# ---- booth_digit_accumulator ----
## config.mk

```make
export PLATFORM = sky130hd
export DESIGN_NAME = booth_digit_accumulator
export DESIGN_NICKNAME = d
export VERILOG_FILES = /design/src/rtl/booth_digit_accumulator.sv
export SDC_FILE = /design/constraint.sdc
export NUM_CORES = 1
export LEC_CHECK = 0
export CAP_MARGIN = 30
export CELL_PAD_IN_SITES_DETAIL_PLACEMENT = 1
export CELL_PAD_IN_SITES_GLOBAL_PLACEMENT = 2
export CORE_ASPECT_RATIO = 2
export CORE_MARGIN = 2
export CORE_UTILIZATION = 30
export DETAILED_ROUTE_END_ITERATION = 7
export GPL_TIMING_DRIVEN = 1
export PLACE_DENSITY_LB_ADDON = 0.1
export SETUP_SLACK_MARGIN = 0.4
export SYNTH_ARGS = -nofsm -noshare
export SYNTH_HDL_FRONTEND = slang
export SYNTH_SLANG_ARGS = --single-unit
```

## constraint.sdc

```tcl
create_clock -name clk -period 5.6 [get_ports clk]
set_clock_uncertainty 0.2 [all_clocks]
set_input_delay 1.12 -clock clk [delete_from_list [all_inputs] [get_ports clk]]
set_output_delay 1.12 -clock clk [all_outputs]
set_load 0.05 [all_outputs]
```

## src/rtl/booth_digit_accumulator.sv

```systemverilog
// Radix-4 Booth back end: folds NDIG shifted partial products of a latched multiplicand into a 2*WIDTH product.
// One digit per cycle, done pulses the cycle after the last accept; dig_valid stalls simply hold state.
module booth_digit_accumulator #(
  parameter int WIDTH = 8,
  localparam int NDIG = WIDTH / 2
) (
  input  logic                      clk,
  input  logic                      rst_n,
  input  logic                      start,
  input  logic signed [WIDTH-1:0]   mcand,
  input  logic                      dig_valid,
  output logic                      dig_ready,
  input  logic                      single,
  input  logic                      double,
  input  logic                      negate,
  output logic                      busy,
  output logic                      done,
  output logic signed [2*WIDTH-1:0] product,
  output logic                      err
);

  localparam int KW = (NDIG > 1) ? $clog2(NDIG) : 1;
  localparam int AW = 2 * WIDTH + 2;

  typedef enum logic [1:0] {S_IDLE, S_ACCUM, S_DONE} state_t;
  state_t state, state_nxt;

  logic signed [WIDTH-1:0] mcand_q;
  logic signed [WIDTH+1:0] m_ext, mag, pp;
  logic signed [AW-1:0]    acc, acc_nxt, pp_ext, pp_sh;
  logic [KW-1:0]           k;
  logic                    accept, last, illegal;

  assign illegal = single & double;
  assign accept  = dig_valid & dig_ready;
  assign last    = (k == KW'(NDIG - 1));

  always_ff @(posedge clk or negedge rst_n) begin
    if (!rst_n) state <= S_IDLE;
    else        state <= state_nxt;
  end

  always_comb begin
    state_nxt = state;
    dig_ready = 1'b0;
    busy      = 1'b0;
    done      = 1'b0;
    case (state)
      S_IDLE: begin
        if (start) state_nxt = S_ACCUM;
      end
      S_ACCUM: begin
        dig_ready = 1'b1;
        busy      = 1'b1;
        if (dig_valid && last) state_nxt = S_DONE;
      end
      S_DONE: begin
        busy      = 1'b1;
        done      = 1'b1;
        state_nxt = S_IDLE;
      end
      default: state_nxt = S_IDLE;
    endcase
  end

  // Two guard bits so that 2M and its negation of the most negative M stay representable.
  always_comb begin
    m_ext = {{2{mcand_q[WIDTH-1]}}, mcand_q};
    mag   = '0;
    if (!illegal) begin
      if (single)      mag = m_ext;
      else if (double) mag = m_ext <<< 1;
    end
    pp      = negate ? -mag : mag;
    pp_ext  = {{(AW - WIDTH - 2){pp[WIDTH+1]}}, pp};
    pp_sh   = pp_ext <<< {k, 1'b0};
    acc_nxt = acc + pp_sh;
  end

  always_ff @(posedge clk or negedge rst_n) begin
    if (!rst_n) begin
      mcand_q <= '0;
      acc     <= '0;
      k       <= '0;
      product <= '0;
      err     <= 1'b0;
    end else begin
      case (state)
        S_IDLE: begin
          if (start) begin
            mcand_q <= mcand;
            acc     <= '0;
            k       <= '0;
            err     <= 1'b0;
          end
        end
        S_ACCUM: begin
          if (accept) begin
            acc <= acc_nxt;
            k   <= k + KW'(1);
            if (illegal) err <= 1'b1;
            if (last) product <= acc_nxt[2*WIDTH-1:0];
          end
        end
        default: ;
      endcase
    end
  end

endmodule

```

# ---- serial_sub ----
[config.mk]
export PLATFORM = sky130hd
export DESIGN_NAME = serial_sub
export DESIGN_NICKNAME = d
export VERILOG_FILES = /design/src/rtl/serial_sub.sv
export SDC_FILE = /design/constraint.sdc
export NUM_CORES = 1
export LEC_CHECK = 0
export CORE_MARGIN = 2
export CORE_UTILIZATION = 56
export CTS_CLUSTER_DIAMETER = 150
export DETAILED_ROUTE_END_ITERATION = 10
export PLACE_DENSITY_LB_ADDON = 0.3
export SLEW_MARGIN = 20
export SYNTH_ARGS = -nofsm -noshare
export SYNTH_HDL_FRONTEND = slang
export SYNTH_SLANG_ARGS = --single-unit
[constraint.sdc]
create_clock -name i_clk -period 6.7 [get_ports i_clk]
set_clock_uncertainty 0.05 [all_clocks]
set_input_delay 1.34 -clock i_clk [delete_from_list [all_inputs] [get_ports i_clk]]
set_output_delay 1.34 -clock i_clk [all_outputs]
set_load 0.01 [all_outputs]
[src/rtl/serial_sub.sv]
// serial_sub: digit-serial A - B with borrow, zero, overflow and signed/unsigned
// less-than flags. One DIGIT_WIDTH slice is added per RUN cycle using A + ~B + 1,
// with the inter-digit carry held in a register. Operands and results move
// through valid/ready handshakes.
module serial_sub #(
    parameter int unsigned DATA_WIDTH  = 32,
    parameter int unsigned DIGIT_WIDTH = 4
) (
    input  logic                  i_clk,
    input  logic                  i_rst_n,
    input  logic                  i_valid,
    output logic                  o_ready,
    input  logic [DATA_WIDTH-1:0] i_data_a,
    input  logic [DATA_WIDTH-1:0] i_data_b,
    output logic                  o_valid,
    input  logic                  i_ready,
    output logic [DATA_WIDTH-1:0] o_data,
    output logic                  o_borrow,
    output logic                  o_zero,
    output logic                  o_overflow,
    output logic                  o_lt_signed,
    output logic                  o_lt_unsigned
);

    localparam int unsigned NUM_DIGITS = DATA_WIDTH / DIGIT_WIDTH;
    // A single-digit configuration still needs a 1-bit counter to stay legal.
    localparam int unsigned CNT_WIDTH  = (NUM_DIGITS > 1) ? $clog2(NUM_DIGITS) : 1;
    localparam logic [CNT_WIDTH-1:0] LAST_DIGIT = CNT_WIDTH'(NUM_DIGITS - 1);

    typedef enum logic [1:0] {
        StIdle,
        StRun,
        StDone
    } state_t;

    state_t                  state_q;
    logic [DATA_WIDTH-1:0]   a_q;
    logic [DATA_WIDTH-1:0]   nb_q;      // captured ~B
    logic [DATA_WIDTH-1:0]   work_q;    // partial difference built during RUN
    logic                    carry_q;
    logic [CNT_WIDTH-1:0]    cnt_q;

    // Output registers; kept separate from work_q so o_data holds through RUN.
    logic                    ready_q;
    logic                    valid_q;
    logic [DATA_WIDTH-1:0]   data_q;
    logic                    borrow_q;
    logic                    zero_q;
    logic                    overflow_q;
    logic                    lt_signed_q;

    logic [DIGIT_WIDTH-1:0]  a_digit;
    logic [DIGIT_WIDTH-1:0]  nb_digit;
    logic [DIGIT_WIDTH:0]    digit_sum;
    logic [DATA_WIDTH-1:0]   work_d;
    logic                    carry_out;
    logic                    sign_a;
    logic                    sign_b;
    logic                    sign_d;
    logic                    overflow_d;
    logic                    zero_d;

    // Select the active digit and ripple-add it with the registered carry.
    always_comb begin
        a_digit  = '0;
        nb_digit = '0;
        for (int k = 0; k < int'(NUM_DIGITS); k++) begin
            if (cnt_q == CNT_WIDTH'(k)) begin
                a_digit  = a_q[k*DIGIT_WIDTH +: DIGIT_WIDTH];
                nb_digit = nb_q[k*DIGIT_WIDTH +: DIGIT_WIDTH];
            end
        end
        digit_sum = {1'b0, a_digit} + {1'b0, nb_digit} + {{DIGIT_WIDTH{1'b0}}, carry_q};
        carry_out = digit_sum[DIGIT_WIDTH];
    end

    // Merge the fresh digit into the partial difference.
    always_comb begin
        work_d = work_q;
        for (int k = 0; k < int'(NUM_DIGITS); k++) begin
            if (cnt_q == CNT_WIDTH'(k)) begin
                work_d[k*DIGIT_WIDTH +: DIGIT_WIDTH] = digit_sum[DIGIT_WIDTH-1:0];
            end
        end
    end

    // Flags derived from the complete difference, valid on the last RUN cycle.
    always_comb begin
        sign_a     = a_q[DATA_WIDTH-1];
        sign_b     = ~nb_q[DATA_WIDTH-1];
        sign_d     = work_d[DATA_WIDTH-1];
        overflow_d = (sign_a != sign_b) && (sign_d != sign_a);
        zero_d     = (work_d == '0);
    end

    // Control FSM with datapath and registered handshake/result outputs.
    always_ff @(posedge i_clk) begin
        if (!i_rst_n) begin
            state_q     <= StIdle;
            a_q         <= '0;
            nb_q        <= '0;
            work_q      <= '0;
            carry_q     <= 1'b0;
            cnt_q       <= '0;
            ready_q     <= 1'b1;
            valid_q     <= 1'b0;
            data_q      <= '0;
            borrow_q    <= 1'b0;
            zero_q      <= 1'b0;
            overflow_q  <= 1'b0;
            lt_signed_q <= 1'b0;
        end else begin
            unique case (state_q)
                StIdle: begin
                    if (i_valid && ready_q) begin
                        a_q     <= i_data_a;
                        nb_q    <= ~i_data_b;
                        work_q  <= '0;
                        carry_q <= 1'b1;
                        cnt_q   <= '0;
                        ready_q <= 1'b0;
                        state_q <= StRun;
                    end
                end
                StRun: begin
                    work_q  <= work_d;
                    carry_q <= carry_out;
                    cnt_q   <= cnt_q + CNT_WIDTH'(1);
                    if (cnt_q == LAST_DIGIT) begin
                        cnt_q       <= '0;
                        valid_q     <= 1'b1;
                        data_q      <= work_d;
                        borrow_q    <= ~carry_out;
                        zero_q      <= zero_d;
                        overflow_q  <= overflow_d;
                        lt_signed_q <= sign_d ^ overflow_d;
                        state_q     <= StDone;
                    end
                end
                StDone: begin
                    // Result and flags keep their values after the handoff.
                    if (i_ready) begin
                        valid_q <= 1'b0;
                        ready_q <= 1'b1;
                        state_q <= StIdle;
                    end
                end
                default: begin
                    valid_q <= 1'b0;
                    ready_q <= 1'b1;
                    state_q <= StIdle;
                end
            endcase
        end
    end

    assign o_ready       = ready_q;
    assign o_valid       = valid_q;
    assign o_data        = data_q;
    assign o_borrow      = borrow_q;
    assign o_zero        = zero_q;
    assign o_overflow    = overflow_q;
    assign o_lt_signed   = lt_signed_q;
    assign o_lt_unsigned = borrow_q;

endmodule

# ---- vram_wr_sched ----
### config.mk
export PLATFORM = sky130hd
export DESIGN_NAME = vram_wr_sched
export DESIGN_NICKNAME = d
export VERILOG_FILES = /design/src/rtl/vram_wr_sched.sv
export SDC_FILE = /design/constraint.sdc
export NUM_CORES = 1
export LEC_CHECK = 0
export ABC_AREA = 1
export CORE_MARGIN = 5
export CORE_UTILIZATION = 33
export CTS_CLUSTER_DIAMETER = 40
export DETAILED_ROUTE_END_ITERATION = 8
export GPL_ROUTABILITY_DRIVEN = 0
export PLACE_DENSITY = 0.59
export SLEW_MARGIN = 20
export SYNTH_ARGS = -nofsm -noshare
export SYNTH_HDL_FRONTEND = slang
export SYNTH_SLANG_ARGS = --single-unit
### constraint.sdc
create_clock -name clk_ram -period 7.14 [get_ports clk_ram]
set_input_delay 1.071 -clock clk_ram [delete_from_list [all_inputs] [get_ports clk_ram]]
set_output_delay 1.071 -clock clk_ram [all_outputs]
set_load 0.02 [all_outputs]
### src/rtl/vram_wr_sched.sv
// vram_wr_sched: CPU write FIFO and screen-fill engine sharing the video RAM write port.
// Define VRAM_SCHED_FILL_EN to build the fill engine; without it every write slot serves the FIFO.
module vram_wr_sched #(
    parameter int unsigned FIFO_DEPTH = 4,
    parameter int unsigned FILL_SHARE = 4
) (
    input  logic        clk_ram,
    input  logic        reset_n,
    input  logic        cpu_we,
    input  logic [15:0] cpu_addr,
    input  logic [7:0]  cpu_data,
    input  logic [7:0]  cpu_color,
    input  logic        fill_start,
    input  logic [7:0]  fill_data,
    input  logic [7:0]  fill_color,
    input  logic        ovf_clr,
    output logic        wr_en,
    output logic [13:0] wr_addr,
    output logic [15:0] wr_data,
    output logic        fill_busy,
    output logic        fifo_full,
    output logic        overflow
);

    localparam int unsigned PW = (FIFO_DEPTH > 1) ? $clog2(FIFO_DEPTH) : 1;
    localparam int unsigned CW = PW + 1;
    localparam logic [CW-1:0] DEPTH_C  = CW'(FIFO_DEPTH);
    localparam logic [13:0]   WIN_BASE = 14'h1000;

    typedef struct packed {
        logic [13:0] addr;
        logic [7:0]  color;
        logic [7:0]  data;
    } wr_ent_t;

    wr_ent_t        fifo_mem [FIFO_DEPTH];
    wr_ent_t        head;
    logic [PW-1:0]  rd_ptr;
    logic [PW-1:0]  wr_ptr;
    logic [CW-1:0]  count;
    logic [CW-1:0]  count_nxt;
    logic [13:0]    cpu_off;
    logic           hit;
    logic           fifo_empty;
    logic           push;
    logic           pop;
    logic           drop;
    logic           grant_cpu;

    assign hit        = cpu_we & cpu_addr[15] & ~cpu_addr[14] & (cpu_addr[13] | cpu_addr[12]);
    assign cpu_off    = cpu_addr[13:0] - WIN_BASE;
    assign fifo_empty = (count == '0);
    assign head       = fifo_mem[rd_ptr];
    assign pop        = grant_cpu;
    // A full FIFO still accepts a write when the head leaves in the same slot.
    assign push       = hit & ((count != DEPTH_C) | pop);
    assign drop       = hit & ~push;

    always_comb begin
        count_nxt = count;
        case ({push, pop})
            2'b10:   count_nxt = count + CW'(1);
            2'b01:   count_nxt = count - CW'(1);
            default: count_nxt = count;
        endcase
    end

    always_ff @(posedge clk_ram) begin
        if (push) begin
            fifo_mem[wr_ptr] <= '{addr: cpu_off, color: cpu_color, data: cpu_data};
        end
    end

    always_ff @(posedge clk_ram or negedge reset_n) begin
        if (!reset_n) begin
            rd_ptr    <= '0;
            wr_ptr    <= '0;
            count     <= '0;
            fifo_full <= 1'b0;
            overflow  <= 1'b0;
        end else begin
            if (push) wr_ptr <= wr_ptr + PW'(1);
            if (pop)  rd_ptr <= rd_ptr + PW'(1);
            count     <= count_nxt;
            fifo_full <= (count_nxt == DEPTH_C);
            if (drop)         overflow <= 1'b1;
            else if (ovf_clr) overflow <= 1'b0;
        end
    end

`ifdef VRAM_SCHED_FILL_EN
    typedef enum logic {F_IDLE, F_RUN} fill_state_t;

    localparam logic [3:0]  SHARE_LAST = 4'(FILL_SHARE - 1);
    localparam logic [13:0] FILL_LAST  = 14'h2FFF;

    fill_state_t state;
    fill_state_t state_nxt;
    logic [13:0] fill_addr;
    logic [13:0] fill_addr_nxt;
    logic [7:0]  fill_d_q;
    logic [7:0]  fill_c_q;
    logic [3:0]  share_cnt;
    logic [3:0]  share_nxt;
    logic        fill_busy_q;
    logic        fill_pend;
    logic        grant_fill;

    // fill_busy trails the FSM by one cycle; fill only competes once it is visible.
    assign fill_pend = (state == F_RUN) & fill_busy_q;
    assign fill_busy = fill_busy_q;

    always_comb begin
        grant_cpu  = 1'b0;
        grant_fill = 1'b0;
        if (fill_pend && fifo_empty) begin
            grant_fill = 1'b1;
        end else if (!fill_pend && !fifo_empty) begin
            grant_cpu = 1'b1;
        end else if (fill_pend && !fifo_empty) begin
            if (share_cnt == SHARE_LAST) grant_fill = 1'b1;
            else                         grant_cpu  = 1'b1;
        end
    end

    always_comb begin
        share_nxt = share_cnt;
        if (!fill_pend || grant_fill) share_nxt = '0;
        else if (grant_cpu)           share_nxt = share_cnt + 4'd1;
    end

    always_comb begin
        state_nxt     = state;
        fill_addr_nxt = fill_addr;
        case (state)
            F_IDLE: begin
                if (fill_start) begin
                    state_nxt     = F_RUN;
                    fill_addr_nxt = '0;
                end
            end
            F_RUN: begin
                if (fill_start) begin
                    fill_addr_nxt = '0;
                end else if (grant_fill) begin
                    if (fill_addr == FILL_LAST) begin
                        state_nxt     = F_IDLE;
                        fill_addr_nxt = '0;
                    end else begin
                        fill_addr_nxt = fill_addr + 14'd1;
                    end
                end
            end
            default: state_nxt = F_IDLE;
        endcase
    end

    always_ff @(posedge clk_ram or negedge reset_n) begin
        if (!reset_n) begin
            state       <= F_IDLE;
            fill_addr   <= '0;
            fill_d_q    <= '0;
            fill_c_q    <= '0;
            share_cnt   <= '0;
            fill_busy_q <= 1'b0;
        end else begin
            state       <= state_nxt;
            fill_addr   <= fill_addr_nxt;
            share_cnt   <= share_nxt;
            fill_busy_q <= (state == F_RUN);
            if (fill_start) begin
                fill_d_q <= fill_data;
                fill_c_q <= fill_color;
            end
        end
    end
`else
    logic unused_fill;

    assign unused_fill = ^{fill_start, fill_data, fill_color};
    assign grant_cpu   = ~fifo_empty;
    assign fill_busy   = 1'b0;
`endif

    always_ff @(posedge clk_ram or negedge reset_n) begin
        if (!reset_n) begin
            wr_en   <= 1'b0;
            wr_addr <= '0;
            wr_data <= '0;
        end else begin
`ifdef VRAM_SCHED_FILL_EN
            wr_en <= grant_cpu | grant_fill;
`else
            wr_en <= grant_cpu;
`endif
            if (grant_cpu) begin
                wr_addr <= head.addr;
                wr_data <= {head.color, head.data};
            end
`ifdef VRAM_SCHED_FILL_EN
            else if (grant_fill) begin
                wr_addr <= fill_addr;
                wr_data <= {fill_c_q, fill_d_q};
            end
`endif
        end
    end

endmodule

==> screenshots <==
Clock routing.
shot_01.png
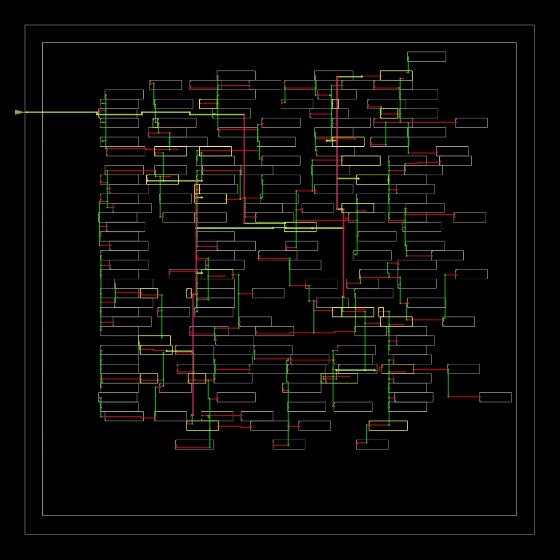
shot_02.png
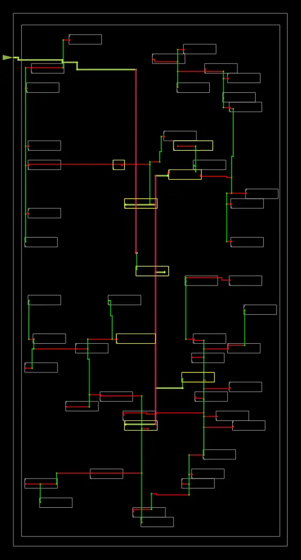
shot_03.png
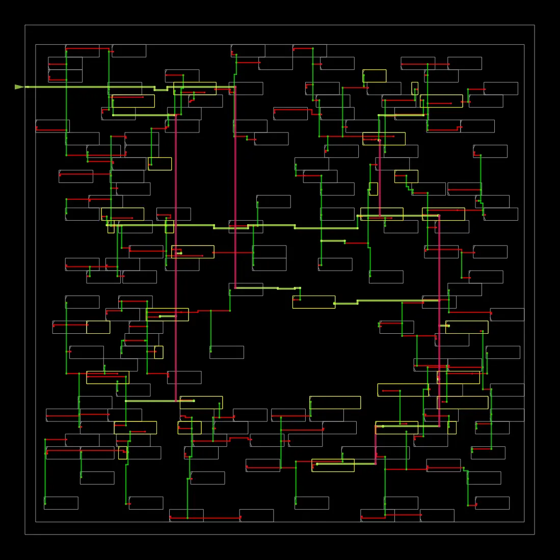
- fewest clock buffers: shot_02.png
- fewest sequential cells: shot_02.png
serial_sub -> shot_03.png
booth_digit_accumulator -> shot_02.png
vram_wr_sched -> shot_01.png

### Clock wires, drivers and flops, booth_digit_accumulator

(4 px per µm)
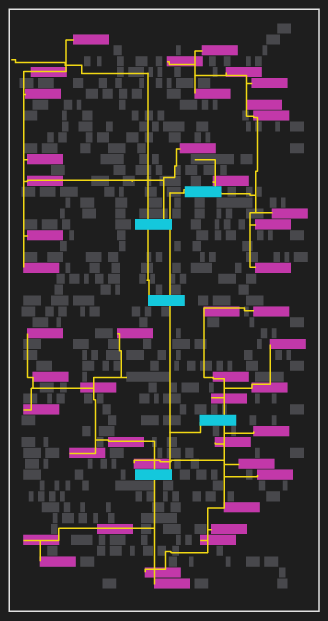
- flip-flops: magenta (count 45)
- cells driving clock nets: cyan (count 5)
- clock wires: yellow (length 804 µm)
- routed clock nets: 6

==> results.cfg, booth_digit_accumulator <==
; implementation run metrics
[outcome]
outcome = finished, final reports clean

[placed_design]
preCtsSetupSlack_ps = -42.6
place_inst = 531
place_hpwl_mm = 7.38

[cells_and_area]
layout-drive-gt1-share_pct = 15.6
postLayoutCellArea_um2 = 4030
final_clock_cell_share_pct = 4.82
layout.area.top_class = logic gates
design.final.nets = 441
final-instance-count-excl-fill = 542
combAreaFraction_pct = 49.9
fillerInstances = 1276
number_of_inserted_diodes = 0
seq_area_share_pct = 28.0

[final_timing]
timing.final.ws_setup_ps = 823
final.min_clock_period_ps = 4780
timing_max_transition_violations_final = 0
setup_viol = 0
worst_slew_pin_slew_ps = 804

[clock_network]
clk_transition_reported_paths_ps = 70
clk_latency_ps = 300
clock-root-buffer = clkbuf_16
h-tree-depth = 2
cts_post_setup_buffers_inserted = 0
cts.path.max_buffers = 2
clkSinkCount = 45

[global_route]
globalRoute.busiestLayer = met2
grt_pass1_wl_mm = 15.9
first_global_vias = 3075
grt_max_degree = 46

[pwr]
pg_clk_uw = 400
p_sw_share_pct = 48.3
power.switching_mw = 1.26
seq_power_share_pct = 22.9

[floorplanning]
floorplan.die_area_um2 = 11600
core_area_um2 = 10500
tapCellCount = 137
placementRows = 53
floorplan.die.width_um = 77.1

[worst_hold_path]
worst_hold_stages = 2
min-delay-path-class = reg -> reg

[yosys]
yosysTopAreaCell = dfrtp_1
post_synth_ao_oa_area_fraction_pct = 23.9
most_common_cell = dfrtp_1
yosys-top-cells-area = dfrtp_1, ha_1, nand2_1, o21ai_0, mux2_2
synth.top_cell.area_share_pct = 35.1
synth.area.mux_share_pct = 4.80
ys_warn_count = 0
syn-mean-instance-area_um2 = 8.78
ys_dominant_reg_cell = dfrtp_1

[worst_setup_path]
startpoint_type = input pin
crit_path_end = product[15]
crit-reg2reg-launch = mcand_q[1]
timing.critical_path.cells = dlymetal6s2s_1 > nor2b_1 > a22oi_2 > ha_2 > inv_1 > a221o_2 > o21ai_2 > nor3b_1 > or4_4 > o22ai_4 > ha_4 > a21oi_1 > o21ai_1 > o2111ai_2 > nand4_1 > and3_4 > or3_1 > a31oi_1
worst_r2r_path_depth = 16
crit_path_end_kind = register
max_stage_delay_ps = 530
reg2reg_setup_slack_ps = 1520
timing.critical_path.slowest_stage_cell = or4_4

[route]
drt-vias-per-instance = 5.34
wl_met1_mm = 3.55
drc = 0
met2RoutedLength_mm = 5.57
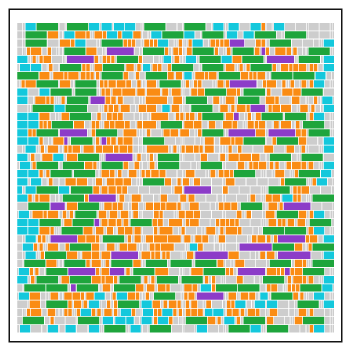
*Cell classes on the final placement, serial_sub*
(3 px per µm) Fill, decap, tap and diode cells in grey.
- flip-flops: green (cells 137)
- all other logic: orange (cells 559)
- clock drivers and dummy loads: purple (cells 32)
- other buffers and delay cells: cyan (cells 114)
cell area after layout: 7960 µm²
floorplan core area: 10900 µm²
final core utilization: 72.8%
# rows: 38
sequential share of cell area: 34.4%

### Cell density map, serial_sub

(2 px per µm) 11 x 11 tiles, from black (low) to pale yellow (high), 0 to 100% covered.
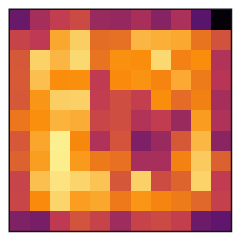
- mean over tiles: 64%
- densest ninth of the die: middle left
- fullest tile: 96%
- tiles over 75% full: 35%
- nearly empty tiles: 0.80%
starting utilization of the core area: 57.9%

==> results.cfg, serial_sub <==
; implementation run metrics
[worst_setup_path]
reg2reg_setup_slack_ps = 1820
critPathBufInv = 2
critPathTopFamily = AND-OR/OR-AND gates
max_stage_delay_ps = 720
startpoint_type = register

[clock_network]
clk_transition_reported_paths_ps = 60
clock-root-buffer = clkbuf_16
clkSinkCount = 137

[yosys]
synth_cells = 765
yosysUniqueCellTypes = 54
most_common_cell = nand2_1
postSynthNetCount = 844
yosys_cells = 765
fraction_of_synthesis_flops_using_an_asynchronous_set_or_reset_pin_pct = 0
post_synth_ao_oa_area_fraction_pct = 28.4
synth.area.mux_share_pct = 0.969
ys_ff = 137
ys_warn_count = 0

[pwr]
seq_power_share_pct = 41.0
pg_clk_uw = 976
cell_internal_pwr_mw = 1.60
top_power_group = the clock network
power_frac_clock_pct = 45.5
p_sw_share_pct = 25.5

[cells_and_area]
design.final.nets = 908
layout.area.top_class = logic gates
final-instance-count-excl-fill = 982
final-seq-area_um2 = 2740
flow.area_growth_from_synthesis_pct = 25.8
combAreaFraction_pct = 41.2
seq_cells = 137

[placed_design]
place_hpwl_mm = 12.2

[route]
drt-vias-per-instance = 6.02
met2RoutedLength_mm = 8.68
wl_met1_mm = 7.46
sum_of_met3_wire_segment_lengths_after_detailed_routing_mm = 1.08
num_vias = 5913

[final_timing]
setup_viol = 0
fin_setup_tns_ps = 0
final.min_clock_period_ps = 4880
max-slew-margin-rel_pct = 28.5

[floorplanning]
tapCellCount = 140
floorplan.die_area_um2 = 12200
num_io_pins = 107

[worst_hold_path]
min-delay-start = o_data[20]
min-delay-path-class = reg -> reg
holdPathEnd = o_data[20]

[global_route]
globalRoute.busiestLayer = met2
grt_antenna_before_repair = 0
grt.total_usage_pct = 30.8
grt_util_met3_pct = 7.35
globalRoute.totalOverflow = 0
grt_pass1_wl_mm = 28.5

[outcome]
outcome = finished, final reports clean
### Cell density map, vram_wr_sched

(2 px per µm) 15 x 15 tiles, from black (low) to pale yellow (high), 0 to 100% covered.
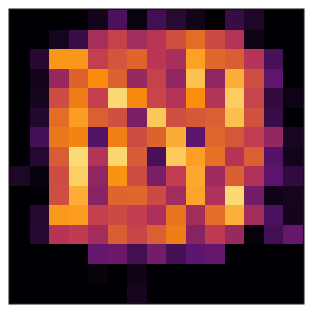
- tiles over 75% full: 11%
- mean over tiles: 34%
- densest ninth of the die: centre
- fullest tile: 92%
- nearly empty tiles: 27%
starting utilization of the core area: 33.2%
final core utilization: 40.9%
floorplan core area: 18500 µm²

==> results.cfg, vram_wr_sched <==
; implementation run metrics
[final_timing]
fin_setup_tns_ps = 0
grt_setup_unrepaired = false
timing.final.ws_setup_ps = 4090
final.min_clock_period_ps = 3050

[cells_and_area]
inv_count = 17
final-seq-area_um2 = 4610
combAreaFraction_pct = 17.5
layout-drive-gt1-share_pct = 7.16
design.final.nets = 606
layout.area.top_class = sequential cells
final_clock_cell_share_pct = 7.73
largest_register_ffs = 120

[outcome]
outcome = finished, final reports clean

[pwr]
pg_clk_uw = 887
p_sw_share_pct = 33.0
power_consumed_by_sequential_cells_mw = 1.29
cell_internal_pwr_mw = 2.10
max-vdd-ir-drop_uv = 223

[worst_hold_path]
min-delay-start = overflow
holdPathEnd = overflow
min-delay-path-class = reg -> reg
worst_hold_stages = 2

[global_route]
grt.met1_usage_pct = 13.4
grt_max_degree = 65
grt_antenna_before_repair = 0
grt_use_met2_pct = 21.4
grt_util_met3_pct = 3.85

[yosys]
ys_sh_adder_pct = 1.34
syn-mean-instance-area_um2 = 12.7
ys_warn_count = 0
synth-xor-area-share_pct = 0.428
synth.top_cell.area_share_pct = 58.6

[clock_network]
cts_buffers = 17

[worst_setup_path]
reg2reg_setup_slack_ps = 5060
startpoint = cpu_addr[12]
timing.critical_path.slowest_stage_cell = nor2_4
critPathBufInv = 2
worst-endpoint-required_ps = 7170
critPathTopFamily = simple AND/OR/NAND/NOR gates
startpoint_type = input pin

[floorplanning]
floorplan.die.width_um = 146

[route]
met2RoutedLength_mm = 6.41
route.final.wire_length_mm = 12.5
wl_met1_mm = 5.27

[placed_design]
place_hpwl_mm = 7.11
preCtsSetupSlack_ps = 3600

# ---- bcd_addsub_sequencer ----
[src/rtl/bcd_seq_pkg.sv]
// Shared types and constants for the digit-serial BCD add/subtract sequencer.
// FIX exists in the state enum only when BCD_NEG_FIXUP_EN is defined.
package bcd_seq_pkg;

   localparam logic       OP_ADD        = 1'b0;
   localparam logic       OP_SUB        = 1'b1;
   localparam logic [3:0] BCD_MAX_DIGIT = 4'd9;

`ifdef BCD_NEG_FIXUP_EN
   typedef enum logic [1:0] {
      IDLE = 2'd0,
      ADD  = 2'd1,
      FIX  = 2'd2,
      DONE = 2'd3
   } state_e;
`else
   typedef enum logic [1:0] {
      IDLE = 2'd0,
      ADD  = 2'd1,
      DONE = 2'd3
   } state_e;
`endif

endpackage

[src/rtl/bcd_addsub_sequencer_digit_add.sv]
// Single BCD digit adder: binary sum with +6 decimal correction above 9.
module bcd_digit_add (
   input  logic [3:0] a,
   input  logic [3:0] b,
   input  logic       cin,
   output logic [3:0] sum,
   output logic       cout
);

   logic [4:0] bin;

   always_comb begin
      bin  = {1'b0, a} + {1'b0, b} + {4'b0000, cin};
      cout = (bin > 5'd9);
      // The +6 wraps modulo 16, leaving the corrected decimal digit.
      sum  = cout ? (bin[3:0] + 4'd6) : bin[3:0];
   end

endmodule

[src/rtl/bcd_addsub_sequencer.sv]
// Digit-serial BCD add/subtract, LSB digit first, through one shared bcd_digit_add.
// Define BCD_NEG_FIXUP_EN to convert negative differences to their magnitude in a FIX pass.
module bcd_addsub_sequencer
   import bcd_seq_pkg::*;
#(
   parameter int NDIGITS = 4
) (
   input  logic                 clk,
   input  logic                 rst_n,
   input  logic                 start,
   input  logic                 op,
   input  logic [4*NDIGITS-1:0] a,
   input  logic [4*NDIGITS-1:0] b,
   output logic                 busy,
   output logic                 done,
   output logic [4*NDIGITS-1:0] result,
   output logic                 neg,
   output logic                 ovf,
   output logic                 err,
   output state_e               state_o
);

   localparam int W  = 4*NDIGITS;
   localparam int CW = (NDIGITS > 1) ? $clog2(NDIGITS) : 1;
   localparam logic [CW-1:0] LAST = CW'(NDIGITS-1);

   state_e        state_q, state_d;
   logic [W-1:0]  a_q, a_d, b_q, b_d, acc_q, acc_d, res_q, res_d;
   logic [CW-1:0] cnt_q, cnt_d;
   logic          c_q, c_d, op_q, op_d, neg_q, neg_d, ovf_q, ovf_d, err_q, err_d;

   logic          bad_digit, in_fix, dig_cout;
   logic [3:0]    dig_a, dig_b, dig_sum;
   logic [W-1:0]  shifted;

   always_comb begin
      bad_digit = 1'b0;
      for (int i = 0; i < NDIGITS; i++) begin
         if ((a[4*i +: 4] > BCD_MAX_DIGIT) || (b[4*i +: 4] > BCD_MAX_DIGIT)) bad_digit = 1'b1;
      end
   end

`ifdef BCD_NEG_FIXUP_EN
   assign in_fix = (state_q == FIX);
`else
   assign in_fix = 1'b0;
`endif

   // FIX reuses the adder as (9 - r_i) + 0 + carry; subtract feeds the nine's complement of b.
   always_comb begin
      dig_a = in_fix ? (BCD_MAX_DIGIT - acc_q[3:0]) : a_q[3:0];
      dig_b = in_fix ? 4'd0 :
              ((op_q == OP_SUB) ? (BCD_MAX_DIGIT - b_q[3:0]) : b_q[3:0]);
   end

   bcd_digit_add u_digit_add (
      .a    (dig_a),
      .b    (dig_b),
      .cin  (c_q),
      .sum  (dig_sum),
      .cout (dig_cout)
   );

   assign shifted = W'({dig_sum, acc_q} >> 4);

   // start is a request sampled only in IDLE; busy high means it is ignored, done pulses once.
   always_comb begin
      state_d = state_q;
      a_d     = a_q;
      b_d     = b_q;
      acc_d   = acc_q;
      res_d   = res_q;
      cnt_d   = cnt_q;
      c_d     = c_q;
      op_d    = op_q;
      neg_d   = neg_q;
      ovf_d   = ovf_q;
      err_d   = err_q;
      case (state_q)
         IDLE: begin
            if (start) begin
               a_d     = a;
               b_d     = b;
               op_d    = op;
               acc_d   = '0;
               res_d   = '0;
               cnt_d   = '0;
               c_d     = (op == OP_SUB);
               neg_d   = 1'b0;
               ovf_d   = 1'b0;
               err_d   = bad_digit;
               state_d = bad_digit ? DONE : ADD;
            end
         end
         ADD: begin
            a_d   = a_q >> 4;
            b_d   = b_q >> 4;
            acc_d = shifted;
            c_d   = dig_cout;
            cnt_d = cnt_q + CW'(1);
            if (cnt_q == LAST) begin
               cnt_d   = '0;
               state_d = DONE;
               res_d   = shifted;
               ovf_d   = (op_q == OP_ADD) && dig_cout;
               neg_d   = (op_q == OP_SUB) && !dig_cout;
`ifdef BCD_NEG_FIXUP_EN
               if ((op_q == OP_SUB) && !dig_cout) begin
                  c_d     = 1'b1;
                  state_d = FIX;
                  res_d   = res_q;
                  neg_d   = 1'b0;
               end
`endif
            end
         end
`ifdef BCD_NEG_FIXUP_EN
         FIX: begin
            acc_d = shifted;
            c_d   = dig_cout;
            cnt_d = cnt_q + CW'(1);
            if (cnt_q == LAST) begin
               cnt_d   = '0;
               state_d = DONE;
               res_d   = shifted;
               neg_d   = 1'b1;
            end
         end
`endif
         DONE:    state_d = IDLE;
         default: state_d = IDLE;
      endcase
   end

   always_ff @(posedge clk) begin
      if (!rst_n) begin
         state_q <= IDLE;
         a_q     <= '0;
         b_q     <= '0;
         acc_q   <= '0;
         res_q   <= '0;
         cnt_q   <= '0;
         c_q     <= 1'b0;
         op_q    <= 1'b0;
         neg_q   <= 1'b0;
         ovf_q   <= 1'b0;
         err_q   <= 1'b0;
      end else begin
         state_q <= state_d;
         a_q     <= a_d;
         b_q     <= b_d;
         acc_q   <= acc_d;
         res_q   <= res_d;
         cnt_q   <= cnt_d;
         c_q     <= c_d;
         op_q    <= op_d;
         neg_q   <= neg_d;
         ovf_q   <= ovf_d;
         err_q   <= err_d;
      end
   end

   assign busy    = (state_q != IDLE);
   assign done    = (state_q == DONE);
   assign result  = res_q;
   assign neg     = neg_q;
   assign ovf     = ovf_q;
   assign err     = err_q;
   assign state_o = state_q;

endmodule

[config.mk]
export PLATFORM = sky130hd
export DESIGN_NAME = bcd_addsub_sequencer
export DESIGN_NICKNAME = d
export VERILOG_FILES = /design/src/rtl/bcd_seq_pkg.sv /design/src/rtl/bcd_addsub_sequencer_digit_add.sv /design/src/rtl/bcd_addsub_sequencer.sv
export SDC_FILE = /design/constraint.sdc
export NUM_CORES = 1
export LEC_CHECK = 0
export CORE_UTILIZATION = 51
export CTS_CLUSTER_SIZE = 20
export DETAILED_ROUTE_END_ITERATION = 12
export HOLD_SLACK_MARGIN = 0.1
export PLACE_DENSITY = 0.86
export SYNTH_ARGS = -nofsm -noshare
export SYNTH_HDL_FRONTEND = slang
export SYNTH_SLANG_ARGS = --single-unit
[constraint.sdc]
create_clock -name clk -period 3.4 [get_ports clk]
set_clock_uncertainty 0.05 [all_clocks]
set_input_delay 0.85 -clock clk [delete_from_list [all_inputs] [get_ports clk]]
set_output_delay 0.85 -clock clk [all_outputs]
set_load 0.05 [all_outputs]
# ---- uart_rx_frame ----
**src/rtl/uart_pkg.sv**
```systemverilog
// Shared types and constants for the lab UART link (12-bit frame: start, parity, d0..d7, 2 stops).
package uart_pkg;

  typedef enum logic [2:0] {
    IDLE,
    START,
    PARITY,
    DATA,
    STOP1,
    STOP2,
    BREAK
  } state_t;

  localparam int unsigned FRAME_BITS = 12;
  localparam int unsigned STOP_BITS  = 2;
  // Frame minus start, parity and stop bits
  localparam int unsigned DATA_BITS  = FRAME_BITS - 2 - STOP_BITS;

  // Clocks per oversample tick, rounded to nearest
  function automatic int unsigned calc_div(input int unsigned clk_hz,
                                           input int unsigned baud,
                                           input int unsigned ovs);
    return (clk_hz + (baud * ovs) / 2) / (baud * ovs);
  endfunction

endpackage

```
**src/rtl/uart_baud_tick.sv**
```systemverilog
// Free-running clock divider producing a one-clk tick every DIV clocks; clr_i restarts it at 0.
module uart_baud_tick #(
  parameter int unsigned DIV = 326
) (
  input  logic clk,
  input  logic rst,
  input  logic clr_i,
  output logic tick_o
);

  localparam int unsigned TW = (DIV > 1) ? $clog2(DIV) : 1;
  localparam logic [TW-1:0] LAST = TW'(DIV - 1);

  logic [TW-1:0] cnt_q, cnt_d;
  logic          tick_q, tick_d;

  always_comb begin
    cnt_d  = cnt_q + TW'(1);
    tick_d = 1'b0;
    if (clr_i) begin
      cnt_d = '0;
    end else if (cnt_q == LAST) begin
      cnt_d  = '0;
      tick_d = 1'b1;
    end
  end

  always_ff @(posedge clk or posedge rst) begin
    if (rst) begin
      cnt_q  <= '0;
      tick_q <= 1'b0;
    end else begin
      cnt_q  <= cnt_d;
      tick_q <= tick_d;
    end
  end

  assign tick_o = tick_q;

endmodule

```
**src/rtl/uart_rx_frame.sv**
```systemverilog
// UART frame receiver: 16x oversampled, mid-bit sampling, even parity and stop-bit checking.
// Optional UART_RX_MAJORITY_EN: each bit decided by majority of three samples around mid-bit.
module uart_rx_frame
  import uart_pkg::*;
#(
  parameter int unsigned CLK_HZ = 50000000,
  parameter int unsigned BAUD   = 9600,
  parameter int unsigned OVS    = 16
) (
  input  logic                 clk,
  input  logic                 rst,
  input  logic                 rx,
  output logic [DATA_BITS-1:0] data,
  output logic                 valid,
  output logic                 parity_err,
  output logic                 frame_err,
  output logic                 busy
);

  localparam int unsigned DIV = calc_div(CLK_HZ, BAUD, OVS);
  localparam int unsigned SW  = $clog2(OVS);
  localparam logic [2:0]  IDX_LAST = 3'(DATA_BITS - 1);
`ifdef UART_RX_MAJORITY_EN
  localparam logic [SW-1:0] S_PRE  = SW'(OVS / 2 - 2);
  localparam logic [SW-1:0] S_MID  = SW'(OVS / 2 - 1);
  localparam logic [SW-1:0] S_POST = SW'(OVS / 2);
`else
  localparam logic [SW-1:0] S_MID  = SW'(OVS / 2 - 1);
`endif

  // Line synchronizer and edge history; reset to idle-high so reset release is not a start edge
  logic rx_meta_q, rx_s_q, rx_prev_q;

  always_ff @(posedge clk or posedge rst) begin
    if (rst) begin
      rx_meta_q <= 1'b1;
      rx_s_q    <= 1'b1;
      rx_prev_q <= 1'b1;
    end else begin
      rx_meta_q <= rx;
      rx_s_q    <= rx_meta_q;
      rx_prev_q <= rx_s_q;
    end
  end

  logic fall_c;
  assign fall_c = rx_prev_q & ~rx_s_q;

  logic clr_c;
  logic tick;

  uart_baud_tick #(
    .DIV (DIV)
  ) u_tick (
    .clk    (clk),
    .rst    (rst),
    .clr_i  (clr_c),
    .tick_o (tick)
  );

  state_t                 state_q, state_d;
  logic [SW-1:0]          samp_q, samp_d;
  logic [2:0]             idx_q, idx_d;
  logic [DATA_BITS-1:0]   shift_q, shift_d;
  logic                   par_q, par_d;
  logic [STOP_BITS-2:0]   stop_q, stop_d;
  logic [DATA_BITS-1:0]   data_q, data_d;
  logic                   valid_q, valid_d;
  logic                   perr_q, perr_d;
  logic                   ferr_q, ferr_d;
  logic                   busy_q, busy_d;

  logic bit_evt_c;
  logic bit_val_c;

`ifdef UART_RX_MAJORITY_EN
  logic [1:0] maj_q, maj_d;

  // Two early samples held, third taken live at the decision tick
  always_comb begin
    maj_d = maj_q;
    if (tick && (state_q != IDLE) && (samp_q == S_PRE || samp_q == S_MID)) begin
      maj_d = {maj_q[0], rx_s_q};
    end
  end

  always_ff @(posedge clk or posedge rst) begin
    if (rst) begin
      maj_q <= 2'b11;
    end else begin
      maj_q <= maj_d;
    end
  end

  assign bit_evt_c = tick && (samp_q == S_POST);
  assign bit_val_c = (maj_q[1] & maj_q[0]) | (maj_q[1] & rx_s_q) | (maj_q[0] & rx_s_q);
`else
  assign bit_evt_c = tick && (samp_q == S_MID);
  assign bit_val_c = rx_s_q;
`endif

  always_ff @(posedge clk or posedge rst) begin
    if (rst) begin
      state_q <= IDLE;
    end else begin
      state_q <= state_d;
    end
  end

  always_comb begin
    state_d = state_q;
    samp_d  = samp_q;
    idx_d   = idx_q;
    shift_d = shift_q;
    par_d   = par_q;
    stop_d  = stop_q;
    data_d  = data_q;
    valid_d = 1'b0;
    perr_d  = perr_q;
    ferr_d  = ferr_q;
    clr_c   = 1'b0;

    if ((state_q != IDLE) && tick) begin
      samp_d = samp_q + SW'(1);
    end

    unique case (state_q)
      IDLE: begin
        if (fall_c) begin
          state_d = START;
          samp_d  = '0;
          idx_d   = '0;
          clr_c   = 1'b1;
        end
      end
      START: begin
        if (bit_evt_c) begin
          state_d = bit_val_c ? IDLE : PARITY;
        end
      end
      PARITY: begin
        if (bit_evt_c) begin
          par_d   = bit_val_c;
          state_d = DATA;
        end
      end
      DATA: begin
        if (bit_evt_c) begin
          shift_d[idx_q] = bit_val_c;
          idx_d          = idx_q + 3'd1;
          if (idx_q == IDX_LAST) begin
            state_d = STOP1;
          end
        end
      end
      STOP1: begin
        if (bit_evt_c) begin
          stop_d[0] = bit_val_c;
          state_d   = STOP2;
        end
      end
      STOP2: begin
        // Errors are flagged alongside the byte, never suppress it
        if (bit_evt_c) begin
          data_d  = shift_q;
          perr_d  = ^{shift_q, par_q};
          ferr_d  = ~&{stop_q, bit_val_c};
          valid_d = 1'b1;
          state_d = bit_val_c ? IDLE : BREAK;
        end
      end
      BREAK: begin
        if (rx_s_q) begin
          state_d = IDLE;
        end
      end
      default: begin
        state_d = IDLE;
      end
    endcase

    busy_d = (state_d != IDLE);
  end

  always_ff @(posedge clk or posedge rst) begin
    if (rst) begin
      samp_q  <= '0;
      idx_q   <= '0;
      shift_q <= '0;
      par_q   <= 1'b0;
      stop_q  <= '0;
      data_q  <= '0;
      valid_q <= 1'b0;
      perr_q  <= 1'b0;
      ferr_q  <= 1'b0;
      busy_q  <= 1'b0;
    end else begin
      samp_q  <= samp_d;
      idx_q   <= idx_d;
      shift_q <= shift_d;
      par_q   <= par_d;
      stop_q  <= stop_d;
      data_q  <= data_d;
      valid_q <= valid_d;
      perr_q  <= perr_d;
      ferr_q  <= ferr_d;
      busy_q  <= busy_d;
    end
  end

  assign data       = data_q;
  assign valid      = valid_q;
  assign parity_err = perr_q;
  assign frame_err  = ferr_q;
  assign busy       = busy_q;

endmodule

```
**config.mk**
```make
export PLATFORM = sky130hd
export DESIGN_NAME = uart_rx_frame
export DESIGN_NICKNAME = d
export VERILOG_FILES = /design/src/rtl/uart_pkg.sv /design/src/rtl/uart_baud_tick.sv /design/src/rtl/uart_rx_frame.sv
export SDC_FILE = /design/constraint.sdc
export NUM_CORES = 1
export LEC_CHECK = 0
export CAP_MARGIN = 30
export CORE_AREA = 4 4 68 70
export CTS_BUF_LIST = sky130_fd_sc_hd__clkbuf_4
export DETAILED_ROUTE_END_ITERATION = 10
export DIE_AREA = 0 0 72 74
export GPL_ROUTABILITY_DRIVEN = 0
export PLACE_DENSITY = 0.76
export SLEW_MARGIN = 30
export SYNTH_ARGS = -nofsm -noshare
export SYNTH_HDL_FRONTEND = slang
export SYNTH_SLANG_ARGS = --single-unit
```
**constraint.sdc**
```tcl
create_clock -name clk -period 5.1 [get_ports clk]
set_input_delay 1.02 -clock clk [delete_from_list [all_inputs] [get_ports clk]]
set_output_delay 1.02 -clock clk [all_outputs]
set_load 0.05 [all_outputs]
```
### Clock routing, uart_rx_frame

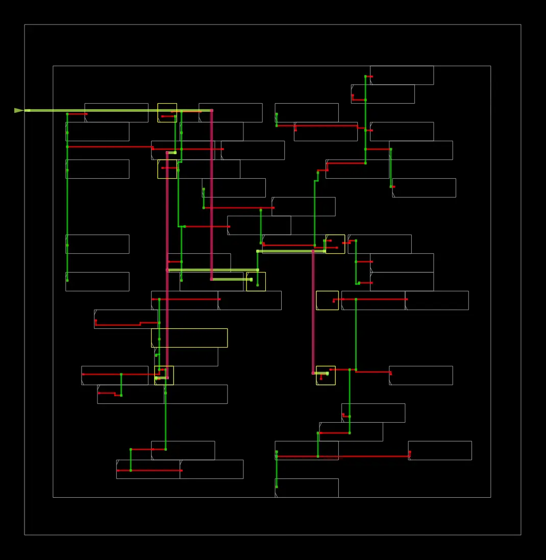
total of clock buffers placed in the layout: 6
power of the clock network: 223 µW
Flop Count: 45
clock sink count: 45

### A small window of the routed layout, uart_rx_frame

Region (24, 24) to (49, 49) µm. Cells in grey, sequential cells in the stronger grey; small squares are vias.
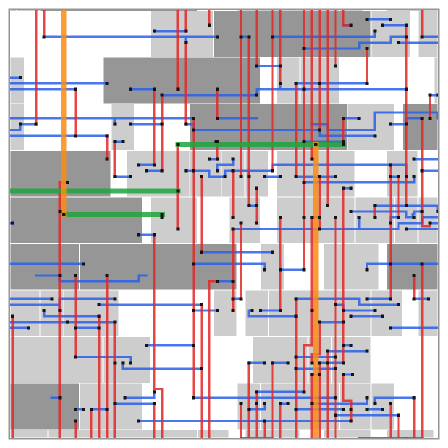
- met1: blue
- met3: green
- met2: red
- met4: orange
- sequential cells in the window: 6
- cells with their middle in the window: 43
- netlist names of flops here include: idx_q (3)
- most frequent: nand2_1 (8), dfrtp_1 (6), nor2_1 (4)

==> results.cfg, uart_rx_frame <==
; implementation run metrics
[outcome]
outcome = finished, final reports clean

[yosys]
ys_warn_count = 0
yosysTopAreaCell = dfrtp_1
post_synth_instance_area_um2 = 2140
synth.top_cell.area_share_pct = 49.1
yosys_cells = 177
synth-xor-area-share_pct = 7.59

[worst_setup_path]
reg2reg_setup_slack_ps = 3260
critPathTopFamily = buffers and inverters
startpoint_type = register

[global_route]
grt_max_degree = 46
globalRoute.totalOverflow = 0

[clock_network]
cts_repair_resized_insts = 0
cts_hold_buffers = 0
clk_transition_reported_paths_ps = 120

[placed_design]
place_inst = 236

[pwr]
p_sw_share_pct = 27.2
power_combinational_uw = 83.6

[final_timing]
grt_setup_unrepaired = false
fin_setup_tns_ps = 0

[route]
route.final.wire_length_mm = 3.39
initialDrtViolationCount = 69

[cells_and_area]
layout.core_utilization_pct = 60.2
lay_top_cells = dfrtp_1, nor2_1, nand2_1, clkdlybuf4s50_1, xor2_1
layout-drive-gt1-share_pct = 16.5

[job]
max_capacitance_violation_total = 0

[floorplanning]
num_io_pins = 15
### Cell density map, bcd_addsub_sequencer

(3 px per µm) 8 x 8 tiles, from black (low) to pale yellow (high), 0 to 100% covered.
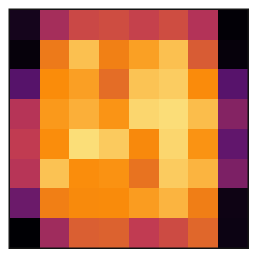
- tiles over 75% full: 38%
- fullest tile: 93%
- mean over tiles: 60%
final core utilization: 68.9%
floorplan core area: 5610 µm²

### Cell classes on the final placement, bcd_addsub_sequencer

(4 px per µm) Fill, decap, tap and diode cells in grey.
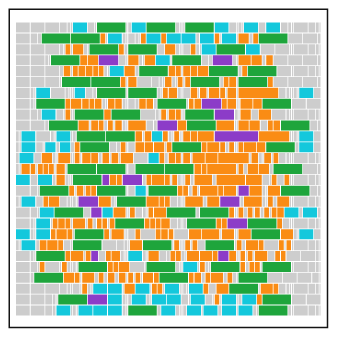
- all other logic: orange (cells 271)
- clock drivers and dummy loads: purple (cells 16)
- flip-flops: green (cells 69)
- other buffers and delay cells: cyan (cells 65)

==> results.cfg, bcd_addsub_sequencer <==
; implementation run metrics
[yosys]
synth.area.mux_share_pct = 0.371

[global_route]
grt_use_met2_pct = 41.2
grt.total_usage_pct = 25.8

[placed_design]
place_hpwl_mm = 4.96
io_buffers = 58

[final_timing]
period_used_pct = 87.8

[worst_setup_path]
worst-endpoint-required_ps = 3630
timing.setup.critical_path_class = reg -> reg
startpoint = op_q

[pwr]
logic_gate_share_of_total_power_pct = 21.7
static-leakage-power_nw = 1.43
seq_power_share_pct = 44.6

[outcome]
outcome = finished, final reports clean

[cells_and_area]
flow.area_growth_from_synthesis_pct = 27.0
design.final.nets = 460

[route]
antenna_violating_nets_post_route = 0

# ---- tile_rect_plotter ----
### Cell classes on the final placement, tile_rect_plotter

(3 px per µm) Fill, decap, tap and diode cells in grey.
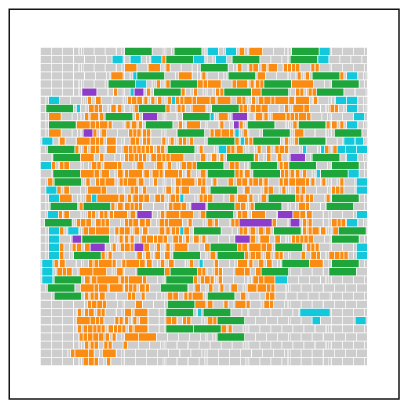

## config.mk

```make
export PLATFORM = sky130hd
export DESIGN_NAME = tile_rect_plotter
export DESIGN_NICKNAME = d
export VERILOG_FILES = /design/src/rtl/tile_rect_plotter.sv
export SDC_FILE = /design/constraint.sdc
export NUM_CORES = 1
export LEC_CHECK = 0
export ABC_AREA = 1
export ABC_CLOCK_PERIOD_IN_PS = 4400
export CAP_MARGIN = 20
export CORE_MARGIN = 10
export CORE_UTILIZATION = 45
export CTS_BUF_LIST = sky130_fd_sc_hd__clkbuf_2 sky130_fd_sc_hd__clkbuf_4 sky130_fd_sc_hd__clkbuf_8
export DETAILED_ROUTE_END_ITERATION = 8
export GPL_ROUTABILITY_DRIVEN = 0
export GPL_TIMING_DRIVEN = 0
export PLACE_DENSITY = 0.7
export SKIP_CTS_REPAIR_TIMING = 1
export SLEW_MARGIN = 10
export SYNTH_ARGS = -nofsm -noshare
export SYNTH_HDL_FRONTEND = slang
export SYNTH_SLANG_ARGS = --single-unit
export TNS_END_PERCENT = 20
```

## constraint.sdc

```tcl
create_clock -name CLOCK_50 -period 4.4 [get_ports CLOCK_50]
set_input_delay 0.44 -clock CLOCK_50 [delete_from_list [all_inputs] [get_ports CLOCK_50]]
set_output_delay 0.44 -clock CLOCK_50 [all_outputs]
set_load 0.05 [all_outputs]
```

## src/rtl/tile_rect_plotter.sv

```systemverilog
// Pixel sequencer that draws, erases or scrolls one falling-tile rectangle in a lane.
// It emits one registered pixel per clock to the VGA adapter and uses a start/busy/done handshake.
module tile_rect_plotter #(
  parameter int                   LANES      = 4,
  parameter int                   LANE_W     = 40,
  parameter int                   TILE_H     = 30,
  parameter int                   SCREEN_H   = 120,
  parameter int                   XW         = 8,
  parameter int                   YW         = 7,
  parameter int                   COLOR_W    = 3,
  parameter logic [COLOR_W-1:0]   TILE_COLOR = 3'b000,
  parameter logic [COLOR_W-1:0]   BG_COLOR   = 3'b111,
  localparam int                  LW         = (LANES > 1) ? $clog2(LANES) : 1
) (
  input  logic               CLOCK_50,
  input  logic               Resetn,
  input  logic               start,
  input  logic [1:0]         mode,
  input  logic [LW-1:0]      lane,
  input  logic [YW-1:0]      y_top,
  input  logic [YW-1:0]      dy,
  output logic               busy,
  output logic               done,
  output logic               err,
  output logic [XW-1:0]      VGA_X,
  output logic [YW-1:0]      VGA_Y,
  output logic [COLOR_W-1:0] VGA_COLOR,
  output logic               plot
);

  localparam int CW = (LANE_W > 1) ? $clog2(LANE_W) : 1;
  // Row arithmetic is two bits wider than YW so y_top+dy+TILE_H never wraps.
  localparam int EW = YW + 2;
  localparam logic [EW-1:0] TH       = EW'(TILE_H);
  localparam logic [EW-1:0] SH       = EW'(SCREEN_H);
  localparam logic [EW-1:0] ONE_ROW  = EW'(1);
  localparam logic [CW-1:0] LAST_COL = CW'(LANE_W - 1);
  localparam logic [CW-1:0] ONE_COL  = CW'(1);

  typedef enum logic [1:0] {S_IDLE, S_LOAD, S_PLOT, S_DONE} state_t;

  state_t             state_q, state_d;
  logic [1:0]         mode_q, mode_d;
  logic [LW-1:0]      lane_q, lane_d;
  logic [YW-1:0]      yTop_q, yTop_d;
  logic [YW-1:0]      dy_q, dy_d;
  logic [EW-1:0]      aHi_q, aHi_d;
  logic [EW-1:0]      bLo_q, bLo_d;
  logic [EW-1:0]      bHi_q, bHi_d;
  logic               bEn_q, bEn_d;
  logic               rej_q, rej_d;
  logic               phaseB_q, phaseB_d;
  logic [EW-1:0]      row_q, row_d;
  logic [CW-1:0]      col_q, col_d;
  logic [XW-1:0]      xBase_q, xBase_d;
  logic [COLOR_W-1:0] aColor_q, aColor_d;
  logic               busy_q, busy_d;
  logic               done_q, done_d;
  logic               err_q, err_d;
  logic               plot_q, plot_d;
  logic [XW-1:0]      vgaX_q, vgaX_d;
  logic [YW-1:0]      vgaY_q, vgaY_d;
  logic [COLOR_W-1:0] vgaColor_q, vgaColor_d;

  logic [EW-1:0] yTopE, dyE, aHiRaw, aHiC, bLoC, bHiRaw, bHiC, curHi;
  logic          isScroll, aEnC, bEnC, rejC;

  // Phase A erases the uncovered top (or the whole tile), phase B draws the newly covered bottom.
  assign yTopE    = EW'(yTop_q);
  assign dyE      = EW'(dy_q);
  assign isScroll = (mode_q == 2'b10);
  assign aHiRaw   = yTopE + (isScroll ? ((dyE < TH) ? dyE : TH) : TH);
  assign aHiC     = (aHiRaw < SH) ? aHiRaw : SH;
  assign aEnC     = (yTopE < aHiC);
  assign bLoC     = (TH > dyE) ? (yTopE + TH) : (yTopE + dyE);
  assign bHiRaw   = yTopE + dyE + TH;
  assign bHiC     = (bHiRaw < SH) ? bHiRaw : SH;
  assign bEnC     = isScroll && (bLoC < bHiC);
  assign rejC     = ({1'b0, lane_q} >= (LW+1)'(LANES)) || (mode_q == 2'b11);
  assign curHi    = phaseB_q ? bHi_q : aHi_q;

  always_ff @(posedge CLOCK_50 or negedge Resetn) begin
    if (!Resetn) begin
      state_q    <= S_IDLE;
      mode_q     <= '0;
      lane_q     <= '0;
      yTop_q     <= '0;
      dy_q       <= '0;
      aHi_q      <= '0;
      bLo_q      <= '0;
      bHi_q      <= '0;
      bEn_q      <= 1'b0;
      rej_q      <= 1'b0;
      phaseB_q   <= 1'b0;
      row_q      <= '0;
      col_q      <= '0;
      xBase_q    <= '0;
      aColor_q   <= '0;
      busy_q     <= 1'b0;
      done_q     <= 1'b0;
      err_q      <= 1'b0;
      plot_q     <= 1'b0;
      vgaX_q     <= '0;
      vgaY_q     <= '0;
      vgaColor_q <= '0;
    end else begin
      state_q    <= state_d;
      mode_q     <= mode_d;
      lane_q     <= lane_d;
      yTop_q     <= yTop_d;
      dy_q       <= dy_d;
      aHi_q      <= aHi_d;
      bLo_q      <= bLo_d;
      bHi_q      <= bHi_d;
      bEn_q      <= bEn_d;
      rej_q      <= rej_d;
      phaseB_q   <= phaseB_d;
      row_q      <= row_d;
      col_q      <= col_d;
      xBase_q    <= xBase_d;
      aColor_q   <= aColor_d;
      busy_q     <= busy_d;
      done_q     <= done_d;
      err_q      <= err_d;
      plot_q     <= plot_d;
      vgaX_q     <= vgaX_d;
      vgaY_q     <= vgaY_d;
      vgaColor_q <= vgaColor_d;
    end
  end

  // Handshake outputs trail the state by one cycle, matching the registered pixel path.
  always_comb begin
    state_d    = state_q;
    mode_d     = mode_q;
    lane_d     = lane_q;
    yTop_d     = yTop_q;
    dy_d       = dy_q;
    aHi_d      = aHi_q;
    bLo_d      = bLo_q;
    bHi_d      = bHi_q;
    bEn_d      = bEn_q;
    rej_d      = rej_q;
    phaseB_d   = phaseB_q;
    row_d      = row_q;
    col_d      = col_q;
    xBase_d    = xBase_q;
    aColor_d   = aColor_q;
    busy_d     = (state_q == S_LOAD) || (state_q == S_PLOT);
    done_d     = (state_q == S_DONE);
    err_d      = (state_q == S_DONE) && rej_q;
    plot_d     = 1'b0;
    vgaX_d     = vgaX_q;
    vgaY_d     = vgaY_q;
    vgaColor_d = vgaColor_q;

    unique case (state_q)
      S_IDLE: begin
        if (start) begin
          mode_d  = mode;
          lane_d  = lane;
          yTop_d  = y_top;
          dy_d    = dy;
          state_d = S_LOAD;
        end
      end
      S_LOAD: begin
        rej_d    = rejC;
        aHi_d    = aHiC;
        bLo_d    = bLoC;
        bHi_d    = bHiC;
        bEn_d    = bEnC;
        aColor_d = (mode_q == 2'b00) ? TILE_COLOR : BG_COLOR;
        xBase_d  = XW'(lane_q * LANE_W);
        col_d    = '0;
        phaseB_d = !aEnC;
        row_d    = aEnC ? yTopE : bLoC;
        if (rejC || (!aEnC && !bEnC)) begin
          state_d = S_DONE;
        end else begin
          state_d = S_PLOT;
        end
      end
      S_PLOT: begin
        plot_d     = 1'b1;
        vgaX_d     = xBase_q + XW'(col_q);
        vgaY_d     = row_q[YW-1:0];
        vgaColor_d = phaseB_q ? TILE_COLOR : aColor_q;
        if (col_q == LAST_COL) begin
          col_d = '0;
          row_d = row_q + ONE_ROW;
          if ((row_q + ONE_ROW) == curHi) begin
            if (!phaseB_q && bEn_q) begin
              phaseB_d = 1'b1;
              row_d    = bLo_q;
            end else begin
              state_d = S_DONE;
            end
          end
        end else begin
          col_d = col_q + ONE_COL;
        end
      end
      S_DONE: begin
        state_d = S_IDLE;
      end
    endcase
  end

  assign busy      = busy_q;
  assign done      = done_q;
  assign err       = err_q;
  assign plot      = plot_q;
  assign VGA_X     = vgaX_q;
  assign VGA_Y     = vgaY_q;
  assign VGA_COLOR = vgaColor_q;

endmodule

```

# ---- tile_serializer_2d_flat ----
### config.mk
export PLATFORM = sky130hd
export DESIGN_NAME = tile_serializer_2d_flat
export DESIGN_NICKNAME = d
export VERILOG_FILES = /design/src/rtl/tile_serializer_2d_if.sv /design/src/rtl/tile_serializer_2d.sv /design/src/flat_wrapper.sv
export SDC_FILE = /design/constraint.sdc
export NUM_CORES = 1
export LEC_CHECK = 0
export CORE_MARGIN = 1
export CORE_UTILIZATION = 46
export CTS_CLUSTER_SIZE = 40
export DETAILED_ROUTE_END_ITERATION = 12
export GPL_ROUTABILITY_DRIVEN = 0
export PLACE_DENSITY = 0.77
export SLEW_MARGIN = 20
export SYNTH_ARGS = -nofsm -noshare
export SYNTH_HDL_FRONTEND = slang
export SYNTH_SLANG_ARGS = --single-unit
### constraint.sdc
create_clock -name clk -period 1.33 [get_ports clk]
set_input_delay 0.266 -clock clk [delete_from_list [all_inputs] [get_ports clk]]
set_output_delay 0.266 -clock clk [all_outputs]
set_load 0.03 [all_outputs]
### src/rtl/tile_serializer_2d_if.sv
// tile_serializer_2d_if
//
// Handshake and data bundle for tile_serializer_2d.
//
// Signals:
//   ivalid  master -> slave  idata holds a complete tile
//   iready  slave  -> master block accepts a tile this cycle
//   idata   master -> slave  tile, indexed [feature][element]
//   ovalid  slave  -> master odata holds a valid row beat
//   oready  master -> slave  downstream accepts the beat
//   odata   slave  -> master current row, indexed [element]
//   orow    slave  -> master index of the current row
//   olast   slave  -> master current beat is the final row of the tile
//
// Modports:
//   master  the side that supplies tiles and consumes rows (the environment)
//   slave   the serializer itself

interface tile_serializer_2d_if #(
  parameter int unsigned NUM_FEATURES = 4,
  parameter int unsigned N            = 4,
  parameter int unsigned PRECISION    = 4
) ();

  // orow is at least one bit wide, even for single-row tiles.
  localparam int unsigned RowW = (NUM_FEATURES > 1) ? $clog2(NUM_FEATURES) : 1;

  logic                                         ivalid;
  logic                                         iready;
  logic [NUM_FEATURES-1:0][N-1:0][PRECISION-1:0] idata;

  logic                                         ovalid;
  logic                                         oready;
  logic [N-1:0][PRECISION-1:0]                  odata;
  logic [RowW-1:0]                              orow;
  logic                                         olast;

  modport master (
    output ivalid,
    output idata,
    output oready,
    input  iready,
    input  ovalid,
    input  odata,
    input  orow,
    input  olast
  );

  modport slave (
    input  ivalid,
    input  idata,
    input  oready,
    output iready,
    output ovalid,
    output odata,
    output orow,
    output olast
  );

endinterface

### src/rtl/tile_serializer_2d.sv
// tile_serializer_2d
//
// Unpacks a parallel [NUM_FEATURES][N] tile into NUM_FEATURES row beats, feature 0 first,
// one row of N elements per beat, with valid/ready flow control on both sides.
//
// A tile is captured whole on accept; rows are then replayed from the internal tile register
// while the input side is stalled. On the transfer of the final row a new tile may be accepted
// in the same cycle, so back-to-back tiles stream with no bubble.
//
// Ports:
//   clk    single clock, all state on posedge
//   rst_n  asynchronous active-low reset
//   bus    tile_serializer_2d_if.slave
//            ivalid/iready/idata  tile input handshake
//            ovalid/oready        row output handshake
//            odata/orow/olast     current row, its index, final-row flag (all 0 when idle)

module tile_serializer_2d #(
  parameter int unsigned NUM_FEATURES = 4,
  parameter int unsigned N            = 4,
  parameter int unsigned PRECISION    = 4
) (
  input logic                 clk,
  input logic                 rst_n,
  tile_serializer_2d_if.slave bus
);

  localparam int unsigned     RowW    = (NUM_FEATURES > 1) ? $clog2(NUM_FEATURES) : 1;
  localparam logic [RowW-1:0] LastRow = RowW'(NUM_FEATURES - 1);

  localparam logic [0:0] StIdle = 1'b0;
  localparam logic [0:0] StSend = 1'b1;

  typedef logic [NUM_FEATURES-1:0][N-1:0][PRECISION-1:0] tile_t;
  typedef logic [N-1:0][PRECISION-1:0]                   row_t;

  logic [0:0]      state_q, state_d;
  logic [RowW-1:0] row_q,   row_d;
  tile_t           tile_q,  tile_d;

  logic send;
  logic last_row;
  logic beat_xfer;
  logic in_ready;
  logic tile_accept;

  // Handshake decode. in_ready depends on oready but never on ivalid, so an upstream that
  // waits for iready before raising ivalid cannot form a loop through this block.
  always_comb begin
    send        = (state_q == StSend);
    last_row    = (row_q == LastRow);
    beat_xfer   = send && bus.oready;
    in_ready    = !send || (beat_xfer && last_row);
    tile_accept = bus.ivalid && in_ready;
  end

  always_comb begin
    state_d = state_q;
    row_d   = row_q;
    tile_d  = tile_q;

    if (tile_accept) begin
      // Covers both the idle accept and the reload on the final-row transfer.
      state_d = StSend;
      row_d   = '0;
      tile_d  = bus.idata;
    end else if (beat_xfer) begin
      if (last_row) begin
        state_d = StIdle;
        row_d   = '0;
      end else begin
        row_d   = row_q + RowW'(1);
      end
    end
  end

  always_ff @(posedge clk or negedge rst_n) begin
    if (!rst_n) begin
      state_q <= StIdle;
      row_q   <= '0;
      tile_q  <= '0;
    end else begin
      state_q <= state_d;
      row_q   <= row_d;
      tile_q  <= tile_d;
    end
  end

  // Output beat comes straight from registered state, so it holds while stalled.
  row_t row_sel;

  always_comb begin
    row_sel = tile_q[row_q];
  end

  assign bus.iready = in_ready;
  assign bus.ovalid = send;
  assign bus.odata  = send ? row_sel : '0;
  assign bus.orow   = send ? row_q : '0;
  assign bus.olast  = send && last_row;

endmodule
### src/flat_wrapper.sv
// flat-port wrapper written by rule: the top's interface ports become plain ports
module tile_serializer_2d_flat 
#(
  parameter int unsigned NUM_FEATURES = 4,
  parameter int unsigned N            = 4,
  parameter int unsigned PRECISION    = 4
)
  (clk, rst_n, bus_ivalid, bus_idata, bus_oready, bus_iready, bus_ovalid, bus_odata, bus_orow, bus_olast);
  tile_serializer_2d_if #(.NUM_FEATURES(NUM_FEATURES), .N(N), .PRECISION(PRECISION)) bus_i ();
  input logic clk;
  input logic rst_n;
  input wire logic [$bits(bus_i.ivalid)-1:0] bus_ivalid;
  input wire logic [$bits(bus_i.idata)-1:0] bus_idata;
  input wire logic [$bits(bus_i.oready)-1:0] bus_oready;
  output wire logic [$bits(bus_i.iready)-1:0] bus_iready;
  output wire logic [$bits(bus_i.ovalid)-1:0] bus_ovalid;
  output wire logic [$bits(bus_i.odata)-1:0] bus_odata;
  output wire logic [$bits(bus_i.orow)-1:0] bus_orow;
  output wire logic [$bits(bus_i.olast)-1:0] bus_olast;
  assign bus_i.ivalid = bus_ivalid;
  assign bus_i.idata = bus_idata;
  assign bus_i.oready = bus_oready;
  assign bus_iready = bus_i.iready;
  assign bus_ovalid = bus_i.ovalid;
  assign bus_odata = bus_i.odata;
  assign bus_orow = bus_i.orow;
  assign bus_olast = bus_i.olast;
  tile_serializer_2d #(.NUM_FEATURES(NUM_FEATURES), .N(N), .PRECISION(PRECISION)) u_core (.clk(clk), .rst_n(rst_n), .bus(bus_i));
endmodule
# ---- v_syncer ----
File: src/rtl/vga_timing_pkg.sv
// Shared VGA timing definitions: vertical FSM states, default 640x480 vertical
// constants and sync polarity, reused by the horizontal and vertical stages.
package vga_timing_pkg;

    typedef enum logic [1:0] {
        VS_ACTIVE      = 2'd0,
        VS_FRONT_PORCH = 2'd1,
        VS_SYNC        = 2'd2,
        VS_BACK_PORCH  = 2'd3
    } v_state_t;

    localparam int V_ACTIVE_DEF = 480;
    localparam int V_FP_DEF     = 10;
    localparam int V_SYNC_DEF   = 2;
    localparam int V_BP_DEF     = 33;

    // 0 = sync pulses are active-low (standard 640x480@60)
    localparam bit SYNC_POL_DEF = 1'b0;

    function automatic v_state_t next_v_state(input v_state_t s);
        v_state_t n;
        n = VS_ACTIVE;
        case (s)
            VS_ACTIVE:      n = VS_FRONT_PORCH;
            VS_FRONT_PORCH: n = VS_SYNC;
            VS_SYNC:        n = VS_BACK_PORCH;
            VS_BACK_PORCH:  n = VS_ACTIVE;
            default:        n = VS_ACTIVE;
        endcase
        return n;
    endfunction

endpackage

File: src/rtl/v_syncer.sv
// Vertical timing generator: counts line_complete strobes and produces v_sync,
// v_active, line_index and a frame-wrap pulse with a modulo-256 frame counter.
//
// state          | meaning
// ---------------+------------------------------------------
// VS_ACTIVE      | visible lines, v_active=1
// VS_FRONT_PORCH | blank lines before sync
// VS_SYNC        | v_sync driven to SYNC_POL
// VS_BACK_PORCH  | blank lines after sync, frame wraps at end
module v_syncer
    import vga_timing_pkg::*;
#(
    parameter int V_ACTIVE = V_ACTIVE_DEF,
    parameter int V_FP     = V_FP_DEF,
    parameter int V_SYNC   = V_SYNC_DEF,
    parameter int V_BP     = V_BP_DEF,
    parameter bit SYNC_POL = SYNC_POL_DEF
) (
    input  logic       clk,
    input  logic       reset,
    input  logic       line_complete,
    output logic       v_sync,
    output logic       v_active,
    output logic [9:0] line_index,
    output logic       frame_complete,
    output logic [7:0] frame_count
);

    localparam int TOTAL = V_ACTIVE + V_FP + V_SYNC + V_BP;

    if (V_ACTIVE < 1 || V_FP < 1 || V_SYNC < 1 || V_BP < 1 || TOTAL > 1024) begin : g_param_check
        $error("v_syncer: every vertical length must be >= 1 and the total <= 1024");
    end

    localparam logic [9:0] ACTIVE_LAST = 10'(V_ACTIVE - 1);
    localparam logic [9:0] FP_LAST     = 10'(V_FP - 1);
    localparam logic [9:0] SYNC_LAST   = 10'(V_SYNC - 1);
    localparam logic [9:0] BP_LAST     = 10'(V_BP - 1);

    v_state_t   state;
    v_state_t   state_nxt;
    logic [9:0] phase;
    logic [9:0] phase_last;
    logic       phase_done;
    logic       frame_wrap;

    always_comb begin
        phase_last = ACTIVE_LAST;
        case (state)
            VS_ACTIVE:      phase_last = ACTIVE_LAST;
            VS_FRONT_PORCH: phase_last = FP_LAST;
            VS_SYNC:        phase_last = SYNC_LAST;
            VS_BACK_PORCH:  phase_last = BP_LAST;
            default:        phase_last = ACTIVE_LAST;
        endcase
    end

    assign phase_done = (phase == phase_last);
    assign state_nxt  = phase_done ? next_v_state(state) : state;
    // The end of back porch is the end of the frame, so no separate TOTAL compare is needed
    assign frame_wrap = phase_done && (state == VS_BACK_PORCH);

    always_ff @(posedge clk) begin
        if (reset) begin
            state          <= VS_ACTIVE;
            phase          <= '0;
            line_index     <= '0;
            v_active       <= 1'b1;
            v_sync         <= ~SYNC_POL;
            frame_complete <= 1'b0;
            frame_count    <= '0;
        end else begin
            frame_complete <= 1'b0;
            if (line_complete) begin
                state      <= state_nxt;
                phase      <= phase_done ? 10'd0 : phase + 10'd1;
                line_index <= frame_wrap ? 10'd0 : line_index + 10'd1;
                v_active   <= (state_nxt == VS_ACTIVE);
                v_sync     <= (state_nxt == VS_SYNC) ? SYNC_POL : ~SYNC_POL;
                if (frame_wrap) begin
                    frame_complete <= 1'b1;
                    frame_count    <= frame_count + 8'd1;
                end
            end
        end
    end

endmodule
File: config.mk
export PLATFORM = sky130hd
export DESIGN_NAME = v_syncer
export DESIGN_NICKNAME = d
export VERILOG_FILES = /design/src/rtl/vga_timing_pkg.sv /design/src/rtl/v_syncer.sv
export SDC_FILE = /design/constraint.sdc
export NUM_CORES = 1
export LEC_CHECK = 0
export CAP_MARGIN = 20
export CORE_MARGIN = 2
export CORE_UTILIZATION = 29
export DETAILED_ROUTE_END_ITERATION = 10
export PLACE_DENSITY = 0.62
export SYNTH_ARGS = -nofsm -noshare
export SYNTH_HDL_FRONTEND = slang
export SYNTH_SLANG_ARGS = --single-unit
File: constraint.sdc
create_clock -name clk -period 2.16 [get_ports clk]
set_clock_uncertainty 0.05 [all_clocks]
set_input_delay 0.432 -clock clk [delete_from_list [all_inputs] [get_ports clk]]
set_output_delay 0.432 -clock clk [all_outputs]
set_load 0.1 [all_outputs]
# ---- multicycle_adder_de2 ----
--- config.mk ---
export PLATFORM = sky130hd
export DESIGN_NAME = multicycle_adder_de2
export DESIGN_NICKNAME = d
export VERILOG_FILES = /design/src/rtl/multicycle_adder_de2.sv
export SDC_FILE = /design/constraint.sdc
export NUM_CORES = 1
export LEC_CHECK = 0
export CAP_MARGIN = 40
export CORE_ASPECT_RATIO = 2
export CORE_MARGIN = 3
export CORE_UTILIZATION = 26
export CTS_BUF_LIST = sky130_fd_sc_hd__clkbuf_16
export CTS_CLUSTER_DIAMETER = 40
export DETAILED_ROUTE_END_ITERATION = 6
export PLACE_DENSITY = 0.44
export SETUP_SLACK_MARGIN = 0.5
export SLEW_MARGIN = 40
export SYNTH_ARGS = -nofsm -noshare
export SYNTH_HDL_FRONTEND = slang
export SYNTH_SLANG_ARGS = --single-unit
--- constraint.sdc ---
create_clock -name CLOCK_50 -period 2.7 [get_ports CLOCK_50]
set_clock_uncertainty 0.15 [all_clocks]
set_input_delay 0.675 -clock CLOCK_50 [delete_from_list [all_inputs] [get_ports CLOCK_50]]
set_output_delay 0.675 -clock CLOCK_50 [all_outputs]
set_load 0.02 [all_outputs]
--- src/rtl/multicycle_adder_de2.sv ---
// Multi-cycle ripple adder: WIDTH-bit operands summed CHUNK bits per clock, LSB chunk first.
// Define MULTICYCLE_ADDER_SUB_EN to add a SUB input that turns the operation into A - B.
`timescale 1ns/1ps

module multicycle_adder_de2 #(
    parameter int WIDTH = 16,
    parameter int CHUNK = 4
) (
    input  logic             CLOCK_50,
    input  logic             RESET,
    input  logic             START,
    input  logic [WIDTH-1:0] A,
    input  logic [WIDTH-1:0] B,
    input  logic             CIN,
`ifdef MULTICYCLE_ADDER_SUB_EN
    input  logic             SUB,
`endif
    output logic [WIDTH-1:0] SUM,
    output logic             COUT,
    output logic             OVF,
    output logic             BUSY,
    output logic             DONE
);

    localparam int BEATS = WIDTH / CHUNK;
    localparam int BW    = (BEATS > 1) ? $clog2(BEATS) : 1;

    typedef enum logic [1:0] {
        S_IDLE = 2'd0,
        S_RUN  = 2'd1,
        S_DONE = 2'd2
    } state_t;

    state_t state;
    state_t state_nxt;

    logic [WIDTH-1:0] a_sh;
    logic [WIDTH-1:0] b_sh;
    logic [WIDTH-1:0] res_sh;
    logic [WIDTH-1:0] res_next;
    logic             carry;
    logic             a_msb;
    logic             b_msb;
    logic [BW-1:0]    beat;
    logic             last_beat;
    logic [CHUNK-1:0] chunk_sum;
    logic             chunk_cout;
    logic [WIDTH-1:0] b_eff;
    logic             cin_eff;

    // Subtraction is folded into the capture path: A + ~B + 1, so the datapath stays add-only.
`ifdef MULTICYCLE_ADDER_SUB_EN
    assign b_eff   = SUB ? ~B : B;
    assign cin_eff = SUB ? 1'b1 : CIN;
`else
    assign b_eff   = B;
    assign cin_eff = CIN;
`endif

    always_comb begin
        {chunk_cout, chunk_sum} = {1'b0, a_sh[CHUNK-1:0]}
                                + {1'b0, b_sh[CHUNK-1:0]}
                                + (CHUNK+1)'(carry);
    end

    // Each new chunk enters at the MSB end, so after BEATS shifts the LSB chunk sits at bit 0.
    generate
        if (BEATS == 1) begin : g_single
            assign res_next = chunk_sum;
        end else begin : g_multi
            assign res_next = {chunk_sum, res_sh[WIDTH-1:CHUNK]};
        end
    endgenerate

    assign last_beat = (beat == BW'(BEATS - 1));

    always_ff @(posedge CLOCK_50 or posedge RESET) begin
        if (RESET) begin
            state <= S_IDLE;
        end else begin
            state <= state_nxt;
        end
    end

    always_comb begin
        state_nxt = state;
        case (state)
            S_IDLE:  if (START) state_nxt = S_RUN;
            S_RUN:   if (last_beat) state_nxt = S_DONE;
            S_DONE:  state_nxt = S_IDLE;
            default: state_nxt = S_IDLE;
        endcase
    end

    assign BUSY = (state != S_IDLE);
    assign DONE = (state == S_DONE);

    // SUM/COUT/OVF live apart from the shift register so partial sums are never visible.
    always_ff @(posedge CLOCK_50 or posedge RESET) begin
        if (RESET) begin
            a_sh   <= '0;
            b_sh   <= '0;
            res_sh <= '0;
            carry  <= 1'b0;
            a_msb  <= 1'b0;
            b_msb  <= 1'b0;
            beat   <= '0;
            SUM    <= '0;
            COUT   <= 1'b0;
            OVF    <= 1'b0;
        end else begin
            if (state == S_IDLE && START) begin
                a_sh  <= A;
                b_sh  <= b_eff;
                carry <= cin_eff;
                a_msb <= A[WIDTH-1];
                b_msb <= b_eff[WIDTH-1];
                beat  <= '0;
            end else if (state == S_RUN) begin
                a_sh   <= a_sh >> CHUNK;
                b_sh   <= b_sh >> CHUNK;
                carry  <= chunk_cout;
                res_sh <= res_next;
                beat   <= beat + BW'(1);
                if (last_beat) begin
                    SUM  <= res_next;
                    COUT <= chunk_cout;
                    OVF  <= (a_msb == b_msb) && (res_next[WIDTH-1] != a_msb);
                end
            end
        end
    end

endmodule
### A small window of the routed layout, multicycle_adder_de2

Region (28, 66) to (53, 91) µm. Cells in grey, sequential cells in the stronger grey; small squares are vias.
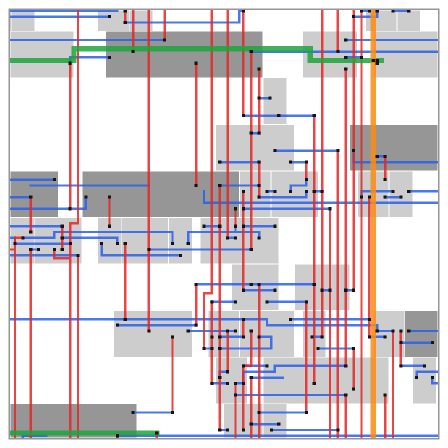
- met4: orange
- met3: green
- met1: blue
- met2: red
- netlist names of flops here include: a_sh (2)
- cells with their middle in the window: 28
- most frequent: dfrtp_1 (4), nand2_1 (4)
- sequential cells in the window: 4

### Cell classes on the final placement, multicycle_adder_de2

(3 px per µm) Fill, decap, tap and diode cells in grey.
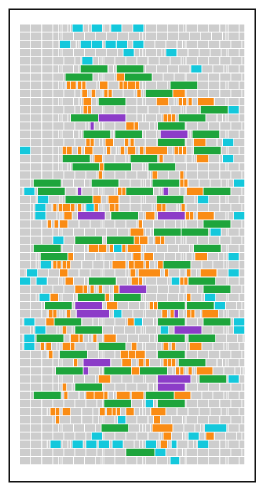
- flip-flops: green (cells 69)
- all other logic: orange (cells 189)
- other buffers and delay cells: cyan (cells 64)
- clock drivers and dummy loads: purple (cells 16)

==> results.cfg, multicycle_adder_de2 <==
; implementation run metrics
[worst_setup_path]
stages_on_the_worst_setup_path = 1
timing.critical_path.cells = clkdlybuf4s50_1
crit-reg2reg-launch = a_sh[0]
timing.critical_path.slowest_stage_cell = clkdlybuf4s50_1
worst-endpoint-required_ps = 1880
r2r-end = res_sh[15]
crit_path_end = OVF

[cells_and_area]
number_of_inserted_diodes = 0
layout.area.top_class = sequential cells
layout-drive-gt1-share_pct = 13.9
design.final.nets = 375
fillerInstances = 1113
postLayoutCellArea_um2 = 3980
reg.largest.list = SUM (16), a_sh (16), b_sh (16)
final_common_cell = nand2_1
multi_input_comb_area_um2 = 1120
lay_top_cells = nand2_1, dfrtp_1, clkdlybuf4s50_1, a22oi_1, o21ai_0
clock_buffers = 9
seq_cells = 69

[placed_design]
globalplace.congestion = 0.737
dpl_cell_area_um2 = 3670
io_buffers = 55
place_inst = 461

[yosys]
synth_seq_share_pct = 58.3
yosys_cells = 273
flip_flops_with_a_built_in_enable = 0
postSynthNetCount = 315
synth_simple_gate_area_share_pct = 16.3
ys_dominant_reg_cell = dfrtp_1
yosys-top-cells-count = nand2_1, dfrtp_1, a22oi_1
yosysUniqueCellTypes = 38
post_synth_ao_oa_area_fraction_pct = 11.1
synth-xor-area-share_pct = 0.591
logic_family = simple AND/OR/NAND/NOR gates
syn-mean-instance-area_um2 = 10.9
post_synth_instance_area_um2 = 2960
ys_sh_adder_pct = 3.04

[floorplanning]
num_io_pins = 56
placementRows = 54
core_area_um2 = 11000
tapCellCount = 140

[route]
drt-vias-per-instance = 4.41
initialDrtViolationCount = 124
drt-pass1-iter-count = 4

[final_timing]
hold_slack_ps = 321
final.min_clock_period_ps = 2120
fin_setup_tns_ps = 0
timing.final.ws_setup_ps = 579
worst_slew_pin_slew_ps = 463

[global_route]
grt.total_usage_pct = 12.1
grt_antenna_before_repair = 0
globalRoute.totalOverflow = 0
grt_pass1_wl_mm = 11.4
grt.met1_usage_pct = 13.7

[clock_network]
cts_hold_buffers = 0
clk_transition_reported_paths_ps = 50
h-tree-depth = 3

[outcome]
outcome = finished, final reports clean

[worst_hold_path]
min-delay-start = res_sh[5]
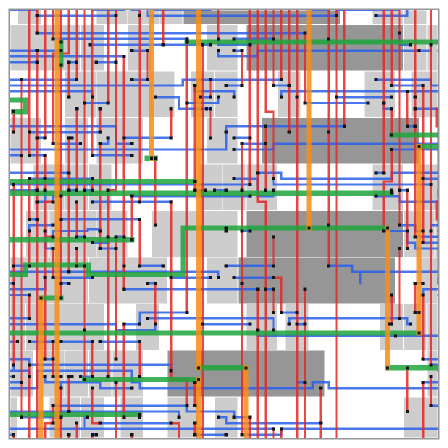
*A small window of the routed layout, tile_rect_plotter*
Region (52, 52) to (77, 77) µm. Cells in grey, sequential cells in the stronger grey; small squares are vias.
- met3: green
- met4: orange
- met1: blue
- met2: red
- most frequent: nand2_1 (11), inv_1 (10), o21ai_0 (6)
- sequential cells in the window: 5
- netlist names of flops here include: bLo_q (5)
- cells with their middle in the window: 54

About 'Cell classes on the final placement' of tile_rect_plotter:
- all other logic: orange (cells 608)
- flip-flops: green (cells 86)
- clock drivers and dummy loads: purple (cells 16)
- other buffers and delay cells: cyan (cells 63)

==> results.cfg, tile_rect_plotter <==
; implementation run metrics
[outcome]
outcome = finished, final reports clean

[global_route]
grt_use_met2_pct = 28.6
grt_pass1_wl_mm = 22.6
grt_antenna_before_repair = 0
grt.met1_usage_pct = 19.6
grt_max_degree = 60
grt.total_usage_pct = 16.6

[cells_and_area]
seq_cells = 86
lay_top_cells = nand2_1, dfrtp_1, inv_1, nor2_1, o21ai_0
layout-drive-gt1-share_pct = 5.56
reg.largest.list = bHi_q (9), row_q (9)
seq_area_share_pct = 34.5
inv_count = 82
layout.core_utilization_pct = 54.0

[floorplanning]
core_area_um2 = 11600
num_io_pins = 43
floorplan.core_util_pct = 46.6

[yosys]
yosysTopAreaCell = dfrtp_1
ys_dominant_reg_cell = dfrtp_1
yosysUniqueCellTypes = 38
fraction_of_synthesis_flops_using_an_asynchronous_set_or_reset_pin_pct = 100
synth_seq_share_pct = 40.0
synth-xor-area-share_pct = 2.11
most_common_cell = nand2_1
synth_cells = 712
synth_simple_gate_area_share_pct = 25.5
syn-mean-instance-area_um2 = 7.56

[route]
antenna_violating_nets_post_route = 0
drt-wirelength-per-cell_um = 14.7
wl_met1_mm = 5.86

[clock_network]
clock-root-buffer = clkbuf_8
clk_latency_ps = 380

[final_timing]
finClkSkew_ps = 16.1
max-slew-margin-rel_pct = 64.5
fin_setup_tns_ps = 0
worst_slew_pin_slew_ps = 527
maxClockFrequency_ghz = 0.248

[worst_setup_path]
startpoint = dy_q[5]
crit_path_frequent_cell = nand2_1
max_stage_delay_ps = 460

[worst_hold_path]
min-delay-start = VGA_Y[2]

[job]
max_capacitance_violation_total = 0
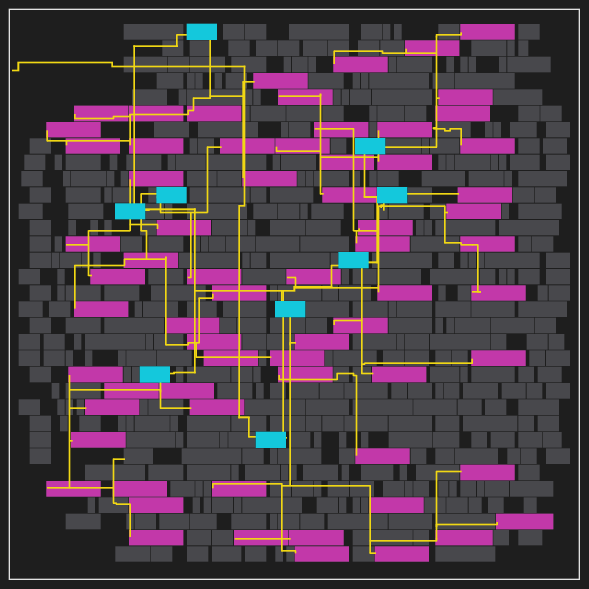
*Clock wires, drivers and flops, tile_serializer_2d_flat*
(6 px per µm)
- clock wires: yellow (length 1020 µm)
- flip-flops: magenta (count 67)
- cells driving clock nets: cyan (count 9)
- flops lie: spread over the die

==> results.cfg, tile_serializer_2d_flat <==
; implementation run metrics
[outcome]
outcome = finished with violations
violations_in_the_final_reports = setup timing

[cells_and_area]
comb_cells = 192
layout.core_utilization_pct = 81.1
number_of_inserted_diodes = 0
flow.area_growth_from_synthesis_pct = 69.2
postLayoutCellArea_um2 = 6700

[final_timing]
setup_viol = 86
timing_hold_violations_final = 0
fin_setup_tns_ps = -37590
timing.final.ws_setup_ps = -632

[worst_setup_path]
critPathBufInv = 3
worst-endpoint-required_ps = 1060
max_stage_delay_ps = 450
reg2reg_setup_slack_ps = -480
startpoint_type = register

[route]
initialDrtViolationCount = 204
sum_of_met3_wire_segment_lengths_after_detailed_routing_um = 689
route.final.wire_length_mm = 13.5
wl_met1_mm = 5.28
drc = 0

[clock_network]
clock-root-buffer = clkbuf_8
clk_transition_reported_paths_ps = 90

[yosys]
ys_ff = 67
yosysTopAreaCell = dfrtp_1
logic_family = AND-OR/OR-AND gates

[global_route]
grt_antenna_before_repair = 0
grt_max_degree = 68

[floorplanning]
floorplan.die_area_um2 = 8980

[job]
max_capacitance_violation_total = 0

[placed_design]
place_hpwl_mm = 6.95
### Clock wires, drivers and flops, v_syncer

(8 px per µm)
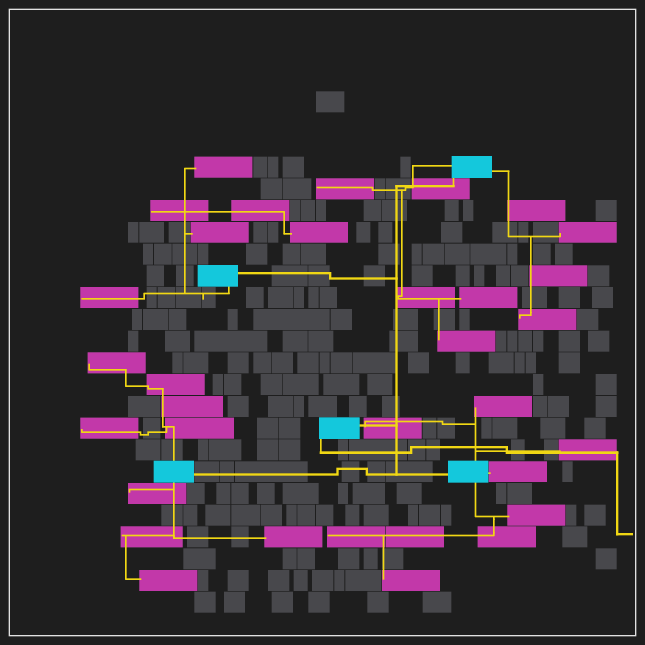
- cells driving clock nets: cyan (count 5)
- flip-flops: magenta (count 33)
- clock wires: yellow (length 459 µm)
- routed clock nets: 6
Insertion Delay late pin: 290 ps

### Cell classes on the final placement, v_syncer

(4 px per µm) Fill, decap, tap and diode cells in grey.
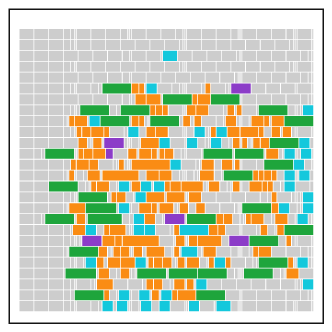
- all other logic: orange (cells 148)
- clock drivers and dummy loads: purple (cells 6)
- other buffers and delay cells: cyan (cells 48)
- flip-flops: green (cells 33)
# rows: 26
cell area after layout: 2230 µm²
floorplan core area: 5200 µm²
final core utilization: 42.8%
sequential share of cell area: 29.9%

==> results.cfg, v_syncer <==
; implementation run metrics
[route]
drt-vias-per-instance = 4.90
wl_met1_mm = 1.88
drt-wirelength-per-cell_um = 12.5
sum_of_met3_wire_segment_lengths_after_detailed_routing_um = 210
met2RoutedLength_mm = 1.67
route.final.wire_length_mm = 3.81

[yosys]
post_synth_instance_area_um2 = 1590
synth_seq_share_pct = 41.5
ys_dominant_reg_cell = dfxtp_1
most_common_cell = dfxtp_1
ys_ff = 33
yosysUniqueCellTypes = 40
flip_flops_with_a_built_in_enable = 0
ys_warn_count = 0
yosysTopAreaCell = dfxtp_1
yosys-top-cells-count = dfxtp_1, nor2_1, nand2_1

[worst_setup_path]
startpoint = state[0]
startpoint_type = register
stages_on_the_worst_setup_path = 8
max_stage_delay_ps = 480
worst-endpoint-required_ps = 2340
critPathBufInv = 2
r2r-end = frame_count[4]

[worst_hold_path]
min-delay-start = frame_count[7]

[outcome]
outcome = finished with violations
violations_in_the_final_reports = setup timing

[cells_and_area]
final-seq-area_um2 = 667
layout-drive-gt1-share_pct = 32.8
combAreaFraction_pct = 44.0
final_clock_cell_share_pct = 3.31
layout.non_clock_buffers = 48

[clock_network]
cts.path.max_buffers = 2
h-tree-depth = 2

[final_timing]
maxClockFrequency_ghz = 0.441
setup_viol = 8
worst_slew_pin_slew_ps = 545
timing.final.ws_setup_ps = -110

[global_route]
grt.met1_usage_pct = 16.8
grt_max_degree = 13
grt_pass1_wl_mm = 6.17
grt.total_usage_pct = 12.8

[placed_design]
place_inst = 296
globalplace.congestion = 0.771


==> notes/layouts.md <==
Pictures saved along the way, in no particular order.

Clock routing.
picture 1
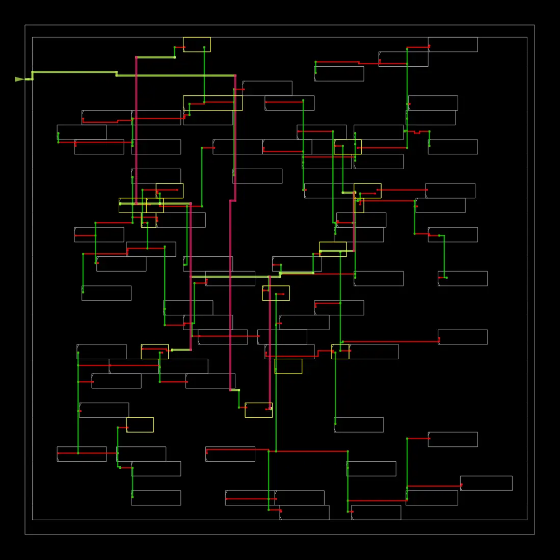
picture 2
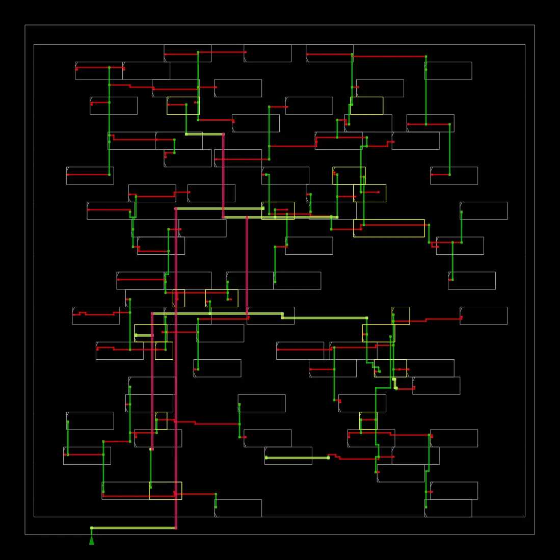
picture 3
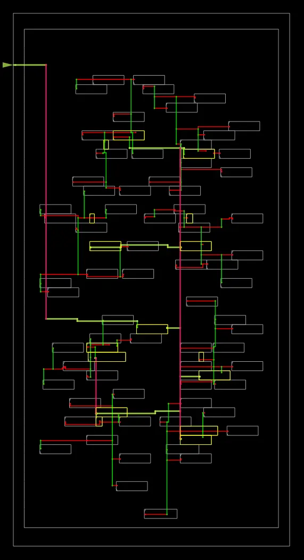
picture 4
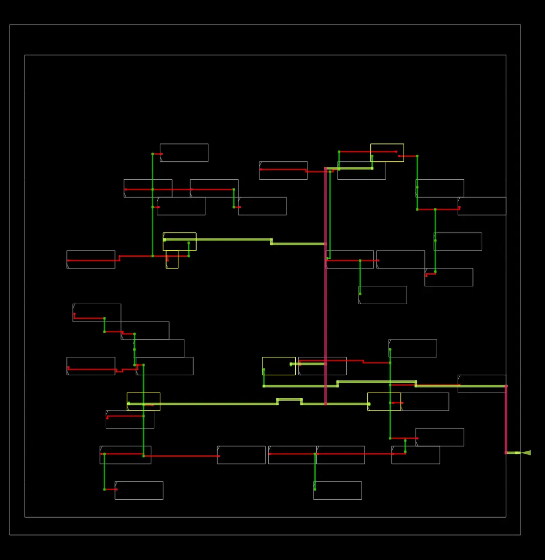
- fewest clock buffers: picture 4
- fewest sequential cells: picture 4
picture 3 -> multicycle_adder_de2
picture 2 -> bcd_addsub_sequencer
picture 1 -> tile_serializer_2d_flat
picture 4 -> v_syncer


==> screenshots <==
Cell classes on the final placement.
Plate I
(3 px per µm) Fill, decap, tap and diode cells in grey.
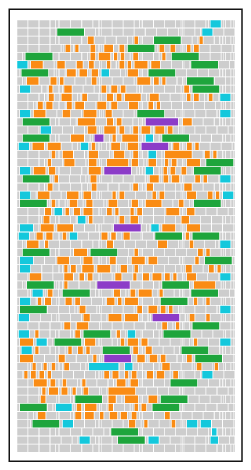
Plate II
(2 px per µm) Fill, decap, tap and diode cells in grey.
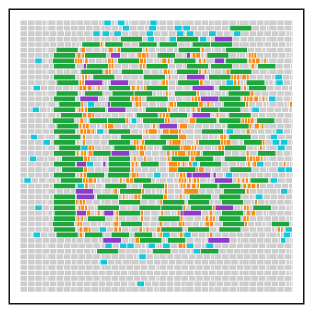
Plate III
(4 px per µm) Fill, decap, tap and diode cells in grey.
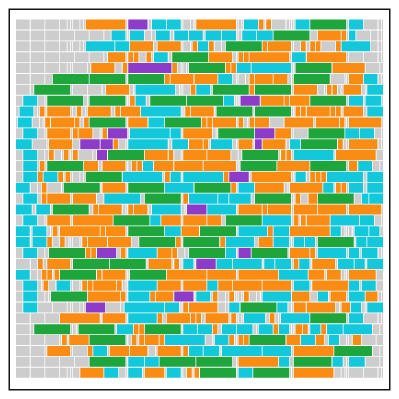
Plate IV
(4 px per µm) Fill, decap, tap and diode cells in grey.
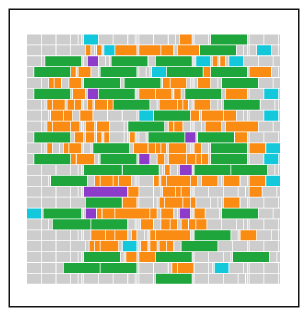
- tile_serializer_2d_flat = Plate III
- uart_rx_frame = Plate IV
- booth_digit_accumulator = Plate I
- vram_wr_sched = Plate II
The one with the most sequential cells is Plate II.

Power is estimated from default activity; no workload was simulated.
